==================== mmss_display_flat
mmss_display_flat, clock wires, drivers and flops:
Scale bar: 20 um.
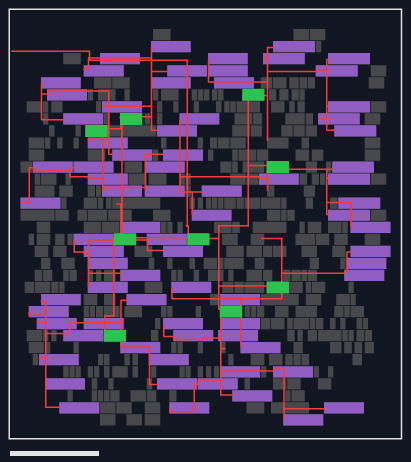

File: src/rtl/mmss_display_pkg.sv
// Shared encodings and constants for the MM.SS seven-segment display driver.
package mmss_pkg;

   typedef enum logic [1:0] {
      ST_IDLE,
      ST_CONV_S,
      ST_CONV_M,
      ST_HOLD
   } conv_state_t;

   typedef enum logic [1:0] {
      SLOT_SEC_ONES,
      SLOT_SEC_TENS,
      SLOT_MIN_ONES,
      SLOT_MIN_TENS
   } slot_t;

   // Segment patterns are active-low, bit 0 = segment a ... bit 6 = segment g.
   localparam logic [6:0] SEG_DASH  = 7'b0111111;
   localparam logic [6:0] SEG_BLANK = 7'h7F;
   localparam logic [5:0] MAX_VAL   = 6'd59;

   function automatic logic [6:0] digit_seg(input logic [3:0] d);
      case (d)
         4'd0:    return 7'b1000000;
         4'd1:    return 7'b1111001;
         4'd2:    return 7'b0100100;
         4'd3:    return 7'b0110000;
         4'd4:    return 7'b0011001;
         4'd5:    return 7'b0010010;
         4'd6:    return 7'b0000010;
         4'd7:    return 7'b1111000;
         4'd8:    return 7'b0000000;
         4'd9:    return 7'b0010000;
         default: return SEG_BLANK;
      endcase
   endfunction

endpackage

File: src/rtl/mmss_display_if.sv
// Timer-to-display bundle: binary sec/min in, multiplexed anode/segment/dp pins out.
interface mmss_display_if;
   logic [5:0] sec;
   logic [5:0] min;
   logic [3:0] an;
   logic [6:0] seg;
   logic       dp;

   modport master (output sec, min, input an, seg, dp);
   modport slave  (input sec, min, output an, seg, dp);
endinterface

File: src/rtl/mmss_display_bin2bcd6.sv
// Iterative 6-bit binary to BCD: one subtract-10 per cycle, done pulses one cycle after the last step.
module bin2bcd6 (
   input  logic       clk,
   input  logic       reset,
   input  logic       start,
   input  logic [5:0] bin,
   output logic       busy,
   output logic       done,
   output logic [2:0] tens,
   output logic [3:0] ones
);

   logic [5:0] val;

   always_ff @(posedge clk or posedge reset) begin
      if (reset) begin
         val  <= '0;
         tens <= '0;
         busy <= 1'b0;
         done <= 1'b0;
      end else begin
         done <= 1'b0;
         if (start) begin
            val  <= bin;
            tens <= '0;
            busy <= 1'b1;
         end else if (busy) begin
            if (val >= 6'd10) begin
               val  <= val - 6'd10;
               tens <= tens + 3'd1;
            end else begin
               busy <= 1'b0;
               done <= 1'b1;
            end
         end
      end
   end

   // Remainder is below ten once done, so only the low nibble carries the digit.
   assign ones = val[3:0];

endmodule

File: src/rtl/mmss_display.sv
// Scans sec/min as MM.SS on a common-anode 4-digit display, snapshotting once per frame for tear-free digits.
// Optional COLON_BLINK_EN drives dp on the minutes-ones digit from the displayed seconds parity.
module mmss_display
   import mmss_pkg::*;
#(
   parameter int DIGIT_CYCLES = 2500
) (
   input  logic           clk,
   input  logic           reset,
   mmss_display_if.slave  bus
);

   localparam int CW = $clog2(DIGIT_CYCLES);

   logic [CW-1:0] cnt, cnt_nxt;
   slot_t         slot, slot_nxt;
   logic          tick, boundary;
   conv_state_t   state, state_nxt;

   logic       conv_start, conv_busy, conv_done;
   logic [5:0] conv_bin;
   logic [2:0] conv_tens;
   logic [3:0] conv_ones;

   logic [5:0] snap_min;
   logic       snap_inv_s, snap_inv_m;
   logic [2:0] hold_s_tens, hold_m_tens, disp_s_tens, disp_m_tens;
   logic [3:0] hold_s_ones, hold_m_ones, disp_s_ones, disp_m_ones;
   logic       disp_inv_s, disp_inv_m;

   logic [3:0] digit;
   logic       dash;

   assign tick     = (cnt == CW'(DIGIT_CYCLES - 1));
   assign cnt_nxt  = tick ? '0 : cnt + CW'(1);
   assign slot_nxt = tick ? slot_t'(slot + 2'd1) : slot;
   assign boundary = tick && (slot == SLOT_MIN_TENS);

   always_ff @(posedge clk or posedge reset) begin
      if (reset) begin
         cnt  <= '0;
         slot <= SLOT_SEC_ONES;
      end else begin
         cnt  <= cnt_nxt;
         slot <= slot_nxt;
      end
   end

   always_ff @(posedge clk or posedge reset) begin
      if (reset) state <= ST_IDLE;
      else       state <= state_nxt;
   end

   // Seconds are converted straight from the pins on the boundary cycle; that
   // start pulse is the seconds snapshot. Minutes follow from the snapshot register.
   always_comb begin
      state_nxt  = state;
      conv_start = 1'b0;
      conv_bin   = snap_min;
      if (boundary) begin
         state_nxt  = ST_CONV_S;
         conv_start = 1'b1;
         conv_bin   = bus.sec;
      end else begin
         case (state)
            ST_CONV_S: if (conv_done) begin
               state_nxt  = ST_CONV_M;
               conv_start = 1'b1;
            end
            ST_CONV_M: if (conv_done) state_nxt = ST_HOLD;
            default: ;
         endcase
      end
   end

   bin2bcd6 u_conv (
      .clk   (clk),
      .reset (reset),
      .start (conv_start),
      .bin   (conv_bin),
      .busy  (conv_busy),
      .done  (conv_done),
      .tens  (conv_tens),
      .ones  (conv_ones)
   );

   always_ff @(posedge clk or posedge reset) begin
      if (reset) begin
         snap_min    <= '0;
         snap_inv_s  <= 1'b0;
         snap_inv_m  <= 1'b0;
         hold_s_tens <= '0;
         hold_s_ones <= '0;
         hold_m_tens <= '0;
         hold_m_ones <= '0;
         disp_s_tens <= '0;
         disp_s_ones <= '0;
         disp_m_tens <= '0;
         disp_m_ones <= '0;
         disp_inv_s  <= 1'b0;
         disp_inv_m  <= 1'b0;
      end else begin
         if (boundary) begin
            disp_s_tens <= hold_s_tens;
            disp_s_ones <= hold_s_ones;
            disp_m_tens <= hold_m_tens;
            disp_m_ones <= hold_m_ones;
            disp_inv_s  <= snap_inv_s;
            disp_inv_m  <= snap_inv_m;
            snap_min    <= bus.min;
            snap_inv_s  <= (bus.sec > MAX_VAL);
            snap_inv_m  <= (bus.min > MAX_VAL);
         end
         if (state == ST_CONV_S && conv_done) begin
            hold_s_tens <= conv_tens;
            hold_s_ones <= conv_ones;
         end
         if (state == ST_CONV_M && conv_done) begin
            hold_m_tens <= conv_tens;
            hold_m_ones <= conv_ones;
         end
      end
   end

   // Display registers only change when cnt_nxt is 0 (blanked), so reading the
   // current values here never shows a half-committed frame.
   always_comb begin
      digit = '0;
      dash  = 1'b0;
      case (slot_nxt)
         SLOT_SEC_ONES: begin digit = disp_s_ones;         dash = disp_inv_s; end
         SLOT_SEC_TENS: begin digit = {1'b0, disp_s_tens}; dash = disp_inv_s; end
         SLOT_MIN_ONES: begin digit = disp_m_ones;         dash = disp_inv_m; end
         default:       begin digit = {1'b0, disp_m_tens}; dash = disp_inv_m; end
      endcase
   end

   always_ff @(posedge clk or posedge reset) begin
      if (reset) begin
         bus.an  <= 4'b1111;
         bus.seg <= SEG_BLANK;
      end else if (cnt_nxt == '0) begin
         bus.an  <= 4'b1111;
         bus.seg <= SEG_BLANK;
      end else begin
         bus.an  <= ~(4'b0001 << slot_nxt);
         bus.seg <= dash ? SEG_DASH : digit_seg(digit);
      end
   end

`ifdef COLON_BLINK_EN
   always_ff @(posedge clk or posedge reset) begin
      if (reset) bus.dp <= 1'b1;
      else       bus.dp <= !((cnt_nxt != '0) && (slot_nxt == SLOT_MIN_ONES) &&
                             !disp_inv_s && !disp_s_ones[0]);
   end
`else
   assign bus.dp = 1'b1;
`endif

   assert property (@(posedge clk) DIGIT_CYCLES >= 8);
   assert property (@(posedge clk) disable iff (reset) conv_done |-> !conv_busy);

endmodule

File: src/flat_wrapper.sv
// flat-port wrapper written by rule: the top's interface ports become plain ports
module mmss_display_flat import mmss_pkg::*;
#(
   parameter int DIGIT_CYCLES = 2500
)
  (clk, reset, bus_sec, bus_min, bus_an, bus_seg, bus_dp);
  mmss_display_if bus_i ();
  input  logic clk;
  input  logic reset;
  input wire logic [$bits(bus_i.sec)-1:0] bus_sec;
  input wire logic [$bits(bus_i.min)-1:0] bus_min;
  output wire logic [$bits(bus_i.an)-1:0] bus_an;
  output wire logic [$bits(bus_i.seg)-1:0] bus_seg;
  output wire logic [$bits(bus_i.dp)-1:0] bus_dp;
  assign bus_i.sec = bus_sec;
  assign bus_i.min = bus_min;
  assign bus_an = bus_i.an;
  assign bus_seg = bus_i.seg;
  assign bus_dp = bus_i.dp;
  mmss_display #(.DIGIT_CYCLES(DIGIT_CYCLES)) u_core (.clk(clk), .reset(reset), .bus(bus_i));
endmodule
File: config.mk
export PLATFORM = sky130hd
export DESIGN_NAME = mmss_display_flat
export DESIGN_NICKNAME = d
export VERILOG_FILES = /design/src/rtl/mmss_display_pkg.sv /design/src/rtl/mmss_display_if.sv /design/src/rtl/mmss_display_bin2bcd6.sv /design/src/rtl/mmss_display.sv /design/src/flat_wrapper.sv
export SDC_FILE = /design/constraint.sdc
export NUM_CORES = 1
export LEC_CHECK = 0
export CORE_ASPECT_RATIO = 1.1
export CORE_MARGIN = 2
export CORE_UTILIZATION = 50
export DETAILED_ROUTE_END_ITERATION = 8
export PLACE_DENSITY = 0.69
export SYNTH_ARGS = -nofsm -noshare
export SYNTH_HDL_FRONTEND = slang
export SYNTH_HIERARCHICAL = 1
export SYNTH_SLANG_ARGS = --single-unit
export TNS_END_PERCENT = 50
File: constraint.sdc
create_clock -name clk -period 7.5 [get_ports clk]
set_input_delay 1.5 -clock clk [delete_from_list [all_inputs] [get_ports clk]]
set_output_delay 1.5 -clock clk [all_outputs]
set_load 0.03 [all_outputs]
==================== lectura_fecha
File: config.mk
export PLATFORM = sky130hd
export DESIGN_NAME = lectura_fecha
export DESIGN_NICKNAME = d
export VERILOG_FILES = /design/src/rtl/lectura_fecha.sv
export SDC_FILE = /design/constraint.sdc
export NUM_CORES = 1
export LEC_CHECK = 0
export CORE_MARGIN = 4
export CORE_UTILIZATION = 52
export CTS_CLUSTER_DIAMETER = 50
export DETAILED_ROUTE_END_ITERATION = 8
export GPL_TIMING_DRIVEN = 0
export MAX_ROUTING_LAYER = met4
export PLACE_DENSITY = 0.88
export SKIP_LAST_GASP = 1
export SLEW_MARGIN = 20
export SYNTH_ARGS = -nofsm -noshare
export SYNTH_HDL_FRONTEND = slang
export SYNTH_SLANG_ARGS = --single-unit
File: constraint.sdc
create_clock -name clk -period 2.7 [get_ports clk]
set_input_delay 0.405 -clock clk [delete_from_list [all_inputs] [get_ports clk]]
set_output_delay 0.405 -clock clk [all_outputs]
set_load 0.02 [all_outputs]
File: src/rtl/lectura_fecha.sv
// lectura_fecha: reads the RTC date, month, year and day-of-week registers and publishes them together
module lectura_fecha #(
   parameter logic [7:0] ADDR_DATE = 8'h24,
   parameter logic [7:0] ADDR_MES  = 8'h25,
   parameter logic [7:0] ADDR_YEAR = 8'h26,
   parameter logic [7:0] ADDR_DAY  = 8'h27,
   parameter int         WAIT_CYC  = 4
) (
   input  logic       clk,
   input  logic       reset,
   input  logic       start,
   input  logic [7:0] rd_data,
   output logic [7:0] direc,
   output logic       rd,
   output logic       busy,
   output logic       done,
   output logic       bcd_err,
   output logic [7:0] date,
   output logic [7:0] mes,
   output logic [7:0] year,
   output logic [7:0] day
);
   typedef enum logic [1:0] {IDLE, ADDR, STROBE, DONE} state_t;
   state_t state, state_n;
   logic [1:0] idx;
   logic [3:0] cnt;
   logic [7:0] sh [4];
   logic [7:0] cap [4];
   logic [7:0] addr;
   logic       any_bad;
   // bus address of the field currently being read
   assign addr = idx == 2'd0 ? ADDR_DATE : idx == 2'd1 ? ADDR_MES : idx == 2'd2 ? ADDR_YEAR : ADDR_DAY;
   // state register; reset aborts any sequence at once
   always_ff @(posedge clk or posedge reset)
      if (reset) state <= IDLE;
      else state <= state_n;
   // next state and bus/handshake outputs, all decoded from the current state
   always_comb begin
      state_n = state;
      direc = 8'h00;
      rd = 1'b0;
      busy = 1'b0;
      done = 1'b0;
      case (state)
         IDLE: state_n = start ? ADDR : IDLE;
         ADDR: begin
            direc = addr;
            busy = 1'b1;
            state_n = STROBE;
         end
         STROBE: begin
            direc = addr;
            rd = 1'b1;
            busy = 1'b1;
            if (cnt == 4'd0) state_n = idx == 2'd3 ? DONE : ADDR;
         end
         default: begin
            done = 1'b1;
            state_n = IDLE;
         end
      endcase
   end
   // the byte being captured this cycle merged with the earlier shadows, so publication needs no extra cycle
   always_comb begin
      any_bad = 1'b0;
      for (int k = 0; k < 4; k++) begin
         cap[k] = idx == 2'(k) ? rd_data : sh[k];
         any_bad = any_bad | (cap[k][7:4] > 4'd9) | (cap[k][3:0] > 4'd9);
      end
   end
   // field index, strobe counter, shadow capture and atomic publication on entry to DONE
   always_ff @(posedge clk or posedge reset)
      if (reset) begin
         idx <= 2'd0;
         cnt <= 4'd0;
         for (int k = 0; k < 4; k++) sh[k] <= 8'h00;
         {date, mes, year, day, bcd_err} <= '0;
      end else begin
         if (state == IDLE && start) idx <= 2'd0;
         if (state == ADDR) cnt <= 4'(WAIT_CYC - 1);
         if (state == STROBE && cnt != 4'd0) cnt <= cnt - 4'd1;
         if (state == STROBE && cnt == 4'd0) begin
            sh[idx] <= rd_data;
            idx <= idx + 2'd1;
            if (idx == 2'd3) begin
               date <= cap[0];
               mes <= cap[1];
               year <= cap[2];
               day <= cap[3];
               bcd_err <= any_bad;
            end
         end
      end
endmodule

==================== mult_block_engine
`src/rtl/mult_block_pkg.sv`:
```
// Shared types and the operand-extending multiply used by the multiply-to-memory engine.
package mult_block_pkg;

    typedef enum logic [1:0] {
        FILL = 2'd0,
        FULL = 2'd1,
        READ = 2'd2
    } mbe_state_t;

    localparam int MBE_OPND_MAX = 64;
    localparam int MBE_PROD_MAX = 128;

    // Extends each inW-bit operand (sign or zero), multiplies, and keeps the low width bits.
    function automatic logic [MBE_PROD_MAX-1:0] mbe_ext_product(
        input logic [MBE_OPND_MAX-1:0] a,
        input logic [MBE_OPND_MAX-1:0] b,
        input logic                    isSigned,
        input int                      width,
        input int                      inW
    );
        logic signed [MBE_PROD_MAX-1:0] ea;
        logic signed [MBE_PROD_MAX-1:0] eb;
        logic signed [MBE_PROD_MAX-1:0] prod;
        logic        [MBE_PROD_MAX-1:0] mask;
        int                             sh;
        sh = MBE_PROD_MAX - inW;
        ea = {{MBE_OPND_MAX{1'b0}}, a};
        eb = {{MBE_OPND_MAX{1'b0}}, b};
        if (isSigned) begin
            ea = (ea << sh) >>> sh;
            eb = (eb << sh) >>> sh;
        end else begin
            ea = (ea << sh) >> sh;
            eb = (eb << sh) >> sh;
        end
        prod = ea * eb;
        mask = (width >= MBE_PROD_MAX) ? '1
             : ((MBE_PROD_MAX'(1) << width) - MBE_PROD_MAX'(1));
        return prod & mask;
    endfunction

endpackage

```
`src/rtl/mult_out_skid.sv`:
```
// Two-entry valid/ready FIFO for returned read data; exposes occupancy to the read issuer.
module mult_out_skid
    import mult_block_pkg::*;
#(
    parameter int WIDTH = 32
) (
    input  logic             clk,
    input  logic             rst,
    input  logic             pushValid,
    input  logic [WIDTH-1:0] pushData,
    output logic             popValid,
    input  logic             popReady,
    output logic [WIDTH-1:0] popData,
    output logic [1:0]       count
);

    logic [WIDTH-1:0] slots [2];
    logic             rdPtr;
    logic             wrPtr;
    logic             popFire;

    assign popValid = (count != 2'd0);
    assign popFire  = popValid && popReady;
    assign popData  = popValid ? slots[rdPtr] : '0;

    always_ff @(posedge clk) begin
        if (rst) begin
            rdPtr <= 1'b0;
            wrPtr <= 1'b0;
            count <= 2'd0;
        end else begin
            if (pushValid) wrPtr <= ~wrPtr;
            if (popFire)   rdPtr <= ~rdPtr;
            case ({pushValid, popFire})
                2'b10:   count <= count + 2'd1;
                2'b01:   count <= count - 2'd1;
                default: count <= count;
            endcase
        end
    end

    // NOTE: data slots carry no reset; the output is gated by popValid, so stale contents never escape.
    always_ff @(posedge clk) begin
        if (pushValid) slots[wrPtr] <= pushData;
    end

endmodule

```
`src/rtl/mult_block_engine.sv`:
```
// Multiplies operand pairs into consecutive memory entries (port B) and streams the
// block back out through port A and a 2-entry skid with a valid/ready handshake.
module mult_block_engine
    import mult_block_pkg::*;
#(
    parameter int IN_W  = 16,
    parameter int WIDTH = 32,
    parameter int DEPTH = 64,
    parameter int AW    = $clog2(DEPTH)
) (
    input  logic             clk,
    input  logic             rst,
    input  logic             EN_mult,
    output logic             RDY_mult,
    input  logic [IN_W-1:0]  mult_input0,
    input  logic [IN_W-1:0]  mult_input1,
    input  logic             mult_signed,
    input  logic             acc_mode,
    output logic             EN_writeMem,
    output logic [AW-1:0]    writeMem_addr,
    output logic [WIDTH-1:0] writeMem_val,
    input  logic             EN_blockRead,
    output logic             EN_readMem,
    output logic [AW-1:0]    readMem_addr,
    input  logic [WIDTH-1:0] readMem_val,
    output logic             VALID_memVal,
    input  logic             memVal_ready,
    output logic [WIDTH-1:0] memVal_data,
    output logic [AW:0]      block_len
);

    // Running sums are allowed to wrap, so only the plain product must fit in WIDTH.
    if (IN_W < 1 || IN_W > MBE_OPND_MAX) begin : gBadInW
        $error("mult_block_engine: IN_W out of range");
    end
    if (WIDTH < 2 * IN_W || WIDTH > MBE_PROD_MAX) begin : gBadWidth
        $error("mult_block_engine: WIDTH out of range");
    end
    if (DEPTH < 2 || (DEPTH & (DEPTH - 1)) != 0 || AW != $clog2(DEPTH)) begin : gBadDepth
        $error("mult_block_engine: DEPTH must be a power of two >= 2 with AW derived");
    end

    localparam logic [AW:0]   LAST_LEN = (AW+1)'(DEPTH - 1);
    localparam logic [AW:0]   LEN_ONE  = (AW+1)'(1);
    localparam logic [AW-1:0] ADDR_ONE = AW'(1);

    mbe_state_t       state;
    logic [AW-1:0]    wrAddr;
    logic [AW:0]      rdIssued;
    logic [WIDTH-1:0] acc;
    logic             accHold;
    logic             readPending;

    logic             accept;
    logic             effAcc;
    logic [WIDTH-1:0] product;
    logic [WIDTH-1:0] result;
    logic [1:0]       skidCount;
    logic [1:0]       occAfterPop;
    logic             popFire;
    logic             rdHazard;
    logic             lastXfer;

    assign accept  = EN_mult && RDY_mult;
    assign effAcc  = (block_len == '0) ? acc_mode : accHold;
    assign product = WIDTH'(mbe_ext_product(MBE_OPND_MAX'(mult_input0), MBE_OPND_MAX'(mult_input1),
                                            mult_signed, WIDTH, IN_W));
    assign result  = effAcc ? (acc + product) : product;

    // Issue only if everything already committed still fits in the skid should the consumer stall.
    assign popFire      = VALID_memVal && memVal_ready;
    assign occAfterPop  = skidCount + {1'b0, readPending} - {1'b0, popFire};
    assign rdHazard     = EN_writeMem && (writeMem_addr == rdIssued[AW-1:0]);
    assign EN_readMem   = (state == READ) && (rdIssued != block_len)
                       && (occAfterPop < 2'd2) && !rdHazard;
    assign readMem_addr = rdIssued[AW-1:0];
    assign lastXfer     = (state == READ) && popFire && (skidCount == 2'd1)
                       && !readPending && (rdIssued == block_len);

    always_ff @(posedge clk) begin
        if (rst) begin
            state         <= FILL;
            RDY_mult      <= 1'b0;
            wrAddr        <= '0;
            rdIssued      <= '0;
            block_len     <= '0;
            acc           <= '0;
            accHold       <= 1'b0;
            readPending   <= 1'b0;
            EN_writeMem   <= 1'b0;
            writeMem_addr <= '0;
            writeMem_val  <= '0;
        end else begin
            EN_writeMem <= accept;
            readPending <= EN_readMem;
            if (EN_readMem) rdIssued <= rdIssued + LEN_ONE;
            if (accept) begin
                writeMem_addr <= wrAddr;
                writeMem_val  <= result;
                wrAddr        <= wrAddr + ADDR_ONE;
                block_len     <= block_len + LEN_ONE;
                if (effAcc) acc <= result;
                if (block_len == '0) accHold <= acc_mode;
            end
            case (state)
                FILL: begin
                    // NOTE: a later non-blocking assignment to the same register in this block wins.
                    RDY_mult <= 1'b1;
                    if (EN_blockRead && (block_len != '0 || accept)) begin
                        state    <= READ;
                        RDY_mult <= 1'b0;
                    end else if (accept && block_len == LAST_LEN) begin
                        state    <= FULL;
                        RDY_mult <= 1'b0;
                    end
                end
                FULL: begin
                    if (EN_blockRead) state <= READ;
                end
                READ: begin
                    if (lastXfer) begin
                        state     <= FILL;
                        RDY_mult  <= 1'b1;
                        wrAddr    <= '0;
                        rdIssued  <= '0;
                        block_len <= '0;
                        acc       <= '0;
                    end
                end
                default: state <= FILL;
            endcase
        end
    end

    mult_out_skid #(.WIDTH(WIDTH)) skid (
        .clk      (clk),
        .rst      (rst),
        .pushValid(readPending),
        .pushData (readMem_val),
        .popValid (VALID_memVal),
        .popReady (memVal_ready),
        .popData  (memVal_data),
        .count    (skidCount)
    );

endmodule
```
`config.mk`:
```
export PLATFORM = sky130hd
export DESIGN_NAME = mult_block_engine
export DESIGN_NICKNAME = d
export VERILOG_FILES = /design/src/rtl/mult_block_pkg.sv /design/src/rtl/mult_out_skid.sv /design/src/rtl/mult_block_engine.sv
export SDC_FILE = /design/constraint.sdc
export NUM_CORES = 1
export LEC_CHECK = 0
export CORE_UTILIZATION = 25
export DETAILED_ROUTE_END_ITERATION = 10
export SETUP_SLACK_MARGIN = 0.3
export SLEW_MARGIN = 25
export SYNTH_ARGS = -nofsm -noshare
export SYNTH_HDL_FRONTEND = slang
export SYNTH_SLANG_ARGS = --single-unit
```
`constraint.sdc`:
```
create_clock -name clk -period 31.3 [get_ports clk]
set_input_delay 6.26 -clock clk [delete_from_list [all_inputs] [get_ports clk]]
set_output_delay 6.26 -clock clk [all_outputs]
set_load 0.02 [all_outputs]
```
mmss_display_flat, clock nets:
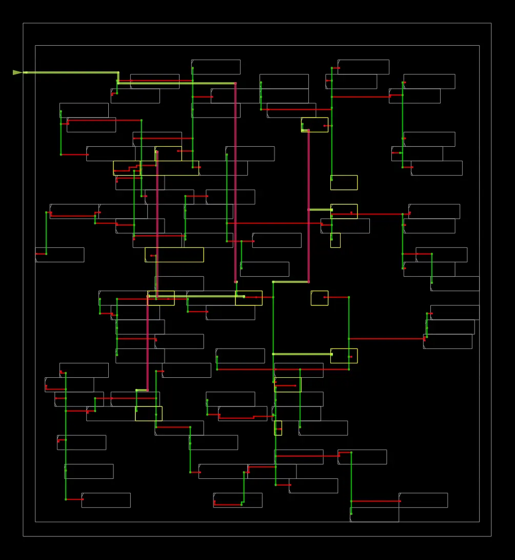
count of clock tree sinks: 76
clock latency reported for the late side of the worst-skew pair: 340 ps

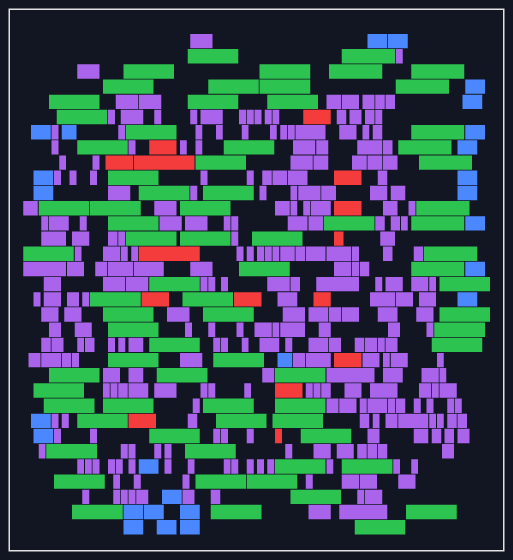
mmss_display_flat: placement by cell class
color	class	cells
purple	all other logic	290
green	flops	76
red	clock drivers and dummy loads	15
blue	other buffers and delay cells	26
share of the core filled with cells in the final layout: 0.581
total number of placement rows: 33
Layout Cell Area excl Fill: 4360 um^2
core area: 7510 um^2
flop share of the area: 0.439

## Picture notes: 'clock wires, drivers and flops' of mmss_display_flat
[green] cells driving clock nets | count: 9
[purple] flip-flops | count: 76
[red] clock wires | length: 893 um
flops lie	widely spread
Worst Clk Skew: 11.0 ps

==> run_results.csv, mmss_display_flat <==
group,metric,value,unit
run_status,outcome,"complete, no violations",
logic_synthesis,synth.top_cell.area_share,0.417,
setup_path,worstPathRequired,7720,ps
global_routing,grt_antenna_before_repair,0,
place,placement.setup.worst_slack,4450,ps
min_path,hold_path.class,"reg2reg",
cells_and_area,ff_latch_count,76,
cells_and_area,buffers,26,
timing,peak_clock_frequency_supported_by_timing,324,MHz
cells_and_area,combAreaFraction,0.413,
timing,final.min_clock_period,3090,ps
cells_and_area,flip_flop_count_of_the_largest_register_all_copies_and_words_added,12,
logic_synthesis,synth_cell_types,67,
routing,dr_wl_met2,3680,um
logic_synthesis,yosysCellCount,388,
die,ios,26,
routing,dr.pass1.iters,5,
routing,post_drt_wl_per_cell,14.2,um
cells_and_area,number_of_clock_buffers_in_the_layout,11,
flow_run,warnings,26,
setup_path,cp_slowest_cell,"sky130_fd_sc_hd__nor3_2",
logic_synthesis,yosys.area_share.adder,0.0160,
timing,worst-slew-pin-transition,799,ps
==> mmss_display_flat: path summary, 6_finish.rpt <==
path	slack [ps]	from	endpoint
min in group asynchronous	1490	reset	u_core/u_conv/tens[0]
max in group asynchronous	5240	reset	u_core/disp_s_ones[3]
setup reg to reg	4410	u_core/cnt[0]	u_core/u_conv/val[2]
setup / recovery	4410	u_core/cnt[0]	u_core/u_conv/val[2]
hold reg to reg	460	u_core/hold_s_tens[2]	u_core/disp_s_tens[2]
hold / removal	460	u_core/hold_s_tens[2]	u_core/disp_s_tens[2]
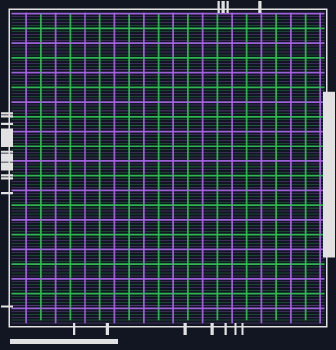
mult_block_engine: floorplan with the power grid
Scale bar: 100 um. Pins as bars on the die edge.
color	net
purple	VSS
green	VDD
met4 straps	21
rows	105
met5 straps	21
core area: 82,500 um^2
Vert. Die Dim: 292 um
chip width: 292 um

==> run_results.csv, mult_block_engine <==
group,metric,value,unit
setup_path,critical_path_capture_point,"writeMem_val[31]",
run_status,outcome,"complete, no violations",
logic_synthesis,yosys-mux-area-fraction,0.0177,
routing,highest_metal_used,"met5",
cells_and_area,layout.core_utilization,0.294,
global_routing,grt_overflow,0,
cells_and_area,top_area_cell_class,"multi-input combinational cells",
setup_path,crit_family,"adder cells",
flow_run,max_capacitance_violation_count,0,
place,placement.setup.worst_slack,15270,ps
logic_synthesis,yosysWarnings,0,
die,tapCellCount,1070,
cells_and_area,insertedDiodeCount,0,
cells_and_area,fillerInstances,8723,
logic_synthesis,yosysCellCount,2191,
global_routing,global_route_wire_length_before_repair,87200,um
logic_synthesis,xor_share,0.0525,
==> mult_block_engine: Yosys cell counts, types with 37 or more instances <==
cell type,count
sky130_fd_sc_hd__inv_1,374
sky130_fd_sc_hd__fa_1,347
sky130_fd_sc_hd__nand2_1,240
sky130_fd_sc_hd__and2_1,191
sky130_fd_sc_hd__ha_1,174
sky130_fd_sc_hd__nor2_1,120
sky130_fd_sc_hd__dfxtp_1,101
sky130_fd_sc_hd__a21oi_1,91
sky130_fd_sc_hd__xnor2_1,87
sky130_fd_sc_hd__clkbuf_1,73
sky130_fd_sc_hd__edfxtp_1,64
sky130_fd_sc_hd__xor2_1,37
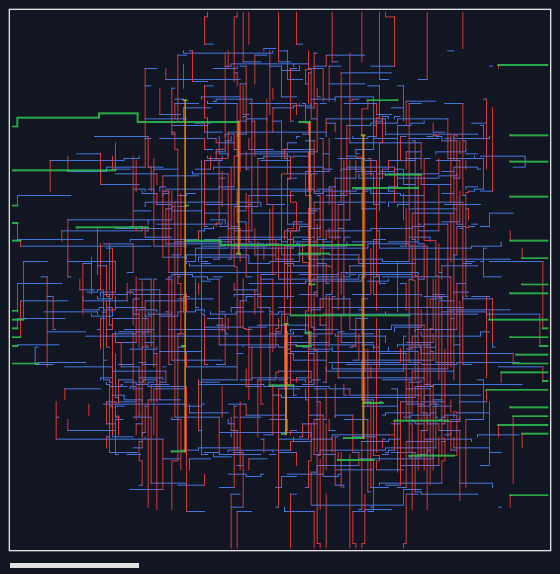
lectura_fecha: signal wires by layer
Scale bar: 20 um.
color	layer	wire length
red	met2	3,320 um
orange	met4	164 um
blue	met1	2,890 um
green	met3	306 um
final wirelength: 6680 um
post-detailed-route wirelength per cell: 16.0 um
via count of the routed design: 2,229
Tot GR Track Use: 0.208

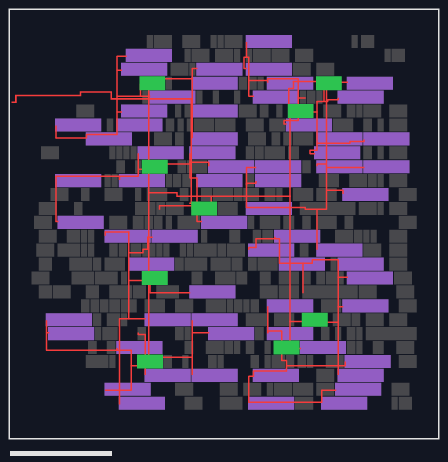
lectura_fecha: clock wires, drivers and flops
Scale bar: 20 um.
[green] cells driving clock nets | count: 9
[purple] flip-flops | count: 65
[red] clock wires | length: 772 um
routed clock nets	10
clock latency reported for the late side of the worst-skew pair: 340 ps

==> run_results.csv, lectura_fecha <==
group,metric,value,unit
logic_synthesis,syn_inst,275,
cells_and_area,nets,360,
die,placeableCoreArea,5540,um^2
routing,route.antenna.remaining_nets,0,
setup_path,crit_path_start_kind,"register",
flow_run,max_capacitance_violation_count,0,
setup_path,regToRegEndpoint,"year[0]",
setup_path,worst_setup_path_startpoint,"state[1]",
logic_synthesis,synth.area.top_cells,"sky130_fd_sc_hd__dfrtp_1 (55%), sky130_fd_sc_hd__mux2_2 (9.5%), sky130_fd_sc_hd__nand2_1 (6.9%)",
logic_synthesis,yosys.area_share.aoi,0.0878,
timing,rsz0062_at_grt,"no",
timing,final.min_clock_period,2390,ps
run_status,outcome,"complete, no violations",
global_routing,global_route_wire_length_before_repair,11200,um
timing,report.final.setup_viol,0,
cells_and_area,fraction_of_final_layout_cells_with_drive_strength_greater_than_1,0.183,
timing,final.setup_skew,3.83,ps
place,instance_count_after_placement_with_tap_cells_included,401,
timing,timing.final.max_slew_violations,0,
min_path,hold_path.class,"in2async",
logic_synthesis,synth-main-ff-cell,"sky130_fd_sc_hd__dfrtp_1",
timing,setup-tns-final,0,ps
cells_and_area,combAreaFraction,0.323,
clocking,clock_tree.buffer_depth,2,
logic_synthesis,yosys.area_share.adder,0.0378,
setup_path,timing.critical_path.to_type,"output port",
setup_path,critical_path_depth,4,
place,globalplace.congestion,0.862,
global_routing,grt_start_max_net_pins,54,
logic_synthesis,yosys-mux-area-fraction,0.158,
place,portBuffers,50,
timing,peak_clock_frequency_supported_by_timing,419,MHz
global_routing,grt.busiest_layer,"met2",
logic_synthesis,yosys-stat-area,2980,um^2
-- lectura_fecha: registers in the layout, indices dropped and copies added, names as in the netlist --
name / cells
state: 2
cnt: 4
day: 8
year: 8
idx: 2
bcd_err: 1
mes: 8
sh: 24
date: 8

==================== port_rst_sched
File: config.mk
export PLATFORM = sky130hd
export DESIGN_NAME = port_rst_sched
export DESIGN_NICKNAME = d
export VERILOG_FILES = /design/src/rtl/port_rst_sched.sv
export SDC_FILE = /design/constraint.sdc
export NUM_CORES = 1
export LEC_CHECK = 0
export CAP_MARGIN = 40
export CELL_PAD_IN_SITES_DETAIL_PLACEMENT = 1
export CELL_PAD_IN_SITES_GLOBAL_PLACEMENT = 1
export CORE_UTILIZATION = 45
export DETAILED_ROUTE_END_ITERATION = 10
export PLACE_DENSITY_LB_ADDON = 0.1
export SYNTH_ARGS = -nofsm -noshare
export SYNTH_HDL_FRONTEND = slang
export SYNTH_SLANG_ARGS = --single-unit
File: constraint.sdc
create_clock -name sys_clk -period 3.47 [get_ports sys_clk]
set_input_delay 0.5205 -clock sys_clk [delete_from_list [all_inputs] [get_ports sys_clk]]
set_output_delay 0.5205 -clock sys_clk [all_outputs]
set_load 0.1 [all_outputs]
File: src/rtl/port_rst_sched.sv
// port_rst_sched: staggers per-port resets after power-on, then serves soft-reset requests round-robin
module port_rst_sched #(
    parameter int PORT_NUM = 4,
    parameter int HOLD_CYC = 64,
    parameter int GAP_CYC  = 16,
    parameter int CNT_W    = 8,
    parameter int PTR_W    = 2
) (
    input  logic                sys_clk,
    input  logic                rstn_sys,
    input  logic [PORT_NUM-1:0] soft_rst_req,
    output logic [PORT_NUM-1:0] rstn_port,
    output logic [PORT_NUM-1:0] rst_ack,
    output logic                init_done,
    output logic                busy
);
    typedef enum logic [1:0] {S_IDLE, S_HOLD, S_GAP} state_t;
    state_t              state_q, state_d;
    logic                init_phase_q, init_phase_d;
    logic [PTR_W-1:0]    cur_q, cur_d;
    logic [CNT_W-1:0]    cnt_q, cnt_d;
    logic [PORT_NUM-1:0] pend_q, pend_d;
    logic [PTR_W-1:0]    rr_ptr_q, rr_ptr_d;
    logic [PORT_NUM-1:0] rstn_port_q, rstn_port_d;
    logic [PORT_NUM-1:0] rst_ack_q, rst_ack_d;
    logic                init_done_q, init_done_d;
    logic [PORT_NUM-1:0] grant;
    logic [PTR_W-1:0]    sel, idx;
    logic                found;
    // Scan downwards so the earliest port after rr_ptr is the last one written
    always_comb begin
        sel   = '0;
        idx   = '0;
        found = 1'b0;
        for (int i = PORT_NUM; i >= 1; i--) begin
            idx = PTR_W'((int'(rr_ptr_q) + i) % PORT_NUM);
            if (pend_q[idx]) begin
                sel   = idx;
                found = 1'b1;
            end
        end
    end
    always_comb begin
        state_d      = state_q;
        init_phase_d = init_phase_q;
        cur_d        = cur_q;
        cnt_d        = cnt_q;
        rr_ptr_d     = rr_ptr_q;
        rstn_port_d  = rstn_port_q;
        rst_ack_d    = '0;
        init_done_d  = init_done_q;
        grant        = '0;
        case (state_q)
            S_HOLD: begin
                cnt_d = cnt_q + CNT_W'(1);
                if (cnt_q == CNT_W'(HOLD_CYC - 1)) begin
                    rstn_port_d[cur_q] = 1'b1;
                    cnt_d              = '0;
                    state_d            = S_GAP;
                end
            end
            S_GAP: begin
                cnt_d = cnt_q + CNT_W'(1);
                if (cnt_q == CNT_W'(GAP_CYC - 1)) begin
                    cnt_d = '0;
                    if (init_phase_q && cur_q == PTR_W'(PORT_NUM - 1)) begin
                        init_done_d  = 1'b1;
                        init_phase_d = 1'b0;
                        state_d      = S_IDLE;
                    end else if (init_phase_q) begin
                        cur_d   = cur_q + PTR_W'(1);
                        state_d = S_HOLD;
                    end else begin
                        rst_ack_d[cur_q] = 1'b1;
                        rr_ptr_d         = cur_q;
                        state_d          = S_IDLE;
                    end
                end
            end
            default: begin
                if (found) begin
                    cur_d            = sel;
                    rstn_port_d[sel] = 1'b0;
                    grant[sel]       = 1'b1;
                    cnt_d            = '0;
                    state_d          = S_HOLD;
                end
            end
        endcase
    end
    // A request arriving in the grant cycle stays pending and is served again
    assign pend_d = (pend_q & ~grant) | soft_rst_req;
    always_ff @(posedge sys_clk) begin
        if (!rstn_sys) begin
            state_q      <= S_HOLD;
            init_phase_q <= 1'b1;
            cur_q        <= '0;
            cnt_q        <= '0;
            pend_q       <= '0;
            rr_ptr_q     <= PTR_W'(PORT_NUM - 1);
            rstn_port_q  <= '0;
            rst_ack_q    <= '0;
            init_done_q  <= 1'b0;
        end else begin
            state_q      <= state_d;
            init_phase_q <= init_phase_d;
            cur_q        <= cur_d;
            cnt_q        <= cnt_d;
            pend_q       <= pend_d;
            rr_ptr_q     <= rr_ptr_d;
            rstn_port_q  <= rstn_port_d;
            rst_ack_q    <= rst_ack_d;
            init_done_q  <= init_done_d;
        end
    end
    assign rstn_port = rstn_port_q;
    assign rst_ack   = rst_ack_q;
    assign init_done = init_done_q;
    assign busy      = state_q != S_IDLE;
endmodule

==================== sound_sequencer
**config.mk**
```make
export PLATFORM = sky130hd
export DESIGN_NAME = sound_sequencer
export DESIGN_NICKNAME = d
export VERILOG_FILES = /design/src/rtl/sound_sequencer.sv
export SDC_FILE = /design/constraint.sdc
export NUM_CORES = 1
export LEC_CHECK = 0
export ABC_AREA = 1
export CORE_MARGIN = 2
export CORE_UTILIZATION = 47
export CTS_CLUSTER_SIZE = 12
export DETAILED_ROUTE_END_ITERATION = 6
export GPL_TIMING_DRIVEN = 0
export PLACE_DENSITY_LB_ADDON = 0.1
export SLEW_MARGIN = 20
export SYNTH_ARGS = -nofsm -noshare
export SYNTH_HDL_FRONTEND = slang
export SYNTH_SLANG_ARGS = --single-unit
```
**constraint.sdc**
```tcl
create_clock -name clk_i -period 3.7 [get_ports clk_i]
set_clock_uncertainty 0.1 [all_clocks]
set_input_delay 0.74 -clock clk_i [delete_from_list [all_inputs] [get_ports clk_i]]
set_output_delay 0.74 -clock clk_i [all_outputs]
set_load 0.03 [all_outputs]
```
**src/rtl/sound_sequencer.sv**
```systemverilog
// Collision-sound sequencer: plays a fixed, frame-timed note sequence per event code
// and returns a one-cycle finishCount pulse when the sequence (or a rejected code) ends.
//
// state | meaning
// IDLE  | waiting for enableSound, code latched on acceptance
// PLAY  | tone on, counting note frames
// GAP   | tone off between notes, counting silent frames
// DONE  | sequence over, raises finishCount
// COOL  | one cycle ignoring enableSound while the requester clears it
module sound_sequencer #(
  parameter int GAP_FRAMES = 1,
  parameter int DUR_SCALE  = 1
) (
  input  logic       clk_i,
  input  logic       resetN_i,
  input  logic       startOfFrame_i,
  input  logic       enableSound_i,
  input  logic [3:0] soundController_i,
  output logic [3:0] toneIndex_o,
  output logic       toneEn_o,
  output logic       busy_o,
  output logic       finishCount_o
);

  typedef enum logic [2:0] {S_IDLE, S_PLAY, S_GAP, S_DONE, S_COOL} state_t;

  localparam logic [7:0] DUR_MUL = DUR_SCALE[7:0];
  localparam logic [7:0] GAP_CNT = GAP_FRAMES[7:0];

  // A zero duration marks a code with no sequence.
  function automatic logic [7:0] dur_of(input logic [3:0] code);
    case (code)
      4'd1:    return 8'd2;
      4'd2:    return 8'd4;
      4'd3:    return 8'd3;
      4'd4:    return 8'd6;
      4'd5:    return 8'd1;
      4'd6:    return 8'd8;
      default: return 8'd0;
    endcase
  endfunction

  function automatic logic [2:0] len_of(input logic [3:0] code);
    case (code)
      4'd1, 4'd5: return 3'd1;
      4'd2:       return 3'd2;
      4'd3:       return 3'd3;
      4'd4, 4'd6: return 3'd4;
      default:    return 3'd0;
    endcase
  endfunction

  function automatic logic [3:0] note_of(input logic [3:0] code, input logic [1:0] step);
    logic [3:0] n;
    n = 4'd0;
    case (code)
      4'd1: n = 4'd5;
      4'd2: n = (step == 2'd0) ? 4'd3 : 4'd1;
      4'd3: n = 4'd4 + {1'b0, step, 1'b0};
      4'd4: n = 4'd8 - {1'b0, step, 1'b0};
      4'd5: n = 4'd7;
      4'd6: begin
        case (step)
          2'd0:    n = 4'd0;
          2'd1:    n = 4'd2;
          2'd2:    n = 4'd4;
          default: n = 4'd7;
        endcase
      end
      default: n = 4'd0;
    endcase
    return n;
  endfunction

  state_t     state_q, state_d;
  logic [3:0] code_q, code_d;
  logic [1:0] step_q, step_d;
  logic [7:0] cnt_q, cnt_d;
  logic [3:0] tone_idx_q, tone_idx_d;
  logic       tone_en_q, tone_en_d;
  logic       busy_q, busy_d;
  logic       finish_q, finish_d;
  logic       last_note;

  assign last_note = ({1'b0, step_q} == (len_of(code_q) - 3'd1));

  always_comb begin
    state_d = state_q;
    code_d  = code_q;
    step_d  = step_q;
    cnt_d   = cnt_q;
    unique case (state_q)
      S_IDLE: begin
        if (enableSound_i) begin
          code_d = soundController_i;
          step_d = 2'd0;
          if (dur_of(soundController_i) != 8'd0) begin
            state_d = S_PLAY;
            cnt_d   = dur_of(soundController_i) * DUR_MUL;
          end else begin
            state_d = S_DONE;
          end
        end
      end
      S_PLAY: begin
        if (startOfFrame_i) begin
          if (cnt_q <= 8'd1) begin
            if (last_note) begin
              state_d = S_DONE;
            end else begin
              step_d = step_q + 2'd1;
              if (GAP_FRAMES == 0) begin
                cnt_d = dur_of(code_q) * DUR_MUL;
              end else begin
                state_d = S_GAP;
                cnt_d   = GAP_CNT;
              end
            end
          end else begin
            cnt_d = cnt_q - 8'd1;
          end
        end
      end
      S_GAP: begin
        if (startOfFrame_i) begin
          if (cnt_q <= 8'd1) begin
            state_d = S_PLAY;
            cnt_d   = dur_of(code_q) * DUR_MUL;
          end else begin
            cnt_d = cnt_q - 8'd1;
          end
        end
      end
      S_DONE:  state_d = S_COOL;
      S_COOL:  state_d = S_IDLE;
      default: state_d = S_IDLE;
    endcase
  end

  // Outputs are registered from the current state, so they trail it by one cycle.
  always_comb begin
    tone_en_d  = (state_q == S_PLAY);
    tone_idx_d = (state_q == S_PLAY) ? note_of(code_q, step_q) : tone_idx_q;
    busy_d     = (state_q != S_IDLE);
    finish_d   = (state_q == S_DONE);
  end

  always_ff @(posedge clk_i) begin
    if (!resetN_i) begin
      state_q    <= S_IDLE;
      code_q     <= 4'd0;
      step_q     <= 2'd0;
      cnt_q      <= 8'd0;
      tone_idx_q <= 4'd0;
      tone_en_q  <= 1'b0;
      busy_q     <= 1'b0;
      finish_q   <= 1'b0;
    end else begin
      state_q    <= state_d;
      code_q     <= code_d;
      step_q     <= step_d;
      cnt_q      <= cnt_d;
      tone_idx_q <= tone_idx_d;
      tone_en_q  <= tone_en_d;
      busy_q     <= busy_d;
      finish_q   <= finish_d;
    end
  end

  assign toneIndex_o   = tone_idx_q;
  assign toneEn_o      = tone_en_q;
  assign busy_o        = busy_q;
  assign finishCount_o = finish_q;

endmodule

```
==================== i2c_target_regs
`src/rtl/i2c_tgt_pkg.sv`:
```
// Shared types for the I2C register target: FSM states, bus bit constants, helper.
// No logic of its own; imported by i2c_tgt_sync and i2c_target_regs.
// No flow control; pure declarations.
package i2c_tgt_pkg;

  typedef enum logic [3:0] {
    ST_IDLE,
    ST_ADDR,
    ST_ADDR_ACK,
    ST_PTR,
    ST_PTR_ACK,
    ST_WDATA,
    ST_WDATA_ACK,
    ST_RDATA,
    ST_RDATA_ACK,
    ST_IGNORE
  } state_t;

  // Level of SDA on the 9th bit: low acknowledges, high (released) refuses
  localparam logic I2C_ACK  = 1'b0;
  localparam logic I2C_NACK = 1'b1;

  // Bit counter must hold 0..8
  localparam int BCW = 4;

  function automatic logic maj3(input logic a, input logic b, input logic c);
    return (a & b) | (a & c) | (b & c);
  endfunction

endpackage

```
`src/rtl/i2c_tgt_sync.sv`:
```
// Synchronises SCL/SDA and detects SCL edges plus START/STOP conditions.
// Latency: 2 clk sync (+2 clk with I2C_TGT_GLITCH_FILTER_EN majority filter), 1 clk edge history.
// No backpressure; edge/condition outputs are single-cycle strobes.
module i2c_tgt_sync
  import i2c_tgt_pkg::*;
(
  input  logic clk,
  input  logic rst_n,
  input  logic scl_in,
  input  logic sda_in,
  output logic sda,
  output logic scl_rise,
  output logic scl_fall,
  output logic start,
  output logic stop
);

  logic [1:0] scl_ff;
  logic [1:0] sda_ff;
  logic       scl_cur;
  logic       sda_cur;
  logic       scl_prev;
  logic       sda_prev;

  // Two-flop synchronisers; idle bus level is high, so reset to 1 to avoid false edges
  always_ff @(posedge clk or negedge rst_n) begin
    if (!rst_n) begin
      scl_ff <= 2'b11;
      sda_ff <= 2'b11;
    end else begin
      scl_ff <= {scl_ff[0], scl_in};
      sda_ff <= {sda_ff[0], sda_in};
    end
  end

`ifdef I2C_TGT_GLITCH_FILTER_EN
  logic [1:0] scl_hist;
  logic [1:0] sda_hist;
  logic       scl_filt;
  logic       sda_filt;

  // 3-sample majority vote: a level must persist 2 clk before it is believed
  always_ff @(posedge clk or negedge rst_n) begin
    if (!rst_n) begin
      scl_hist <= 2'b11;
      sda_hist <= 2'b11;
      scl_filt <= 1'b1;
      sda_filt <= 1'b1;
    end else begin
      scl_hist <= {scl_hist[0], scl_ff[1]};
      sda_hist <= {sda_hist[0], sda_ff[1]};
      scl_filt <= maj3(scl_ff[1], scl_hist[0], scl_hist[1]);
      sda_filt <= maj3(sda_ff[1], sda_hist[0], sda_hist[1]);
    end
  end

  assign scl_cur = scl_filt;
  assign sda_cur = sda_filt;
`else
  assign scl_cur = scl_ff[1];
  assign sda_cur = sda_ff[1];
`endif

  // One-cycle history of the cleaned levels for edge detection
  always_ff @(posedge clk or negedge rst_n) begin
    if (!rst_n) begin
      scl_prev <= 1'b1;
      sda_prev <= 1'b1;
    end else begin
      scl_prev <= scl_cur;
      sda_prev <= sda_cur;
    end
  end

  assign sda      = sda_cur;
  assign scl_rise = scl_cur & ~scl_prev;
  assign scl_fall = ~scl_cur & scl_prev;
  // SDA may only move while SCL is high for a START/STOP; SCL high on both samples
  assign start    = scl_cur & scl_prev & sda_prev & ~sda_cur;
  assign stop     = scl_cur & scl_prev & ~sda_prev & sda_cur;

endmodule

```
`src/rtl/i2c_target_regs.sv`:
```
// I2C target exposing NREGS byte registers (pointer-then-data, auto-increment) plus a local port.
// Latency: bus events seen 3 clk after the pin (5 with I2C_TGT_GLITCH_FILTER_EN); loc_rdata combinational.
// No clock stretching (scl_oe tied low); I2C commit wins over a same-index local write.
module i2c_target_regs
  import i2c_tgt_pkg::*;
#(
  parameter logic [6:0] TGT_ADDR = 7'h42,
  parameter int         NREGS    = 8,
  localparam int        PW       = $clog2(NREGS)
) (
  input  logic          clk_clk,
  input  logic          reset_reset_n,
  input  logic          scl_in,
  input  logic          sda_in,
  output logic          scl_oe,
  output logic          sda_oe,
  input  logic [PW-1:0] loc_addr,
  input  logic          loc_wr,
  input  logic [7:0]    loc_wdata,
  output logic [7:0]    loc_rdata,
  output logic          i2c_wr_pulse,
  output logic [PW-1:0] i2c_wr_idx,
  output logic          busy
);

  logic           sda_s;
  logic           scl_rise;
  logic           scl_fall;
  logic           start_det;
  logic           stop_det;
  state_t         state;
  logic [6:0]     shift;
  logic [BCW-1:0] bit_cnt;
  logic [PW-1:0]  ptr;
  logic [6:0]     tx_rest;
  logic           rw;
  logic [7:0]     regs [NREGS];
  logic [7:0]     rx_byte;
  logic           last_bit;
  logic           i2c_commit;

  i2c_tgt_sync u_sync (
    .clk      (clk_clk),
    .rst_n    (reset_reset_n),
    .scl_in   (scl_in),
    .sda_in   (sda_in),
    .sda      (sda_s),
    .scl_rise (scl_rise),
    .scl_fall (scl_fall),
    .start    (start_det),
    .stop     (stop_det)
  );

  assign scl_oe     = 1'b0;
  assign loc_rdata  = regs[loc_addr];
  // Full received byte as of the current SCL rise (7 earlier bits plus the bit on the wire)
  assign rx_byte    = {shift, sda_s};
  assign last_bit   = scl_rise && (bit_cnt == BCW'(7));
  assign i2c_commit = (state == ST_WDATA) && last_bit;

  // Protocol FSM; ACK and read bits are driven from the cycle after an SCL fall
  always_ff @(posedge clk_clk or negedge reset_reset_n) begin
    if (!reset_reset_n) begin
      state        <= ST_IDLE;
      shift        <= '0;
      bit_cnt      <= '0;
      ptr          <= '0;
      tx_rest      <= '0;
      rw           <= 1'b0;
      sda_oe       <= 1'b0;
      busy         <= 1'b0;
      i2c_wr_pulse <= 1'b0;
      i2c_wr_idx   <= '0;
    end else begin
      i2c_wr_pulse <= 1'b0;
      if (start_det) begin
        state   <= ST_ADDR;
        bit_cnt <= '0;
        sda_oe  <= 1'b0;
        busy    <= 1'b0;
      end else if (stop_det) begin
        state  <= ST_IDLE;
        sda_oe <= 1'b0;
        busy   <= 1'b0;
      end else begin
        if (scl_rise && (state == ST_ADDR || state == ST_PTR || state == ST_WDATA)) begin
          shift   <= rx_byte[6:0];
          bit_cnt <= bit_cnt + 1'b1;
        end
        case (state)
          ST_ADDR: begin
            if (last_bit) begin
              if (rx_byte[7:1] == TGT_ADDR) begin
                state <= ST_ADDR_ACK;
                rw    <= rx_byte[0];
                busy  <= 1'b1;
              end else begin
                state <= ST_IGNORE;
              end
            end
          end
          ST_ADDR_ACK: begin
            if (scl_fall) begin
              if (!sda_oe) begin
                sda_oe <= ~I2C_ACK;
              end else begin
                bit_cnt <= '0;
                if (rw) begin
                  tx_rest <= regs[ptr][6:0];
                  sda_oe  <= ~regs[ptr][7];
                  state   <= ST_RDATA;
                end else begin
                  sda_oe <= 1'b0;
                  state  <= ST_PTR;
                end
              end
            end
          end
          ST_PTR: begin
            if (last_bit) begin
              ptr   <= rx_byte[PW-1:0];
              state <= ST_PTR_ACK;
            end
          end
          ST_PTR_ACK, ST_WDATA_ACK: begin
            if (scl_fall) begin
              if (!sda_oe) begin
                sda_oe <= ~I2C_ACK;
              end else begin
                sda_oe  <= 1'b0;
                bit_cnt <= '0;
                state   <= ST_WDATA;
              end
            end
          end
          ST_WDATA: begin
            if (last_bit) begin
              i2c_wr_pulse <= 1'b1;
              i2c_wr_idx   <= ptr;
              ptr          <= ptr + 1'b1;
              state        <= ST_WDATA_ACK;
            end
          end
          ST_RDATA: begin
            if (scl_rise) begin
              bit_cnt <= bit_cnt + 1'b1;
            end else if (scl_fall) begin
              if (bit_cnt == BCW'(8)) begin
                sda_oe <= 1'b0;
                state  <= ST_RDATA_ACK;
              end else begin
                sda_oe  <= ~tx_rest[6];
                tx_rest <= {tx_rest[5:0], 1'b0};
              end
            end
          end
          ST_RDATA_ACK: begin
            if (scl_rise) begin
              ptr <= ptr + 1'b1;
              if (sda_s == I2C_NACK) begin
                state <= ST_IGNORE;
                busy  <= 1'b0;
              end
            end else if (scl_fall) begin
              // Only reached after an ACK; ptr already advanced on the ACK rise
              tx_rest <= regs[ptr][6:0];
              sda_oe  <= ~regs[ptr][7];
              bit_cnt <= '0;
              state   <= ST_RDATA;
            end
          end
          ST_IDLE, ST_IGNORE: begin
          end
          default: state <= ST_IDLE;
        endcase
      end
    end
  end

  // Register array; the I2C commit is written last so it wins a same-index collision
  always_ff @(posedge clk_clk or negedge reset_reset_n) begin
    if (!reset_reset_n) begin
      for (int i = 0; i < NREGS; i++) regs[i] <= '0;
    end else begin
      if (loc_wr) regs[loc_addr] <= loc_wdata;
      if (i2c_commit) regs[ptr] <= rx_byte;
    end
  end

endmodule
```
`config.mk`:
```
export PLATFORM = sky130hd
export DESIGN_NAME = i2c_target_regs
export DESIGN_NICKNAME = d
export VERILOG_FILES = /design/src/rtl/i2c_tgt_pkg.sv /design/src/rtl/i2c_tgt_sync.sv /design/src/rtl/i2c_target_regs.sv
export SDC_FILE = /design/constraint.sdc
export NUM_CORES = 1
export LEC_CHECK = 0
export CAP_MARGIN = 20
export CORE_MARGIN = 5
export CORE_UTILIZATION = 45
export DETAILED_ROUTE_END_ITERATION = 7
export SYNTH_ARGS = -nofsm -noshare
export SYNTH_HDL_FRONTEND = slang
export SYNTH_HIERARCHICAL = 1
export SYNTH_SLANG_ARGS = --single-unit
```
`constraint.sdc`:
```
create_clock -name clk_clk -period 2.63 [get_ports clk_clk]
set_input_delay 0.526 -clock clk_clk [delete_from_list [all_inputs] [get_ports clk_clk]]
set_output_delay 0.526 -clock clk_clk [all_outputs]
set_load 0.01 [all_outputs]
```
==================== dmem_rsel_flat
<file path="config.mk">
export PLATFORM = sky130hd
export DESIGN_NAME = dmem_rsel_flat
export DESIGN_NICKNAME = d
export VERILOG_FILES = /design/src/rtl/dmem_rsel_pkg.sv /design/src/rtl/dmem_rsel_if.sv /design/src/rtl/dmem_rsel_load_extract.sv /design/src/rtl/dmem_rsel.sv /design/src/flat_wrapper.sv
export SDC_FILE = /design/constraint.sdc
export NUM_CORES = 1
export LEC_CHECK = 0
export ABC_AREA = 1
export ABC_CLOCK_PERIOD_IN_PS = 3400
export CAP_MARGIN = 0
export CELL_PAD_IN_SITES_DETAIL_PLACEMENT = 1
export CELL_PAD_IN_SITES_GLOBAL_PLACEMENT = 1
export CORE_MARGIN = 8
export CORE_UTILIZATION = 34
export CTS_BUF_LIST = sky130_fd_sc_hd__clkbuf_2 sky130_fd_sc_hd__clkbuf_4 sky130_fd_sc_hd__clkbuf_8
export DETAILED_ROUTE_END_ITERATION = 12
export PLACE_DENSITY_LB_ADDON = 0.12
export SLEW_MARGIN = 20
export SYNTH_ARGS = -nofsm -noshare
export SYNTH_HDL_FRONTEND = slang
export SYNTH_HIERARCHICAL = 1
export SYNTH_SLANG_ARGS = --single-unit
</file>
<file path="constraint.sdc">
create_clock -name clk -period 3.4 [get_ports clk]
set_input_delay 0.68 -clock clk [delete_from_list [all_inputs] [get_ports clk]]
set_output_delay 0.68 -clock clk [all_outputs]
set_load 0.02 [all_outputs]
</file>
<file path="src/rtl/dmem_rsel_pkg.sv">
// rtl/dmem_rsel_pkg.sv - shared load funct3 codes, memory map and region decode
package dmem_rsel_pkg;

    localparam logic [2:0] FNC_LB  = 3'b000;
    localparam logic [2:0] FNC_LH  = 3'b001;
    localparam logic [2:0] FNC_LW  = 3'b010;
    localparam logic [2:0] FNC_LBU = 3'b100;
    localparam logic [2:0] FNC_LHU = 3'b101;

    localparam int REGION_DMEM_BIT = 28;
    localparam int REGION_BIOS_BIT = 30;
    localparam int REGION_MMIO_BIT = 31;

    localparam logic [7:0] MMIO_UART_CTRL = 8'h00;
    localparam logic [7:0] MMIO_UART_RX   = 8'h04;
    localparam logic [7:0] MMIO_CYCLE_CNT = 8'h10;
    localparam logic [7:0] MMIO_INST_CNT  = 8'h14;

    typedef enum logic [1:0] {
        RGN_NONE = 2'd0,
        RGN_DMEM = 2'd1,
        RGN_BIOS = 2'd2,
        RGN_MMIO = 2'd3
    } region_e;

    // MMIO wins over BIOS, BIOS over DMEM, when several region bits are set
    function automatic region_e decode_region(input logic mmio_bit, input logic bios_bit,
                                              input logic dmem_bit);
        if (mmio_bit)      return RGN_MMIO;
        else if (bios_bit) return RGN_BIOS;
        else if (dmem_bit) return RGN_DMEM;
        else               return RGN_NONE;
    endfunction

endpackage

</file>
<file path="src/rtl/dmem_rsel_if.sv">
// rtl/dmem_rsel_if.sv - load request, memory return, UART and counter signals
interface dmem_rsel_if;
    logic        re;
    logic        stall;
    logic [2:0]  funct3;
    logic [31:0] addr;
    logic [31:0] dmem_dout;
    logic [31:0] bios_dout;
    logic        uart_rx_valid;
    logic [7:0]  uart_rx_data;
    logic        uart_tx_ready;
    logic        inst_retire;
    logic        counter_reset;
    logic        uart_rx_ready;
    logic [31:0] load_data;
    logic        load_valid;

    modport master (
        output re, stall, funct3, addr, dmem_dout, bios_dout,
               uart_rx_valid, uart_rx_data, uart_tx_ready, inst_retire, counter_reset,
        input  uart_rx_ready, load_data, load_valid
    );

    modport slave (
        input  re, stall, funct3, addr, dmem_dout, bios_dout,
               uart_rx_valid, uart_rx_data, uart_tx_ready, inst_retire, counter_reset,
        output uart_rx_ready, load_data, load_valid
    );
endinterface

</file>
<file path="src/rtl/dmem_rsel_load_extract.sv">
// rtl/dmem_rsel_load_extract.sv - byte/half/word select with sign or zero extension
module dmem_rsel_load_extract
    import dmem_rsel_pkg::*;
(
    input  logic [31:0] word_i,
    input  logic [1:0]  offset_i,
    input  logic [2:0]  funct3_i,
    output logic [31:0] data_o
);
    logic [7:0]  byte_sel;
    logic [15:0] half_sel;

    assign byte_sel = word_i[8*offset_i +: 8];
    assign half_sel = offset_i[1] ? word_i[31:16] : word_i[15:0];

    always_comb begin
        data_o = word_i;
        case (funct3_i)
            FNC_LB:  data_o = {{24{byte_sel[7]}}, byte_sel};
            FNC_LBU: data_o = {24'b0, byte_sel};
            FNC_LH:  data_o = {{16{half_sel[15]}}, half_sel};
            FNC_LHU: data_o = {16'b0, half_sel};
            default: data_o = word_i;
        endcase
    end
endmodule

</file>
<file path="src/rtl/dmem_rsel.sv">
// rtl/dmem_rsel.sv - load-side source select, MMIO counters and UART pop strobe
module dmem_rsel
    import dmem_rsel_pkg::*;
#(
    parameter int CNT_WIDTH = 32
) (
    input  logic        clk,
    input  logic        rst,
    dmem_rsel_if.slave  bus
);
    region_e                region_q, region_d;
    logic [2:0]             funct3_q, funct3_d;
    logic [1:0]             off_q, off_d;
    logic [31:0]            mmio_q, mmio_d;
    logic                   valid_q, valid_d;
    logic                   pop_q, pop_d;
    logic [CNT_WIDTH-1:0]   cycle_q, cycle_d;
    logic [CNT_WIDTH-1:0]   inst_q, inst_d;

    logic                   capture;
    region_e                rgn_req;
    logic [31:0]            mmio_rd;
    logic [31:0]            word_sel;
    logic                   unused_addr_bits;

    assign capture = bus.re & ~bus.stall;
    assign rgn_req = decode_region(bus.addr[REGION_MMIO_BIT], bus.addr[REGION_BIOS_BIT],
                                   bus.addr[REGION_DMEM_BIT]);
    assign unused_addr_bits = ^{bus.addr[29], bus.addr[27:6]};

    // MMIO word is sampled now so it lines up with the one-cycle BRAM read
    always_comb begin
        mmio_rd = 32'b0;
        case (bus.addr[5:2])
            MMIO_UART_CTRL[5:2]: mmio_rd = {30'b0, bus.uart_rx_valid, bus.uart_tx_ready};
            MMIO_UART_RX[5:2]:   mmio_rd = {24'b0, bus.uart_rx_data};
            MMIO_CYCLE_CNT[5:2]: mmio_rd = 32'(cycle_q);
            MMIO_INST_CNT[5:2]:  mmio_rd = 32'(inst_q);
            default:             mmio_rd = 32'b0;
        endcase
    end

    always_comb begin
        region_d = region_q;
        funct3_d = funct3_q;
        off_d    = off_q;
        mmio_d   = mmio_q;
        valid_d  = valid_q;
        pop_d    = 1'b0;
        if (!bus.stall) valid_d = bus.re;
        if (capture) begin
            region_d = rgn_req;
            funct3_d = bus.funct3;
            off_d    = bus.addr[1:0];
            mmio_d   = mmio_rd;
            pop_d    = (rgn_req == RGN_MMIO) && (bus.addr[5:2] == MMIO_UART_RX[5:2])
                       && bus.uart_rx_valid;
        end
        cycle_d = bus.counter_reset ? '0 : cycle_q + CNT_WIDTH'(1);
        inst_d  = bus.counter_reset ? '0 : inst_q + CNT_WIDTH'(bus.inst_retire);
    end

    always_ff @(posedge clk or posedge rst) begin
        if (rst) begin
            region_q <= RGN_NONE;
            funct3_q <= 3'b0;
            off_q    <= 2'b0;
            mmio_q   <= 32'b0;
            valid_q  <= 1'b0;
            pop_q    <= 1'b0;
            cycle_q  <= '0;
            inst_q   <= '0;
        end else begin
            region_q <= region_d;
            funct3_q <= funct3_d;
            off_q    <= off_d;
            mmio_q   <= mmio_d;
            valid_q  <= valid_d;
            pop_q    <= pop_d;
            cycle_q  <= cycle_d;
            inst_q   <= inst_d;
        end
    end

    always_comb begin
        word_sel = 32'b0;
        case (region_q)
            RGN_DMEM: word_sel = bus.dmem_dout;
            RGN_BIOS: word_sel = bus.bios_dout;
            RGN_MMIO: word_sel = mmio_q;
            default:  word_sel = 32'b0;
        endcase
    end

    dmem_rsel_load_extract u_extract (
        .word_i   (word_sel),
        .offset_i (off_q),
        .funct3_i (funct3_q),
        .data_o   (bus.load_data)
    );

    assign bus.load_valid    = valid_q;
    assign bus.uart_rx_ready = pop_q;
endmodule

</file>
<file path="src/flat_wrapper.sv">
// flat-port wrapper written by rule: the top's interface ports become plain ports
module dmem_rsel_flat import dmem_rsel_pkg::*;
#(
    parameter int CNT_WIDTH = 32
)
  (clk, rst, bus_re, bus_stall, bus_funct3, bus_addr, bus_dmem_dout, bus_bios_dout, bus_uart_rx_valid, bus_uart_rx_data, bus_uart_tx_ready, bus_inst_retire, bus_counter_reset, bus_uart_rx_ready, bus_load_data, bus_load_valid);
  dmem_rsel_if bus_i ();
  input  logic clk;
  input  logic rst;
  input wire logic [$bits(bus_i.re)-1:0] bus_re;
  input wire logic [$bits(bus_i.stall)-1:0] bus_stall;
  input wire logic [$bits(bus_i.funct3)-1:0] bus_funct3;
  input wire logic [$bits(bus_i.addr)-1:0] bus_addr;
  input wire logic [$bits(bus_i.dmem_dout)-1:0] bus_dmem_dout;
  input wire logic [$bits(bus_i.bios_dout)-1:0] bus_bios_dout;
  input wire logic [$bits(bus_i.uart_rx_valid)-1:0] bus_uart_rx_valid;
  input wire logic [$bits(bus_i.uart_rx_data)-1:0] bus_uart_rx_data;
  input wire logic [$bits(bus_i.uart_tx_ready)-1:0] bus_uart_tx_ready;
  input wire logic [$bits(bus_i.inst_retire)-1:0] bus_inst_retire;
  input wire logic [$bits(bus_i.counter_reset)-1:0] bus_counter_reset;
  output wire logic [$bits(bus_i.uart_rx_ready)-1:0] bus_uart_rx_ready;
  output wire logic [$bits(bus_i.load_data)-1:0] bus_load_data;
  output wire logic [$bits(bus_i.load_valid)-1:0] bus_load_valid;
  assign bus_i.re = bus_re;
  assign bus_i.stall = bus_stall;
  assign bus_i.funct3 = bus_funct3;
  assign bus_i.addr = bus_addr;
  assign bus_i.dmem_dout = bus_dmem_dout;
  assign bus_i.bios_dout = bus_bios_dout;
  assign bus_i.uart_rx_valid = bus_uart_rx_valid;
  assign bus_i.uart_rx_data = bus_uart_rx_data;
  assign bus_i.uart_tx_ready = bus_uart_tx_ready;
  assign bus_i.inst_retire = bus_inst_retire;
  assign bus_i.counter_reset = bus_counter_reset;
  assign bus_uart_rx_ready = bus_i.uart_rx_ready;
  assign bus_load_data = bus_i.load_data;
  assign bus_load_valid = bus_i.load_valid;
  dmem_rsel #(.CNT_WIDTH(CNT_WIDTH)) u_core (.clk(clk), .rst(rst), .bus(bus_i));
endmodule
</file>

==> notes/layouts.md <==
Pictures saved along the way, in no particular order.

Placement by cell class.
picture 1
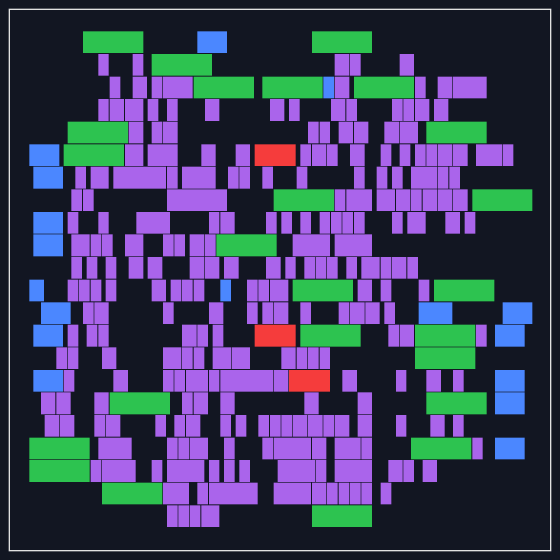
picture 2
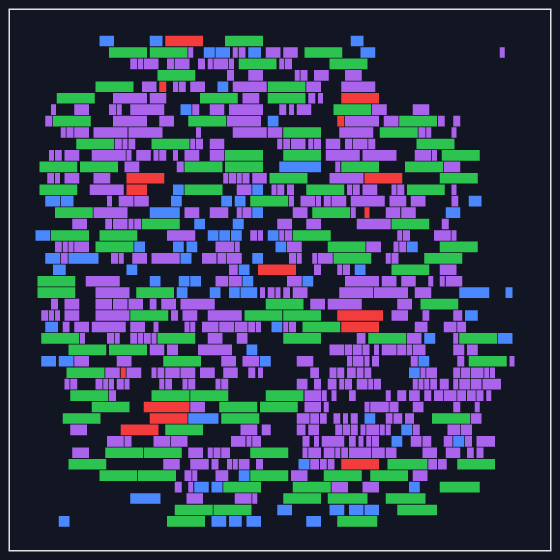
picture 3
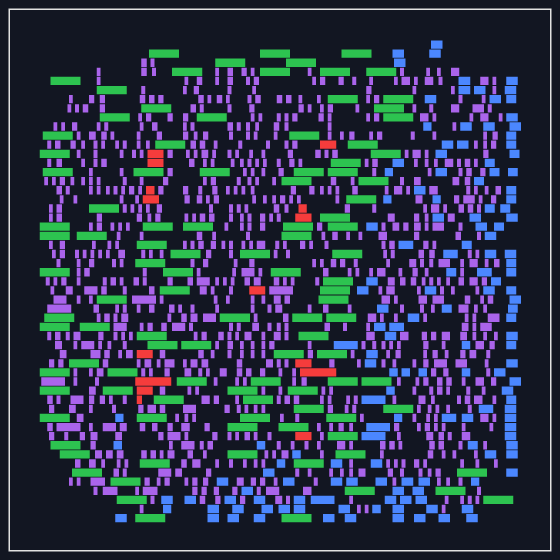
picture 4
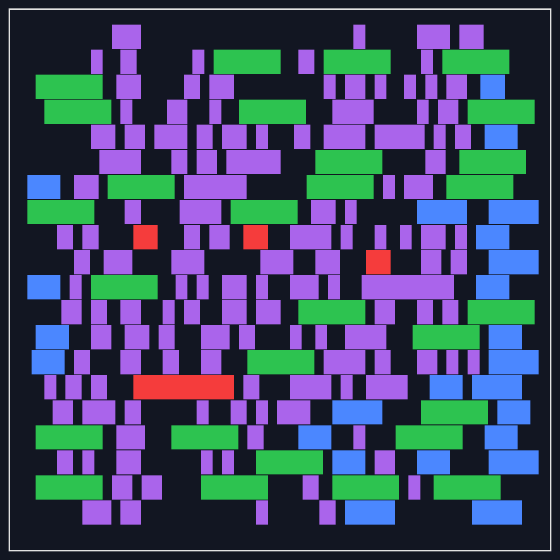
Of these, most cells: picture 3
Of these, fewest cells: picture 4
picture 3: dmem_rsel_flat
picture 4: port_rst_sched
picture 2: i2c_target_regs
picture 1: sound_sequencer

i2c_target_regs, signal wires by layer:
Scale bar: 50 um.
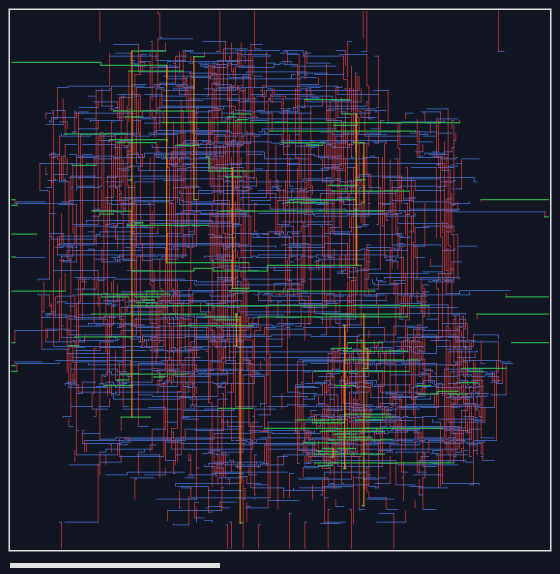
color	layer	wire length
green	met3	1,220 um
orange	met4	390 um
blue	met1	7,710 um
red	met2	8,090 um
Tot GR Track Use: 0.222
post-detailed-route wirelength per cell: 21.0 um
final wirelength: 17,400 um
via count of the routed design: 5,031

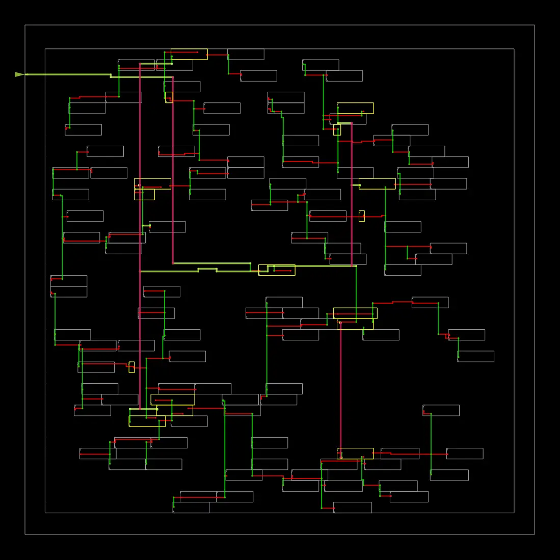
i2c_target_regs: clock nets
Num CTS Buffers: 9
number of clock buffers in the layout: 12
Power Clock: 1440 uW

==> run_results.csv, i2c_target_regs <==
group,metric,value,unit
run_status,outcome,"complete, no violations",
logic_synthesis,syn_inst,608,
routing,highest_metal_used,"met4",
logic_synthesis,synth.area.top_cells,"sky130_fd_sc_hd__dfrtp_1 (38%), sky130_fd_sc_hd__mux2i_1 (12%), sky130_fd_sc_hd__mux4_2 (11%)",
timing,layout_setup_ws,122,ps
cells_and_area,areaGrowthSynthToFinish,16.9,%
setup_path,chain_of_cells_forming_the_critical_path,"buf_2, buf_12, mux4_2, mux2_2, dlygate4sd2_1",
logic_synthesis,synth_area_per_cell,10.4,um^2
place,portBuffers,29,
setup_path,cp_slowest_cell,"sky130_fd_sc_hd__mux4_2",
pwr,p_int,3890,uW
clocking,tritoncts,"yes",
place,placed_cell_area,7040,um^2
setup_path,worstPathRequired,2100,ps
timing,peak_clock_frequency_supported_by_timing,399,MHz
pwr,max-vdd-ir-drop,382,uV
cells_and_area,clock_tree_area_fraction,0.0429,
pwr,powerSeq,2440,uW
timing,final.setup_skew,6.89,ps
global_routing,grt_use_met3,0.0365,
clocking,clock_latency_reported_for_the_late_side_of_the_worst_skew_pair,350,ps
pwr,netSwitchingFraction,0.347,
setup_path,critical_path_class,"in2out",
logic_synthesis,yosysCellCount,608,
cells_and_area,biggestRegsByFlops,"regs (64), shift (7), tx_rest (7)",
clocking,cts_hold_buf,0,
routing,final_routed_drc_violation_total,0,
clocking,cts.clk_slew.worst_paths,60,ps
pwr,power-per-cell-area,808,nW/um^2
timing,final.min_clock_period,2510,ps
-- i2c_target_regs: path summary, 6_finish.rpt --
check / from / to / slack (ps) / cells after the start
worst max-delay path: loc_addr[0] / loc_rdata[7] / 120 / 5
worst max register to register: u_sync/scl_prev / state[1] / 210 / 6
worst min-delay path: reset_reset_n / shift[4] / 160 / 1
min in group clk_clk: u_sync/scl_ff[0] / u_sync/scl_ff[1] / 360 / 0
max in group asynchronous: reset_reset_n / regs[43] / 1740 / 2
worst min register to register: u_sync/scl_ff[0] / u_sync/scl_ff[1] / 360 / 0
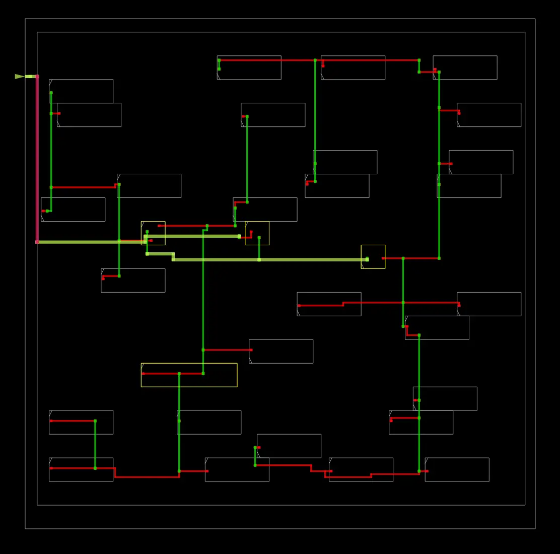
port_rst_sched: clock nets
count of clock tree sinks: 28
clock latency reported for the late side of the worst-skew pair: 340 ps

==> run_results.csv, port_rst_sched <==
group,metric,value,unit
global_routing,global_route_wire_length_before_repair,6220,um
timing,worst-slew-pin-transition,949,ps
cells_and_area,fraction_of_final_layout_cells_with_drive_strength_greater_than_1,0.123,
timing,timing.final.crit_share,0.667,
timing,hold_violations,0,
cells_and_area,layout_top_cell,"sky130_fd_sc_hd__dfxtp_1",
die,row_count,20,
timing,rsz0062_at_grt,"no",
cells_and_area,multi_input_comb_area,820,um^2
cells_and_area,ff_latch_count,28,
pwr,power,685,uW
run_status,outcome,"complete, no violations",
logic_synthesis,synth.top_cells.by_count,"sky130_fd_sc_hd__dfxtp_1 (28), sky130_fd_sc_hd__nor2_1 (16), sky130_fd_sc_hd__nand2_1 (15)",
logic_synthesis,yosys.area_share.aoi,0.240,
timing,timing.max_slew.rel_slack,0.360,
min_path,hold_path.class,"reg2reg",
setup_path,rrSetupSlack,1160,ps
timing,layout_setup_ws,1160,ps
pwr,power-per-cell-area,381,nW/um^2
logic_synthesis,syn_nets,178,
[port_rst_sched: sequential cells by signal (all words and copies together), names as in the netlist]
register / count
cur_q: 2
rstn_port: 4
rr_ptr_q: 2
init_phase_q: 1
init_done: 1
rst_ack: 4
state_q: 2
pend_q: 4
cnt_q: 8
[port_rst_sched: worst max-delay path, delay by kind of cell, from the launching register on]
family,cells,cell delay [ps]
buf+inv,1,100
flops,1,350
fa+ha+maj,1,460
mux,1,290
simple gates,4,1000
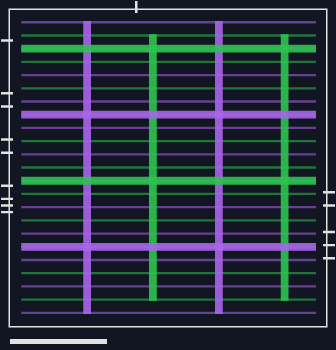
sound_sequencer: floorplan with the power grid
Scale bar: 20 um. Pins as bars on the die edge.
color	net
green	VDD
purple	VSS
met4 straps	4
met1 rails	23
rows	22
chip width: 65.1 um
Vert. Die Dim: 65.1 um

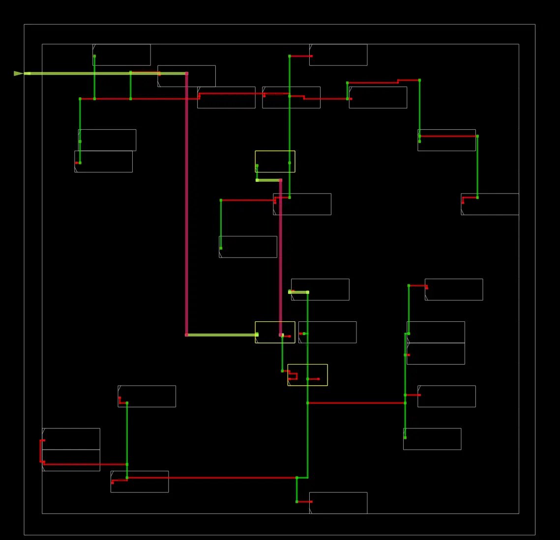
sound_sequencer: clock nets
count of clock tree sinks: 24
clock latency reported for the late side of the worst-skew pair: 270 ps

==> run_results.csv, sound_sequencer <==
group,metric,value,unit
routing,highest_metal_used,"met4",
timing,hold_violations,0,
logic_synthesis,synth.top_cell.area_share,0.274,
routing,post_drt_wl_per_cell,11.5,um
timing,final.hold.worst_slack,368,ps
place,instance_count_after_placement_with_tap_cells_included,336,
routing,met1Wirelength,1850,um
clocking,postCtsSetupRepairBufs,0,
pwr,static_leakage,0.000876,uW
cells_and_area,fraction_of_final_layout_cells_with_drive_strength_greater_than_1,0.107,
logic_synthesis,synth_sequential_area_ratio,0.274,
logic_synthesis,synth.largest_area_cell,"sky130_fd_sc_hd__dfxtp_1",
min_path,min_delay_path_depth,2,
logic_synthesis,syn_area,1750,um^2
timing,rsz0062_at_grt,"no",
timing,worst-slew-pin-transition,502,ps
run_status,outcome,"complete, no violations",
setup_path,critical_path_depth,14,
cells_and_area,areaGrowthSynthToFinish,13.2,%
pwr,netSwitchingFraction,0.522,
-- sound_sequencer: power groups by stage --
stage	clock, uW	sequential (uW)	combinational [uW]
floorplan	0	423	854
global placement	0	415	1080
detailed placement	0	413	1090
CTS	159	408	1090
global route	172	425	1250
finish	157	410	1090
-- sound_sequencer: worst min-delay path: stages, from the launching register on --
cell	delay (ps)
sky130_fd_sc_hd__dfxtp_1	320
sky130_fd_sc_hd__nand2_1	60
sky130_fd_sc_hd__a21oi_1	50
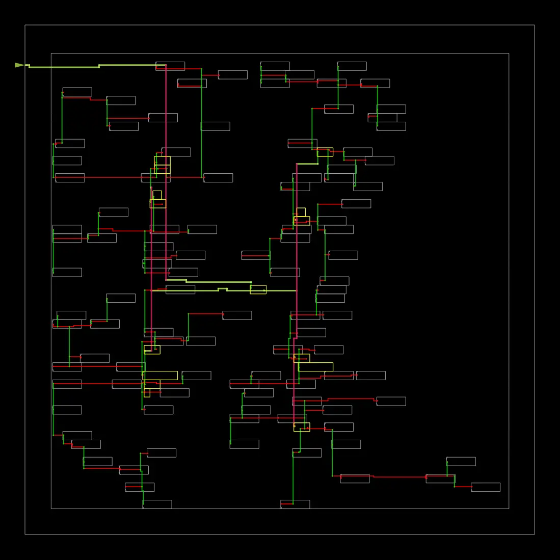
dmem_rsel_flat: clock nets
FF+latch count: 105
Power Clock: 876 uW
Worst Clk Skew: 19.0 ps
Num CTS Buffers: 9

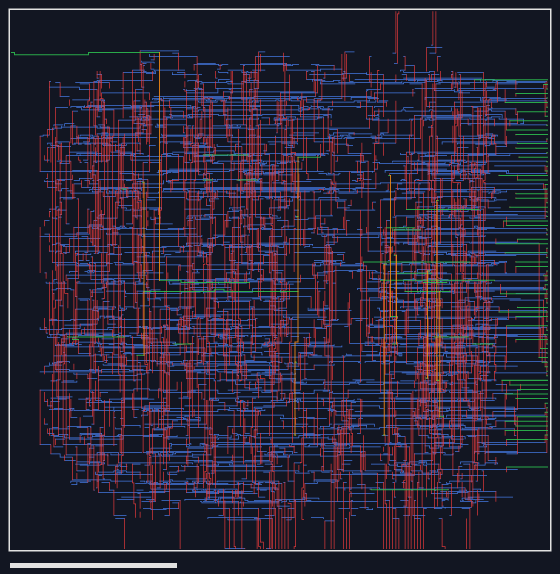
dmem_rsel_flat: signal wires by layer
Scale bar: 50 um.
color	layer	wire length
red	met2	12,300 um
blue	met1	12,800 um
orange	met4	446 um
green	met3	824 um
Tot GR Track Use: 0.206
final wirelength: 26,300 um

==> run_results.csv, dmem_rsel_flat <==
group,metric,value,unit
routing,met1Wirelength,12800,um
cells_and_area,fraction_of_final_layout_cells_with_drive_strength_greater_than_1,0.0932,
die,floorplan.core_util,0.344,
setup_path,timing.critical_path.slowest_cell_delay,400,ps
timing,timing.final.crit_share,0.940,
logic_synthesis,yosysCellCount,1069,
timing,timing.final.max_slew_violations,0,
clocking,clock_tree.buffer_depth,2,
logic_synthesis,yosysWarnings,6,
cells_and_area,finish.cell_count_without_fillers,1466,
logic_synthesis,edf_count,0,
setup_path,cp_slowest_cell,"sky130_fd_sc_hd__dfrtp_1",
global_routing,grt.met2_usage,0.341,
timing,worst-slew-pin-transition,668,ps
routing,met3WireLength,823,um
pwr,power_switching,1020,uW
place,hpwlAfterDp,20600,um
routing,dr_wl_met2,12300,um
die,placeableCoreArea,20900,um^2
routing,highest_metal_used,"met4",
cells_and_area,finalInstanceArea,8990,um^2
setup_path,worst_setup_path_startpoint,"u_core/region_q[0]",
timing,final.hold.worst_slack,469,ps
setup_path,critPathBufInv,5,
setup_path,worstPathRequired,2720,ps
clocking,cts-htree-levels,3,
place,instance_count_after_placement_with_tap_cells_included,1451,
logic_synthesis,xor_share,0.00122,
logic_synthesis,syn_area,7180,um^2
timing,rsz0062_at_grt,"no",
die,die-width,161,um
place,globalplace.congestion,0.952,
cells_and_area,layout_top_cell,"sky130_fd_sc_hd__nand2_1",
setup_path,timing.critical_path.to_type,"output port",
timing,timing.max_slew.rel_slack,0.553,
pwr,clockPowerShare,0.284,
setup_path,depth_of_the_worst_register_to_register_path,8,
global_routing,groute.layer.met1.usage,0.279,
run_status,outcome,"complete, no violations",
setup_path,rrSetupSlack,1850,ps
min_path,worstHoldStart,"u_core/cycle_q[0]",
timing,peak_clock_frequency_supported_by_timing,313,MHz
clocking,clk_root_buffer_cell,"sky130_fd_sc_hd__clkbuf_8",
logic_synthesis,synth.area.top_cells,"sky130_fd_sc_hd__dfrtp_1 (37%), sky130_fd_sc_hd__nand2_1 (18%), sky130_fd_sc_hd__nand3_1 (9.1%)",
place,placed_cell_area,8790,um^2
clocking,cts_hold_buf,0,
[dmem_rsel_flat: what timing repair did]
item | 4_1_cts | 5_1_grt
resized | 25 | 6
setup buffers | 0 | 0
pin swaps | 0 | 0
endpoints found under the setup margin | 25 | 6
[dmem_rsel_flat: cell type report]
class / count / area (um^2) / share of cell area
inverter: 96 / 367 / 0.0408
sequential: 105 / 2630 / 0.292
clock inverter: 5 / 80.1 / 0.00890
multi-input combinational: 826 / 3960 / 0.440
clock buffer: 10 / 138 / 0.0153
tap: 275 / 344 / 0.0383
timing repair buffer: 149 / 1480 / 0.164

==================== alu_sequencer_flat
alu_sequencer_flat, clock wires, drivers and flops:
Scale bar: 50 um.
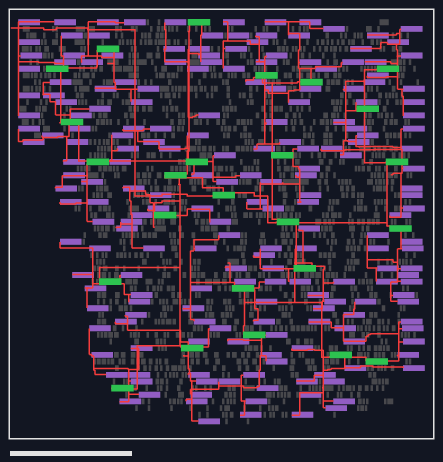

### config.mk
export PLATFORM = sky130hd
export DESIGN_NAME = alu_sequencer_flat
export DESIGN_NICKNAME = d
export VERILOG_FILES = /design/src/rtl/alu_sequencer_if.sv /design/src/rtl/alu_sequencer.sv /design/src/flat_wrapper.sv
export SDC_FILE = /design/constraint.sdc
export NUM_CORES = 1
export LEC_CHECK = 0
export ABC_AREA = 1
export CAP_MARGIN = 20
export CORE_AREA = 3 3 170 172
export CTS_CLUSTER_SIZE = 40
export DETAILED_ROUTE_END_ITERATION = 10
export DIE_AREA = 0 0 173 175
export DONT_BUFFER_PORTS = 1
export HOLD_SLACK_MARGIN = 0.05
export SKIP_CTS_REPAIR_TIMING = 1
export SYNTH_ARGS = -nofsm -noshare
export SYNTH_HDL_FRONTEND = slang
export SYNTH_SLANG_ARGS = --single-unit
### constraint.sdc
create_clock -name clk -period 16.9 [get_ports clk]
set_clock_uncertainty 0.1 [all_clocks]
set_input_delay 3.38 -clock clk [delete_from_list [all_inputs] [get_ports clk]]
set_output_delay 3.38 -clock clk [all_outputs]
set_load 0.02 [all_outputs]
### src/rtl/alu_sequencer_if.sv
// Command/response port of the ALU sequencer: one valid/ready command channel in,
// one valid/ready response channel out.
interface alu_sequencer_if #(
  parameter int DATA_W = 16,
  parameter int AW     = 3
);
  logic              cmd_valid;
  logic              cmd_ready;
  logic [2:0]        cmd_op;
  logic              cmd_cin;
  logic [AW-1:0]     cmd_rd;
  logic [AW-1:0]     cmd_ra;
  logic [AW-1:0]     cmd_rb;
  logic [DATA_W-1:0] cmd_imm;

  logic              rsp_valid;
  logic              rsp_ready;
  logic [DATA_W-1:0] rsp_data;
  logic              rsp_err;

  modport master (
    output cmd_valid, cmd_op, cmd_cin, cmd_rd, cmd_ra, cmd_rb, cmd_imm,
    input  cmd_ready,
    input  rsp_valid, rsp_data, rsp_err,
    output rsp_ready
  );

  modport slave (
    input  cmd_valid, cmd_op, cmd_cin, cmd_rd, cmd_ra, cmd_rb, cmd_imm,
    output cmd_ready,
    output rsp_valid, rsp_data, rsp_err,
    input  rsp_ready
  );
endinterface

### src/rtl/alu_sequencer.sv
// Command sequencer for an external 16-bit combinational ALU: register file, operand
// issue, settle-timed capture of acc, and a held valid/ready response.
module alu_sequencer #(
  parameter int DATA_W = 16,
  parameter int NREG   = 8,
  parameter int AW     = 3,
  parameter int SETTLE = 1
) (
  input  logic              clk,
  input  logic              rst,
  alu_sequencer_if.slave    bus,
  output logic [DATA_W-1:0] alu_A,
  output logic [DATA_W-1:0] alu_B,
  output logic              alu_cin,
  output logic [2:0]        alu_s0,
  input  logic [DATA_W-1:0] alu_acc,
  output logic              busy,
  output logic [15:0]       ops_done
);

  localparam logic [2:0] OP_ALU_MAX = 3'b100;
  localparam logic [2:0] OP_LOADI   = 3'b101;
  localparam logic [2:0] OP_READ    = 3'b110;
  localparam logic [2:0] SETTLE_M1  = 3'(SETTLE - 1);

  // The capture step is the last ISSUE edge, so it has no state of its own.
  typedef enum logic [1:0] {IDLE, ISSUE, RESP} state_t;

  state_t                       state;
  logic [2:0]                   cnt;
  logic [AW-1:0]                rd_q;
  logic [NREG-1:0][DATA_W-1:0]  rf;
  logic                         rsp_valid;
  logic [DATA_W-1:0]            rsp_data;
  logic                         rsp_err;

  assign bus.cmd_ready = (state == IDLE);
  assign busy          = (state != IDLE);
  assign bus.rsp_valid = rsp_valid;
  assign bus.rsp_data  = rsp_data;
  assign bus.rsp_err   = rsp_err;

  always_ff @(posedge clk or posedge rst) begin
    if (rst) begin
      state     <= IDLE;
      cnt       <= '0;
      rd_q      <= '0;
      rf        <= '0;
      alu_A     <= '0;
      alu_B     <= '0;
      alu_cin   <= 1'b0;
      alu_s0    <= '0;
      rsp_valid <= 1'b0;
      rsp_data  <= '0;
      rsp_err   <= 1'b0;
      ops_done  <= '0;
    end else begin
      case (state)
        IDLE: begin
          if (bus.cmd_valid) begin
            rd_q <= bus.cmd_rd;
            if (bus.cmd_op <= OP_ALU_MAX) begin
              alu_A   <= rf[bus.cmd_ra];
              alu_B   <= rf[bus.cmd_rb];
              alu_cin <= bus.cmd_cin;
              alu_s0  <= bus.cmd_op;
              cnt     <= SETTLE_M1;
              state   <= ISSUE;
            end else begin
              rsp_valid <= 1'b1;
              state     <= RESP;
              if (bus.cmd_op == OP_LOADI) begin
                rf[bus.cmd_rd] <= bus.cmd_imm;
                rsp_data       <= bus.cmd_imm;
                rsp_err        <= 1'b0;
              end else if (bus.cmd_op == OP_READ) begin
                rsp_data <= rf[bus.cmd_ra];
                rsp_err  <= 1'b0;
              end else begin
                rsp_data <= '0;
                rsp_err  <= 1'b1;
              end
            end
          end
        end
        ISSUE: begin
          // Operands have been stable for SETTLE cycles when cnt reaches zero.
          if (cnt == 3'd0) begin
            rf[rd_q]  <= alu_acc;
            rsp_data  <= alu_acc;
            rsp_err   <= 1'b0;
            rsp_valid <= 1'b1;
            state     <= RESP;
          end else begin
            cnt <= cnt - 3'd1;
          end
        end
        RESP: begin
          if (bus.rsp_ready) begin
            rsp_valid <= 1'b0;
            rsp_err   <= 1'b0;
            ops_done  <= ops_done + 16'd1;
            state     <= IDLE;
          end
        end
        default: state <= IDLE;
      endcase
    end
  end

endmodule

### src/flat_wrapper.sv
// flat-port wrapper written by rule: the top's interface ports become plain ports
module alu_sequencer_flat 
#(
  parameter int DATA_W = 16,
  parameter int NREG   = 8,
  parameter int AW     = 3,
  parameter int SETTLE = 1
)
  (clk, rst, alu_A, alu_B, alu_cin, alu_s0, alu_acc, busy, ops_done, bus_cmd_valid, bus_cmd_op, bus_cmd_cin, bus_cmd_rd, bus_cmd_ra, bus_cmd_rb, bus_cmd_imm, bus_cmd_ready, bus_rsp_valid, bus_rsp_data, bus_rsp_err, bus_rsp_ready);
  alu_sequencer_if #(.DATA_W(DATA_W), .AW(AW)) bus_i ();
  input  logic clk;
  input  logic rst;
  output logic [DATA_W-1:0] alu_A;
  output logic [DATA_W-1:0] alu_B;
  output logic alu_cin;
  output logic [2:0] alu_s0;
  input  logic [DATA_W-1:0] alu_acc;
  output logic busy;
  output logic [15:0] ops_done;
  input wire logic [$bits(bus_i.cmd_valid)-1:0] bus_cmd_valid;
  input wire logic [$bits(bus_i.cmd_op)-1:0] bus_cmd_op;
  input wire logic [$bits(bus_i.cmd_cin)-1:0] bus_cmd_cin;
  input wire logic [$bits(bus_i.cmd_rd)-1:0] bus_cmd_rd;
  input wire logic [$bits(bus_i.cmd_ra)-1:0] bus_cmd_ra;
  input wire logic [$bits(bus_i.cmd_rb)-1:0] bus_cmd_rb;
  input wire logic [$bits(bus_i.cmd_imm)-1:0] bus_cmd_imm;
  output wire logic [$bits(bus_i.cmd_ready)-1:0] bus_cmd_ready;
  output wire logic [$bits(bus_i.rsp_valid)-1:0] bus_rsp_valid;
  output wire logic [$bits(bus_i.rsp_data)-1:0] bus_rsp_data;
  output wire logic [$bits(bus_i.rsp_err)-1:0] bus_rsp_err;
  input wire logic [$bits(bus_i.rsp_ready)-1:0] bus_rsp_ready;
  assign bus_i.cmd_valid = bus_cmd_valid;
  assign bus_i.cmd_op = bus_cmd_op;
  assign bus_i.cmd_cin = bus_cmd_cin;
  assign bus_i.cmd_rd = bus_cmd_rd;
  assign bus_i.cmd_ra = bus_cmd_ra;
  assign bus_i.cmd_rb = bus_cmd_rb;
  assign bus_i.cmd_imm = bus_cmd_imm;
  assign bus_cmd_ready = bus_i.cmd_ready;
  assign bus_rsp_valid = bus_i.rsp_valid;
  assign bus_rsp_data = bus_i.rsp_data;
  assign bus_rsp_err = bus_i.rsp_err;
  assign bus_i.rsp_ready = bus_rsp_ready;
  alu_sequencer #(.DATA_W(DATA_W), .NREG(NREG), .AW(AW), .SETTLE(SETTLE)) u_core (.clk(clk), .rst(rst), .bus(bus_i), .alu_A(alu_A), .alu_B(alu_B), .alu_cin(alu_cin), .alu_s0(alu_s0), .alu_acc(alu_acc), .busy(busy), .ops_done(ops_done));
endmodule
==================== teclado_cajero
### src/rtl/teclado_pkg.sv
// Shared types, key codes and the matrix-to-code map for the ATM keypad front-end.
package teclado_pkg;

  typedef enum logic [1:0] {SCAN, DEBOUNCE, EMIT, RELEASE} estado_t;

  localparam logic [3:0] KEY_A    = 4'hA;
  localparam logic [3:0] KEY_B    = 4'hB;
  localparam logic [3:0] KEY_C    = 4'hC;
  localparam logic [3:0] KEY_D    = 4'hD;
  localparam logic [3:0] KEY_STAR = 4'hE;
  localparam logic [3:0] KEY_HASH = 4'hF;

  localparam int unsigned SYNC_STAGES = 2;

  function automatic logic [3:0] key_map(input logic [1:0] row, input logic [1:0] col);
    logic [3:0] code;
    case ({row, col})
      4'd0:    code = 4'd1;
      4'd1:    code = 4'd2;
      4'd2:    code = 4'd3;
      4'd3:    code = KEY_A;
      4'd4:    code = 4'd4;
      4'd5:    code = 4'd5;
      4'd6:    code = 4'd6;
      4'd7:    code = KEY_B;
      4'd8:    code = 4'd7;
      4'd9:    code = 4'd8;
      4'd10:   code = 4'd9;
      4'd11:   code = KEY_C;
      4'd12:   code = KEY_STAR;
      4'd13:   code = 4'd0;
      4'd14:   code = KEY_HASH;
      default: code = KEY_D;
    endcase
    return code;
  endfunction

  function automatic logic is_digit(input logic [3:0] code);
    return code <= 4'd9;
  endfunction

endpackage

### src/rtl/teclado_escaner.sv
// Column synchronizer, row scanner and press/release debounce FSM.
// Emits the accepted key code with a one-cycle tecla_evento pulse (high during EMIT).
module teclado_escaner
  import teclado_pkg::*;
#(
  parameter int unsigned SCAN_CYCLES     = 16,
  parameter int unsigned DEBOUNCE_CYCLES = 1000
) (
  input  logic       clk,
  input  logic       rst,
  input  logic [3:0] columnas,
  output logic [3:0] filas,
  output logic [3:0] code,
  output logic       tecla_evento
);

  localparam int unsigned SW = $clog2(SCAN_CYCLES + 1);
  localparam int unsigned DW = $clog2(DEBOUNCE_CYCLES + 1);

  estado_t         state;
  logic [3:0]      sync1, sync2;
  logic [1:0]      row;
  logic [SW-1:0]   scan_cnt;
  logic [DW-1:0]   deb_cnt;
  logic            valid_c;
  logic [1:0]      col_c;
  logic [3:0]      code_c;

  // Exactly one low column is a press; anything else is "no key".
  always_comb begin
    valid_c = 1'b0;
    col_c   = 2'd0;
    case (sync2)
      4'b1110: begin valid_c = 1'b1; col_c = 2'd0; end
      4'b1101: begin valid_c = 1'b1; col_c = 2'd1; end
      4'b1011: begin valid_c = 1'b1; col_c = 2'd2; end
      4'b0111: begin valid_c = 1'b1; col_c = 2'd3; end
      default: ;
    endcase
    code_c = key_map(row, col_c);
  end

  always_ff @(posedge clk or posedge rst) begin
    if (rst) begin
      sync1        <= 4'hF;
      sync2        <= 4'hF;
      state        <= SCAN;
      row          <= 2'd0;
      filas        <= 4'b1110;
      scan_cnt     <= '0;
      deb_cnt      <= '0;
      code         <= 4'd0;
      tecla_evento <= 1'b0;
    end else begin
      sync1        <= columnas;
      sync2        <= sync1;
      tecla_evento <= 1'b0;
      case (state)
        SCAN: begin
          // Synchronized columns lag a row change, so ignore them until they settle.
          if (valid_c && scan_cnt >= SW'(SYNC_STAGES)) begin
            state   <= DEBOUNCE;
            code    <= code_c;
            deb_cnt <= '0;
          end else if (scan_cnt == SW'(SCAN_CYCLES - 1)) begin
            scan_cnt <= '0;
            row      <= row + 2'd1;
            filas    <= {filas[2:0], filas[3]};
          end else begin
            scan_cnt <= scan_cnt + SW'(1);
          end
        end
        DEBOUNCE: begin
          if (!valid_c || code_c != code) begin
            state    <= SCAN;
            deb_cnt  <= '0;
            scan_cnt <= '0;
          end else if (deb_cnt == DW'(DEBOUNCE_CYCLES - 1)) begin
            state        <= EMIT;
            deb_cnt      <= '0;
            tecla_evento <= 1'b1;
          end else begin
            deb_cnt <= deb_cnt + DW'(1);
          end
        end
        EMIT: begin
          state   <= RELEASE;
          deb_cnt <= '0;
        end
        RELEASE: begin
          if (valid_c) begin
            deb_cnt <= '0;
          end else if (deb_cnt == DW'(DEBOUNCE_CYCLES - 1)) begin
            state    <= SCAN;
            deb_cnt  <= '0;
            scan_cnt <= '0;
          end else begin
            deb_cnt <= deb_cnt + DW'(1);
          end
        end
        default: state <= SCAN;
      endcase
    end
  end

endmodule

### src/rtl/teclado_cajero.sv
// ATM keypad front-end: PIN digit strobes in PIN mode, decimal amount assembly in amount mode.
module teclado_cajero
  import teclado_pkg::*;
#(
  parameter int unsigned SCAN_CYCLES     = 16,
  parameter int unsigned DEBOUNCE_CYCLES = 1000,
  parameter int unsigned MAX_DIGITS      = 9
) (
  input  logic        CLK,
  input  logic        RESET,
  input  logic [3:0]  COLUMNAS,
  input  logic        MODO_MONTO,
  output logic [3:0]  FILAS,
  output logic [3:0]  DIGITO,
  output logic        DIGITO_STB,
  output logic [31:0] MONTO,
  output logic        MONTO_STB
);

  localparam int unsigned CW = $clog2(MAX_DIGITS + 1);

  logic [3:0]    code;
  logic          tecla_evento;
  logic          modo_q;
  logic [31:0]   acc;
  logic [CW-1:0] count;

  teclado_escaner #(
    .SCAN_CYCLES    (SCAN_CYCLES),
    .DEBOUNCE_CYCLES(DEBOUNCE_CYCLES)
  ) u_escaner (
    .clk         (CLK),
    .rst         (RESET),
    .columnas    (COLUMNAS),
    .filas       (FILAS),
    .code        (code),
    .tecla_evento(tecla_evento)
  );

  always_ff @(posedge CLK or posedge RESET) begin
    if (RESET) begin
      DIGITO     <= 4'd0;
      DIGITO_STB <= 1'b0;
      MONTO      <= 32'd0;
      MONTO_STB  <= 1'b0;
      modo_q     <= 1'b0;
      acc        <= 32'd0;
      count      <= '0;
    end else begin
      DIGITO_STB <= 1'b0;
      MONTO_STB  <= 1'b0;
      modo_q     <= MODO_MONTO;
      // A mode switch abandons any partially typed amount.
      if (MODO_MONTO != modo_q) begin
        acc   <= 32'd0;
        count <= '0;
      end else if (tecla_evento) begin
        if (!MODO_MONTO) begin
          if (is_digit(code)) begin
            DIGITO     <= code;
            DIGITO_STB <= 1'b1;
          end
        end else if (is_digit(code)) begin
          if (count < CW'(MAX_DIGITS)) begin
            acc   <= acc * 32'd10 + 32'(code);
            count <= count + CW'(1);
          end
        end else if (code == KEY_STAR) begin
          acc   <= 32'd0;
          count <= '0;
        end else if (code == KEY_HASH && count != '0) begin
          MONTO     <= acc;
          MONTO_STB <= 1'b1;
          acc       <= 32'd0;
          count     <= '0;
        end
      end
    end
  end

endmodule

### config.mk
export PLATFORM = sky130hd
export DESIGN_NAME = teclado_cajero
export DESIGN_NICKNAME = d
export VERILOG_FILES = /design/src/rtl/teclado_pkg.sv /design/src/rtl/teclado_escaner.sv /design/src/rtl/teclado_cajero.sv
export SDC_FILE = /design/constraint.sdc
export NUM_CORES = 1
export LEC_CHECK = 0
export CAP_MARGIN = 20
export CORE_MARGIN = 10
export CORE_UTILIZATION = 60
export DETAILED_ROUTE_END_ITERATION = 8
export PLACE_DENSITY = 0.81
export SYNTH_ARGS = -nofsm -noshare
export SYNTH_HDL_FRONTEND = slang
export SYNTH_SLANG_ARGS = --single-unit
### constraint.sdc
create_clock -name CLK -period 4.5 [get_ports CLK]
set_input_delay 0.9 -clock CLK [delete_from_list [all_inputs] [get_ports CLK]]
set_output_delay 0.9 -clock CLK [all_outputs]
set_load 0.01 [all_outputs]
==================== lcd_cgram_loader_flat
`src/rtl/lcd_cgram_loader_pkg.sv`:
```
// Shared constants for the LCD power-on loader: HD44780 commands, glyph codes,
// the custom glyph bitmaps and the sequencer state type.
package lcd_pkg;

   localparam logic [7:0] LCD_FUNC_SET   = 8'h38;
   localparam logic [7:0] LCD_DISP_ON    = 8'h0C;
   localparam logic [7:0] LCD_ENTRY_INC  = 8'h06;
   localparam logic [7:0] LCD_CLEAR      = 8'h01;
   localparam logic [7:0] LCD_CGRAM_BASE = 8'h40;
   localparam logic [7:0] LCD_DDRAM_BASE = 8'h80;

   localparam logic [7:0] GLYPH_BUNNY0 = 8'd0;
   localparam logic [7:0] GLYPH_BUNNY1 = 8'd1;
   localparam logic [7:0] GLYPH_BUNNY2 = 8'd2;
   localparam logic [7:0] GLYPH_OBST0  = 8'd3;
   localparam logic [7:0] GLYPH_OBST1  = 8'd4;
   localparam logic [7:0] GLYPH_OBST2  = 8'd5;

   localparam int unsigned GLYPH_BYTES = 48;

   localparam logic [5:0] STEP_CLEAR       = 6'd3;
   localparam logic [5:0] STEP_CGRAM       = 6'd4;
   localparam logic [5:0] STEP_GLYPH_FIRST = 6'd5;
   localparam logic [5:0] STEP_GLYPH_LAST  = 6'd52;
   localparam logic [5:0] STEP_LAST        = 6'd53;

   // Row r of glyph g lives at index g*8+r, matching CGRAM auto-increment order.
   localparam logic [7:0] GLYPH_ROM [0:47] = '{
      8'h0A, 8'h0A, 8'h0A, 8'h0E, 8'h1F, 8'h15, 8'h1F, 8'h0E,
      8'h0E, 8'h1F, 8'h1F, 8'h1F, 8'h1F, 8'h0E, 8'h00, 8'h00,
      8'h00, 8'h0E, 8'h1F, 8'h1F, 8'h1B, 8'h11, 8'h11, 8'h1B,
      8'h04, 8'h04, 8'h15, 8'h15, 8'h1F, 8'h04, 8'h04, 8'h04,
      8'h00, 8'h00, 8'h00, 8'h0E, 8'h1F, 8'h1F, 8'h1F, 8'h1F,
      8'h00, 8'h10, 8'h18, 8'h1F, 8'h06, 8'h04, 8'h00, 8'h00
   };

   typedef enum logic [2:0] {
      ST_IDLE,
      ST_SETUP,
      ST_PULSE,
      ST_HOLD,
      ST_DONE
   } lcd_state_e;

endpackage

```
`src/rtl/lcd_cgram_loader_if.sv`:
```
// LCD bus plus loader status/control, shared between the loader and its consumer.
interface lcd_cgram_loader_if;
   logic [7:0] lcd_data;
   logic       lcd_rs;
   logic       lcd_rw;
   logic       lcd_en;
   logic       busy;
   logic       done;
   logic       reload;

   modport master (
      output lcd_data, lcd_rs, lcd_rw, lcd_en, busy, done,
      input  reload
   );

   modport slave (
      input  lcd_data, lcd_rs, lcd_rw, lcd_en, busy, done,
      output reload
   );
endinterface

```
`src/rtl/lcd_cgram_loader_glyph_rom.sv`:
```
// Combinational glyph bitmap lookup; indices past the table read as zero.
module lcd_glyph_rom
   import lcd_pkg::*;
(
   input  logic [5:0] idx,
   output logic [7:0] row
);
   always_comb begin
      row = '0;
      if (idx < 6'(GLYPH_BYTES)) row = GLYPH_ROM[idx];
   end
endmodule

```
`src/rtl/lcd_cgram_loader.sv`:
```
// Power-on sequencer: HD44780 init, CGRAM glyph load, then holds done until a reload.
module lcd_cgram_loader
   import lcd_pkg::*;
#(
   parameter int unsigned EN_HIGH      = 2,
   parameter int unsigned WAIT_CYC     = 4,
   parameter int unsigned CLR_WAIT_CYC = 16
) (
   input logic                clk,
   input logic                rst,
   lcd_cgram_loader_if.master bus
);
   localparam int unsigned CNT_MAX = (CLR_WAIT_CYC > EN_HIGH) ? CLR_WAIT_CYC : EN_HIGH;
   localparam int unsigned CNT_W   = ($clog2(CNT_MAX + 1) > 5) ? $clog2(CNT_MAX + 1) : 5;

   localparam logic [CNT_W-1:0] EN_LOAD   = CNT_W'(EN_HIGH - 1);
   localparam logic [CNT_W-1:0] WAIT_LOAD = CNT_W'(WAIT_CYC - 1);
   localparam logic [CNT_W-1:0] CLR_LOAD  = CNT_W'(CLR_WAIT_CYC - 1);
   localparam logic [CNT_W-1:0] CNT_ONE   = CNT_W'(1);

   lcd_state_e       state_q, state_d;
   logic [5:0]       step_q, step_d;
   logic [CNT_W-1:0] cnt_q, cnt_d;
   logic [7:0]       data_q, data_d;
   logic             rs_q, rs_d;
   logic             en_q, en_d;
   logic             busy_q, busy_d;
   logic             done_q, done_d;
   logic [5:0]       rom_idx;
   logic [7:0]       rom_row;

   assign rom_idx = step_d - STEP_GLYPH_FIRST;

   lcd_glyph_rom u_rom (
      .idx (rom_idx),
      .row (rom_row)
   );

   always_ff @(posedge clk or negedge rst) begin
      if (!rst) begin
         state_q <= ST_IDLE;
         step_q  <= '0;
         cnt_q   <= '0;
         data_q  <= '0;
         rs_q    <= 1'b0;
         en_q    <= 1'b0;
         busy_q  <= 1'b0;
         done_q  <= 1'b0;
      end else begin
         state_q <= state_d;
         step_q  <= step_d;
         cnt_q   <= cnt_d;
         data_q  <= data_d;
         rs_q    <= rs_d;
         en_q    <= en_d;
         busy_q  <= busy_d;
         done_q  <= done_d;
      end
   end

   always_comb begin : next_state
      state_d = state_q;
      step_d  = step_q;
      cnt_d   = cnt_q;
      case (state_q)
         ST_IDLE:  state_d = ST_SETUP;
         ST_SETUP: begin
            state_d = ST_PULSE;
            cnt_d   = EN_LOAD;
         end
         ST_PULSE: begin
            if (cnt_q == '0) begin
               state_d = ST_HOLD;
               cnt_d   = (step_q == STEP_CLEAR) ? CLR_LOAD : WAIT_LOAD;
            end else begin
               cnt_d = cnt_q - CNT_ONE;
            end
         end
         ST_HOLD: begin
            if (cnt_q == '0) begin
               if (step_q == STEP_LAST) begin
                  state_d = ST_DONE;
               end else begin
                  state_d = ST_SETUP;
                  step_d  = step_q + 6'd1;
               end
            end else begin
               cnt_d = cnt_q - CNT_ONE;
            end
         end
         ST_DONE: begin
            if (bus.reload) begin
               state_d = ST_SETUP;
               step_d  = '0;
            end
         end
         default: state_d = ST_IDLE;
      endcase
   end

   // Outputs are decoded from the next state so every bus pin comes straight off a flop.
   always_comb begin : out_decode
      data_d = '0;
      rs_d   = 1'b0;
      en_d   = (state_d == ST_PULSE);
      busy_d = (state_d != ST_IDLE) && (state_d != ST_DONE);
      done_d = (state_d == ST_DONE);
      if (busy_d) begin
         rs_d = (step_d >= STEP_GLYPH_FIRST) && (step_d <= STEP_GLYPH_LAST);
         case (step_d)
            6'd0:       data_d = LCD_FUNC_SET;
            6'd1:       data_d = LCD_DISP_ON;
            6'd2:       data_d = LCD_ENTRY_INC;
            STEP_CLEAR: data_d = LCD_CLEAR;
            STEP_CGRAM: data_d = LCD_CGRAM_BASE;
            STEP_LAST:  data_d = LCD_DDRAM_BASE;
            default:    data_d = rom_row;
         endcase
      end
   end

   assign bus.lcd_data = data_q;
   assign bus.lcd_rs   = rs_q;
   assign bus.lcd_rw   = 1'b0;
   assign bus.lcd_en   = en_q;
   assign bus.busy     = busy_q;
   assign bus.done     = done_q;

endmodule
```
`src/flat_wrapper.sv`:
```
// flat-port wrapper written by rule: the top's interface ports become plain ports
module lcd_cgram_loader_flat import lcd_pkg::*;
#(
   parameter int unsigned EN_HIGH      = 2,
   parameter int unsigned WAIT_CYC     = 4,
   parameter int unsigned CLR_WAIT_CYC = 16
)
  (clk, rst, bus_lcd_data, bus_lcd_rs, bus_lcd_rw, bus_lcd_en, bus_busy, bus_done, bus_reload);
  lcd_cgram_loader_if bus_i ();
  input logic clk;
  input logic rst;
  output wire logic [$bits(bus_i.lcd_data)-1:0] bus_lcd_data;
  output wire logic [$bits(bus_i.lcd_rs)-1:0] bus_lcd_rs;
  output wire logic [$bits(bus_i.lcd_rw)-1:0] bus_lcd_rw;
  output wire logic [$bits(bus_i.lcd_en)-1:0] bus_lcd_en;
  output wire logic [$bits(bus_i.busy)-1:0] bus_busy;
  output wire logic [$bits(bus_i.done)-1:0] bus_done;
  input wire logic [$bits(bus_i.reload)-1:0] bus_reload;
  assign bus_lcd_data = bus_i.lcd_data;
  assign bus_lcd_rs = bus_i.lcd_rs;
  assign bus_lcd_rw = bus_i.lcd_rw;
  assign bus_lcd_en = bus_i.lcd_en;
  assign bus_busy = bus_i.busy;
  assign bus_done = bus_i.done;
  assign bus_i.reload = bus_reload;
  lcd_cgram_loader #(.EN_HIGH(EN_HIGH), .WAIT_CYC(WAIT_CYC), .CLR_WAIT_CYC(CLR_WAIT_CYC)) u_core (.clk(clk), .rst(rst), .bus(bus_i));
endmodule
```
`config.mk`:
```
export PLATFORM = sky130hd
export DESIGN_NAME = lcd_cgram_loader_flat
export DESIGN_NICKNAME = d
export VERILOG_FILES = /design/src/rtl/lcd_cgram_loader_pkg.sv /design/src/rtl/lcd_cgram_loader_if.sv /design/src/rtl/lcd_cgram_loader_glyph_rom.sv /design/src/rtl/lcd_cgram_loader.sv /design/src/flat_wrapper.sv
export SDC_FILE = /design/constraint.sdc
export NUM_CORES = 1
export LEC_CHECK = 0
export CAP_MARGIN = 40
export CORE_AREA = 2 2 83 85
export DETAILED_ROUTE_END_ITERATION = 8
export DIE_AREA = 0 0 85 87
export SYNTH_ARGS = -nofsm -noshare
export SYNTH_HDL_FRONTEND = slang
export SYNTH_SLANG_ARGS = --single-unit
```
`constraint.sdc`:
```
create_clock -name clk -period 4.55 [get_ports clk]
set_clock_uncertainty 0.15 [all_clocks]
set_input_delay 0.91 -clock clk [delete_from_list [all_inputs] [get_ports clk]]
set_output_delay 0.91 -clock clk [all_outputs]
set_load 0.02 [all_outputs]
```
alu_sequencer_flat, placement by cell class:
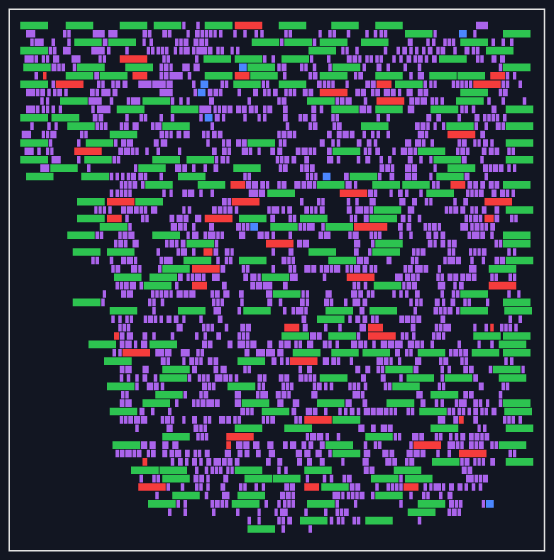
color	class	cells
purple	all other logic	1,471
blue	other buffers and delay cells	8
green	flops	206
red	clock drivers and dummy loads	46
core area: 27,600 um^2
total number of placement rows: 61

Notes on 'clock wires, drivers and flops' of alu_sequencer_flat above:
[red] clock wires | length: 2,970 um
[green] cells driving clock nets | count: 25
[purple] flip-flops | count: 206
flops lie	widely spread
routed clock nets	26
Power Clock: 558 uW
clock power share: 0.304
clock latency reported for the late side of the worst-skew pair: 540 ps

==> run_results.csv, alu_sequencer_flat <==
group,metric,value,unit
place,portBuffers,0,
clocking,clock_tree.buffer_depth,3,
global_routing,grt_use_met3,0.0639,
place,placement.setup.worst_slack,10020,ps
timing,peak_clock_frequency_supported_by_timing,154,MHz
timing,rsz0062_at_grt,"no",
cells_and_area,top_area_cell_class,"multi-input combinational cells",
setup_path,timing.critical_path.to_type,"register",
timing,timing.final.crit_share,0.383,
clocking,cts-htree-levels,1,
setup_path,timing.critical_path.mode_cell,"sky130_fd_sc_hd__nand2_1",
logic_synthesis,synth.top_cell.area_share,0.418,
cells_and_area,buffers,8,
cells_and_area,insertedDiodeCount,0,
pwr,max-vdd-ir-drop,87.4,uV
pwr,netSwitchingFraction,0.416,
setup_path,worst-endpoint-arrival,6790,ps
global_routing,groute.layer.met1.usage,0.404,
timing,hold_violations,0,
cells_and_area,layout_top_cell,"sky130_fd_sc_hd__nand2_1",
routing,routed_wirelength,46600,um
routing,final_routed_drc_violation_total,0,
cells_and_area,non_clock_buffer_area_share,0.00454,
pwr,power_switching,762,uW
routing,route.vias.total,12300,
global_routing,grt_pass1_vias,11500,
logic_synthesis,yosysCellCount,1790,
global_routing,grt.met2_usage,0.463,
cells_and_area,finalInstanceArea,13200,um^2
cells_and_area,nets,1768,
global_routing,grt_overflow,0,
die,ios,121,
clocking,cts.clk_slew.worst_paths,60,ps
timing,setup-tns-final,0,ps
cells_and_area,fillerInstances,2809,
die,floorplan.die.height,175,um
cells_and_area,combAreaFraction,0.450,
timing,final.hold.worst_slack,368,ps
die,tapCellCount,378,
global_routing,grt_usage,0.301,
pwr,power-per-cell-area,138,nW/um^2
setup_path,critical_path_class,"in2reg",
cells_and_area,flip_flop_count_of_the_largest_register_all_copies_and_words_added,128,
place,placed_cell_area,12400,um^2
clocking,clk_root_buffer_cell,"sky130_fd_sc_hd__clkbuf_16",
run_status,outcome,"complete, no violations",
## alu_sequencer_flat: cells by family (layout without fill, tap and decap cells)
family                     count (synthesis)  after routing  share of synthesized area
buffers and inverters                    306            247                     0.0989
xor gates and xnor gates                  12             12                    0.00853
AOI/OAI and AO/OA                        282            282                      0.137
DFF                                      206            206                      0.418
and+or+nand+nor                          976            976                      0.330
adders and majority gates                  7              7                    0.00711
muxes                                      1              1                   0.000914
## alu_sequencer_flat: worst min-delay path: stages, from the launching register on
cell and delay (ps):
sky130_fd_sc_hd__dfrtp_1 340, sky130_fd_sc_hd__nand2_1 50, sky130_fd_sc_hd__nand2_1 50
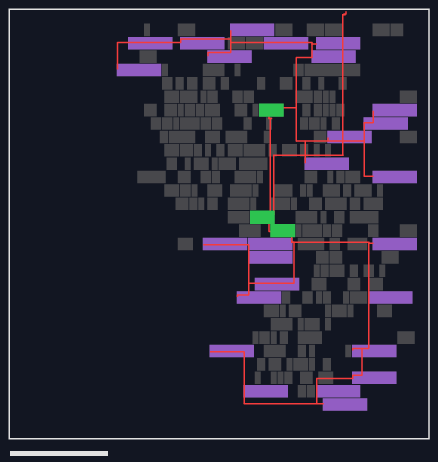
lcd_cgram_loader_flat: clock wires, drivers and flops
Scale bar: 20 um.
[green] cells driving clock nets | count: 3
[purple] flip-flops | count: 26
[red] clock wires | length: 345 um
routed clock nets	4
Power Clock: 128 uW
clock latency reported for the late side of the worst-skew pair: 260 ps
clock power share: 0.348

==> run_results.csv, lcd_cgram_loader_flat <==
group,metric,value,unit
cells_and_area,clock_tree_area_fraction,0.0193,
logic_synthesis,yosys-stat-area,1900,um^2
run_status,outcome,"complete, no violations",
logic_synthesis,yosys.area_share.adder,0.0726,
routing,detail_route.iter0.violations,76,
global_routing,groute.layer.met1.usage,0.164,
logic_synthesis,yosysCellCount,210,
logic_synthesis,synth_cell_types,67,
cells_and_area,fillerInstances,665,
logic_synthesis,simple_gate_area_frac,0.214,
pwr,power,367,uW
setup_path,critical_path.reg2reg.startpoint,"u_core.cnt_q[1]",
timing,timing.final.max_slew_violations,0,
setup_path,critical_path_peak_fanout,8,
min_path,worstHoldStart,"u_core.cnt_q[0]",
min_path,min_delay_path_depth,1,
cells_and_area,multi_input_comb_area,1140,um^2
routing,dr.pass1.iters,4,
global_routing,grt_antenna_before_repair,0,
logic_synthesis,postSynth.asyncResetShare,1.00,
die,placeableCoreArea,6570,um^2
cells_and_area,areaGrowthSynthToFinish,12.9,%
place,portBuffers,14,
cells_and_area,layout.core_utilization,0.326,
==> lcd_cgram_loader_flat: registers in the layout (all words and copies together), names as in the netlist <==
register and cells:
u_core.bus.lcd_en 1, u_core.cnt_q 5, u_core.step_q 6, u_core.bus.done 1, u_core.bus.busy 1, u_core.state_q 3, u_core.bus.lcd_data 8, u_core.bus.lcd_rs 1
==> lcd_cgram_loader_flat: power breakdown <==
part           internal, uW  switching (uW)  leakage [uW]
logic                  2.14            5.90      0.000545
registers               231               0      0.000308
clock network          59.3            68.4     0.0000216
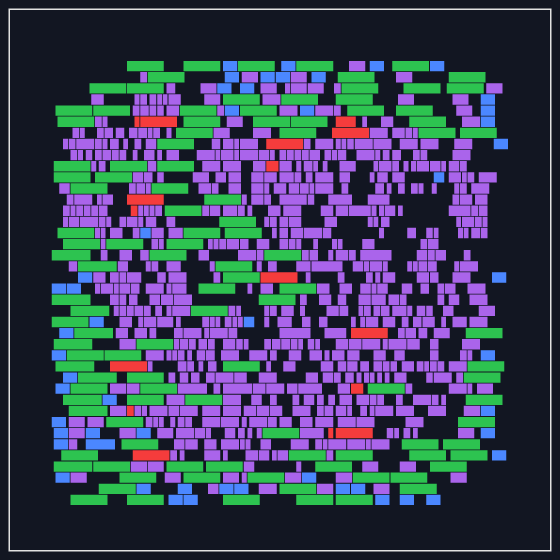
teclado_cajero: placement by cell class
color	class	cells
blue	other buffers and delay cells	52
red	clock drivers and dummy loads	16
green	flops	111
purple	all other logic	642
Layout Cell Area excl Fill: 8440 um^2
share of the core filled with cells in the final layout: 0.694

==> run_results.csv, teclado_cajero <==
group,metric,value,unit
setup_path,depth_of_the_worst_register_to_register_path,12,
routing,highest_metal_used,"met4",
min_path,hold_end,"u_escaner.sync2[2]",
pwr,netSwitchingFraction,0.396,
pwr,clockNetworkPower,768,uW
min_path,hold_path.class,"reg2reg",
pwr,comb_cell_power,1220,uW
cells_and_area,seq_area_frac,0.331,
setup_path,regToRegEndpoint,"acc[26]",
clocking,postCtsSetupRepairBufs,0,
timing,timing.final.max_slew_violations,0,
cells_and_area,clock_tree_area_fraction,0.0325,
cells_and_area,number_of_clock_buffers_in_the_layout,12,
timing,setup-tns-final,0,ps
cells_and_area,regArea,2790,um^2
timing,worst-slew-pin-transition,914,ps
logic_synthesis,yosys.area_share.aoi,0.173,
cells_and_area,combAreaFraction,0.541,
logic_synthesis,syn_inst,779,
global_routing,groute.layer.met1.usage,0.256,
global_routing,grt_pass1_vias,6146,
cells_and_area,non_clock_buffer_area_share,0.0620,
run_status,outcome,"complete, no violations",
pwr,powerSeq,1290,uW
die,floorplan.die.height,132,um
## teclado_cajero: stage by stage
stage                     instance area [um^2]  std cells
final                                     8440        989
after global routing                      8440        989
after CTS                                 8440        989
after detailed placement                  8160        973
after global placement                    8160        973
after floorplan                           7530        779


==> layout pictures side by side <==
Signal wires by layer.
(a)
Scale bar: 20 um.
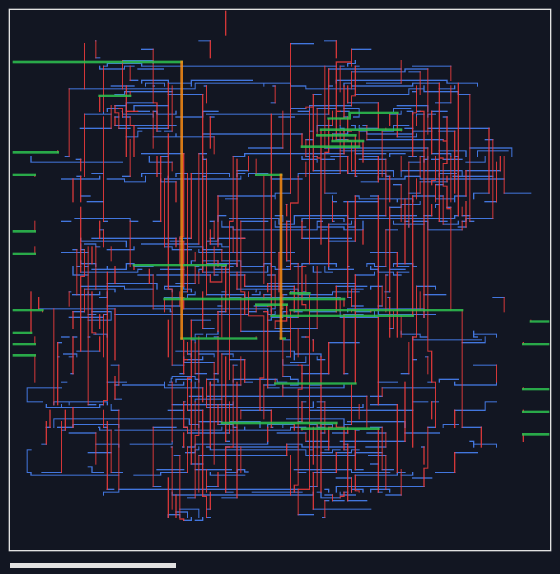
(b)
Scale bar: 20 um.
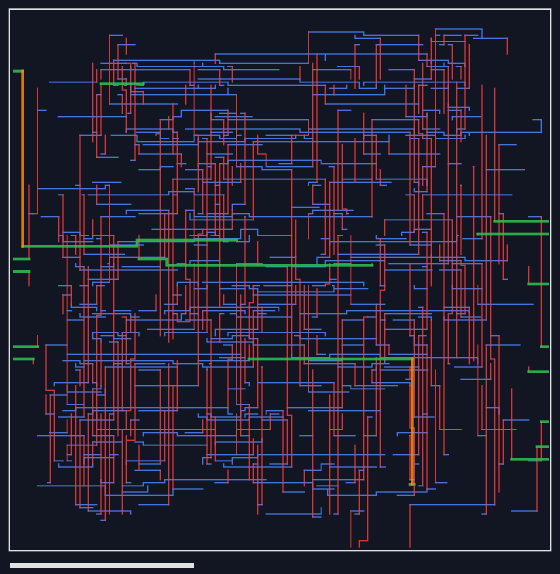
(c)
Scale bar: 50 um.
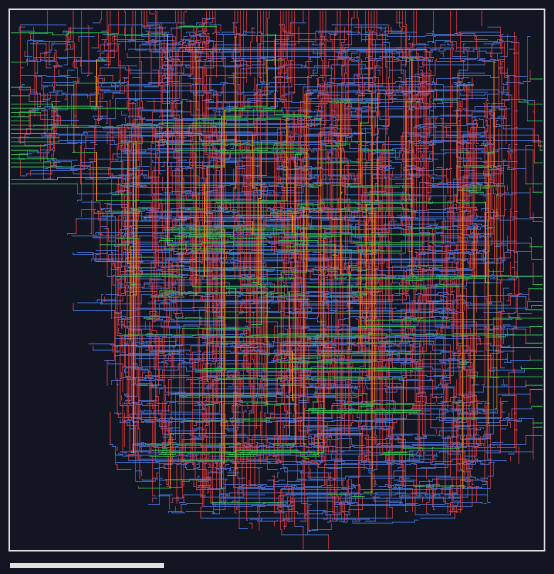
(d)
Scale bar: 50 um.
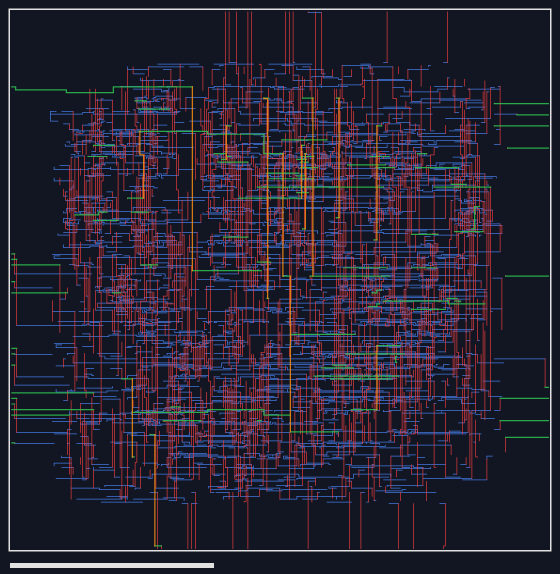
(e)
Scale bar: 20 um.
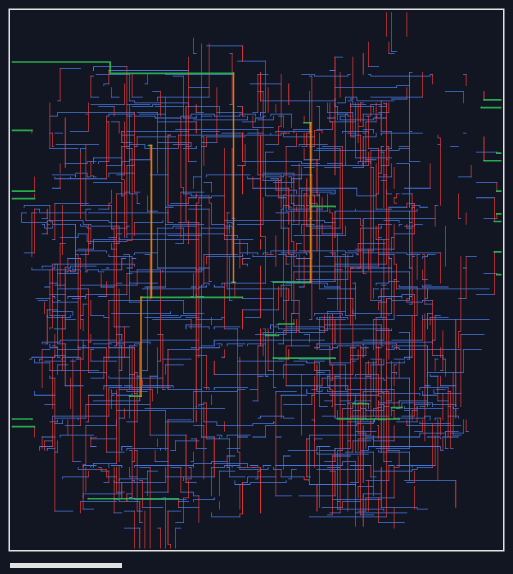
(f)
Scale bar: 100 um.
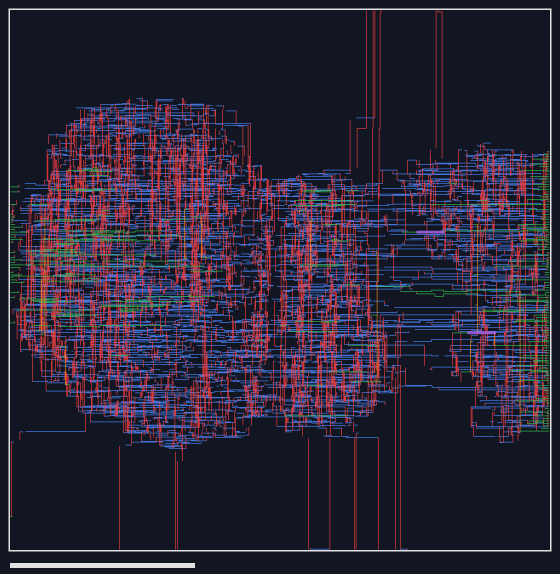
- smallest die: (b)
- most wire: (f)
mmss_display_flat is (e).
mult_block_engine is (f).
sound_sequencer is (a).
port_rst_sched is (b).
teclado_cajero is (d).
alu_sequencer_flat is (c).

Key to (a):
color	layer	wire length
red	met2	1,770 um
green	met3	216 um
orange	met4	53.0 um
blue	met1	1,850 um


## Gallery

Clock wires, drivers and flops.
shot_01.png
Scale bar: 50 um.
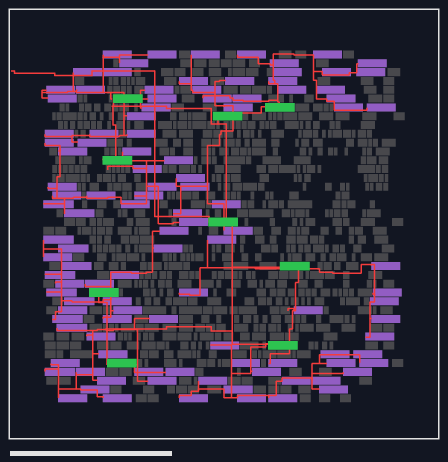
shot_02.png
Scale bar: 100 um.
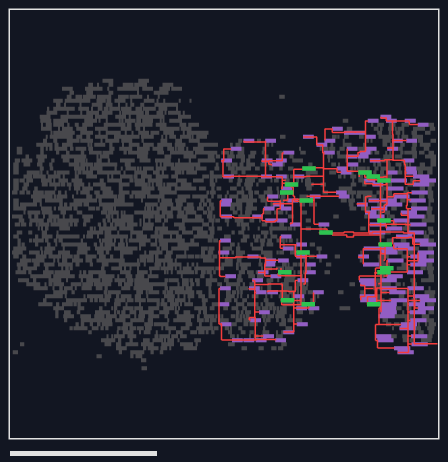
shot_03.png
Scale bar: 50 um.
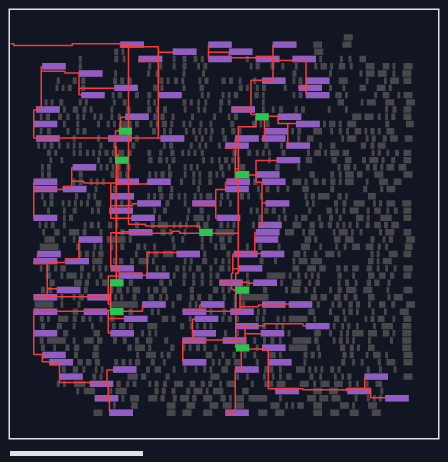
shot_04.png
Scale bar: 20 um.
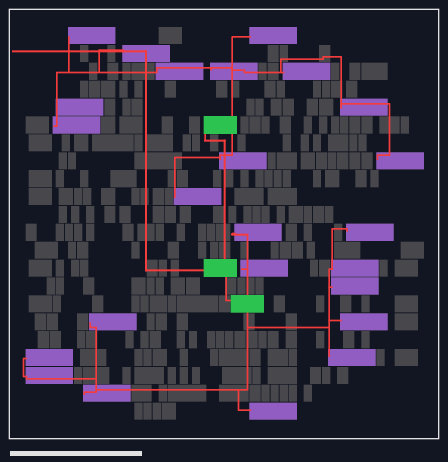
shot_05.png
Scale bar: 50 um.
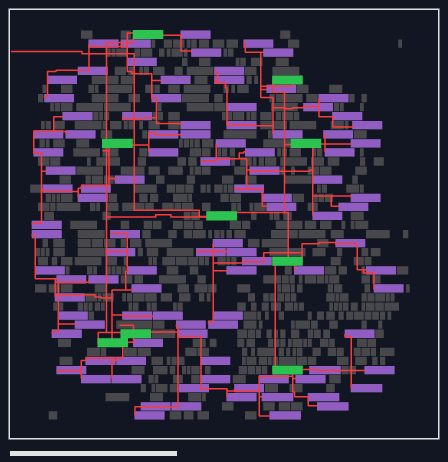
shot_06.png
Scale bar: 20 um.
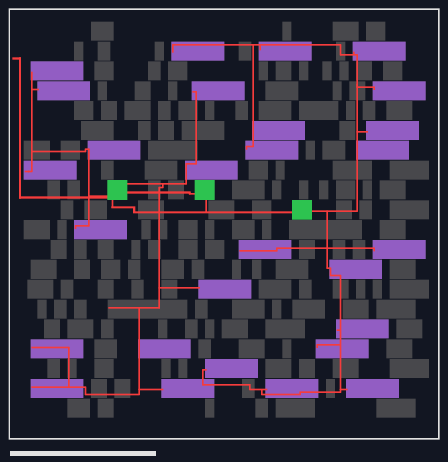
shot_05.png: i2c_target_regs
shot_03.png: dmem_rsel_flat
shot_04.png: sound_sequencer
shot_02.png: mult_block_engine
shot_06.png: port_rst_sched
shot_01.png: teclado_cajero
Of these, smallest die: shot_06.png

Key to shot_02.png:
[red] clock wires | length: 2,270 um
[green] cells driving clock nets | count: 17
[purple] flip-flops | count: 165
routed clock nets	18
flops lie	east

Power and IR drop assume default switching activity.
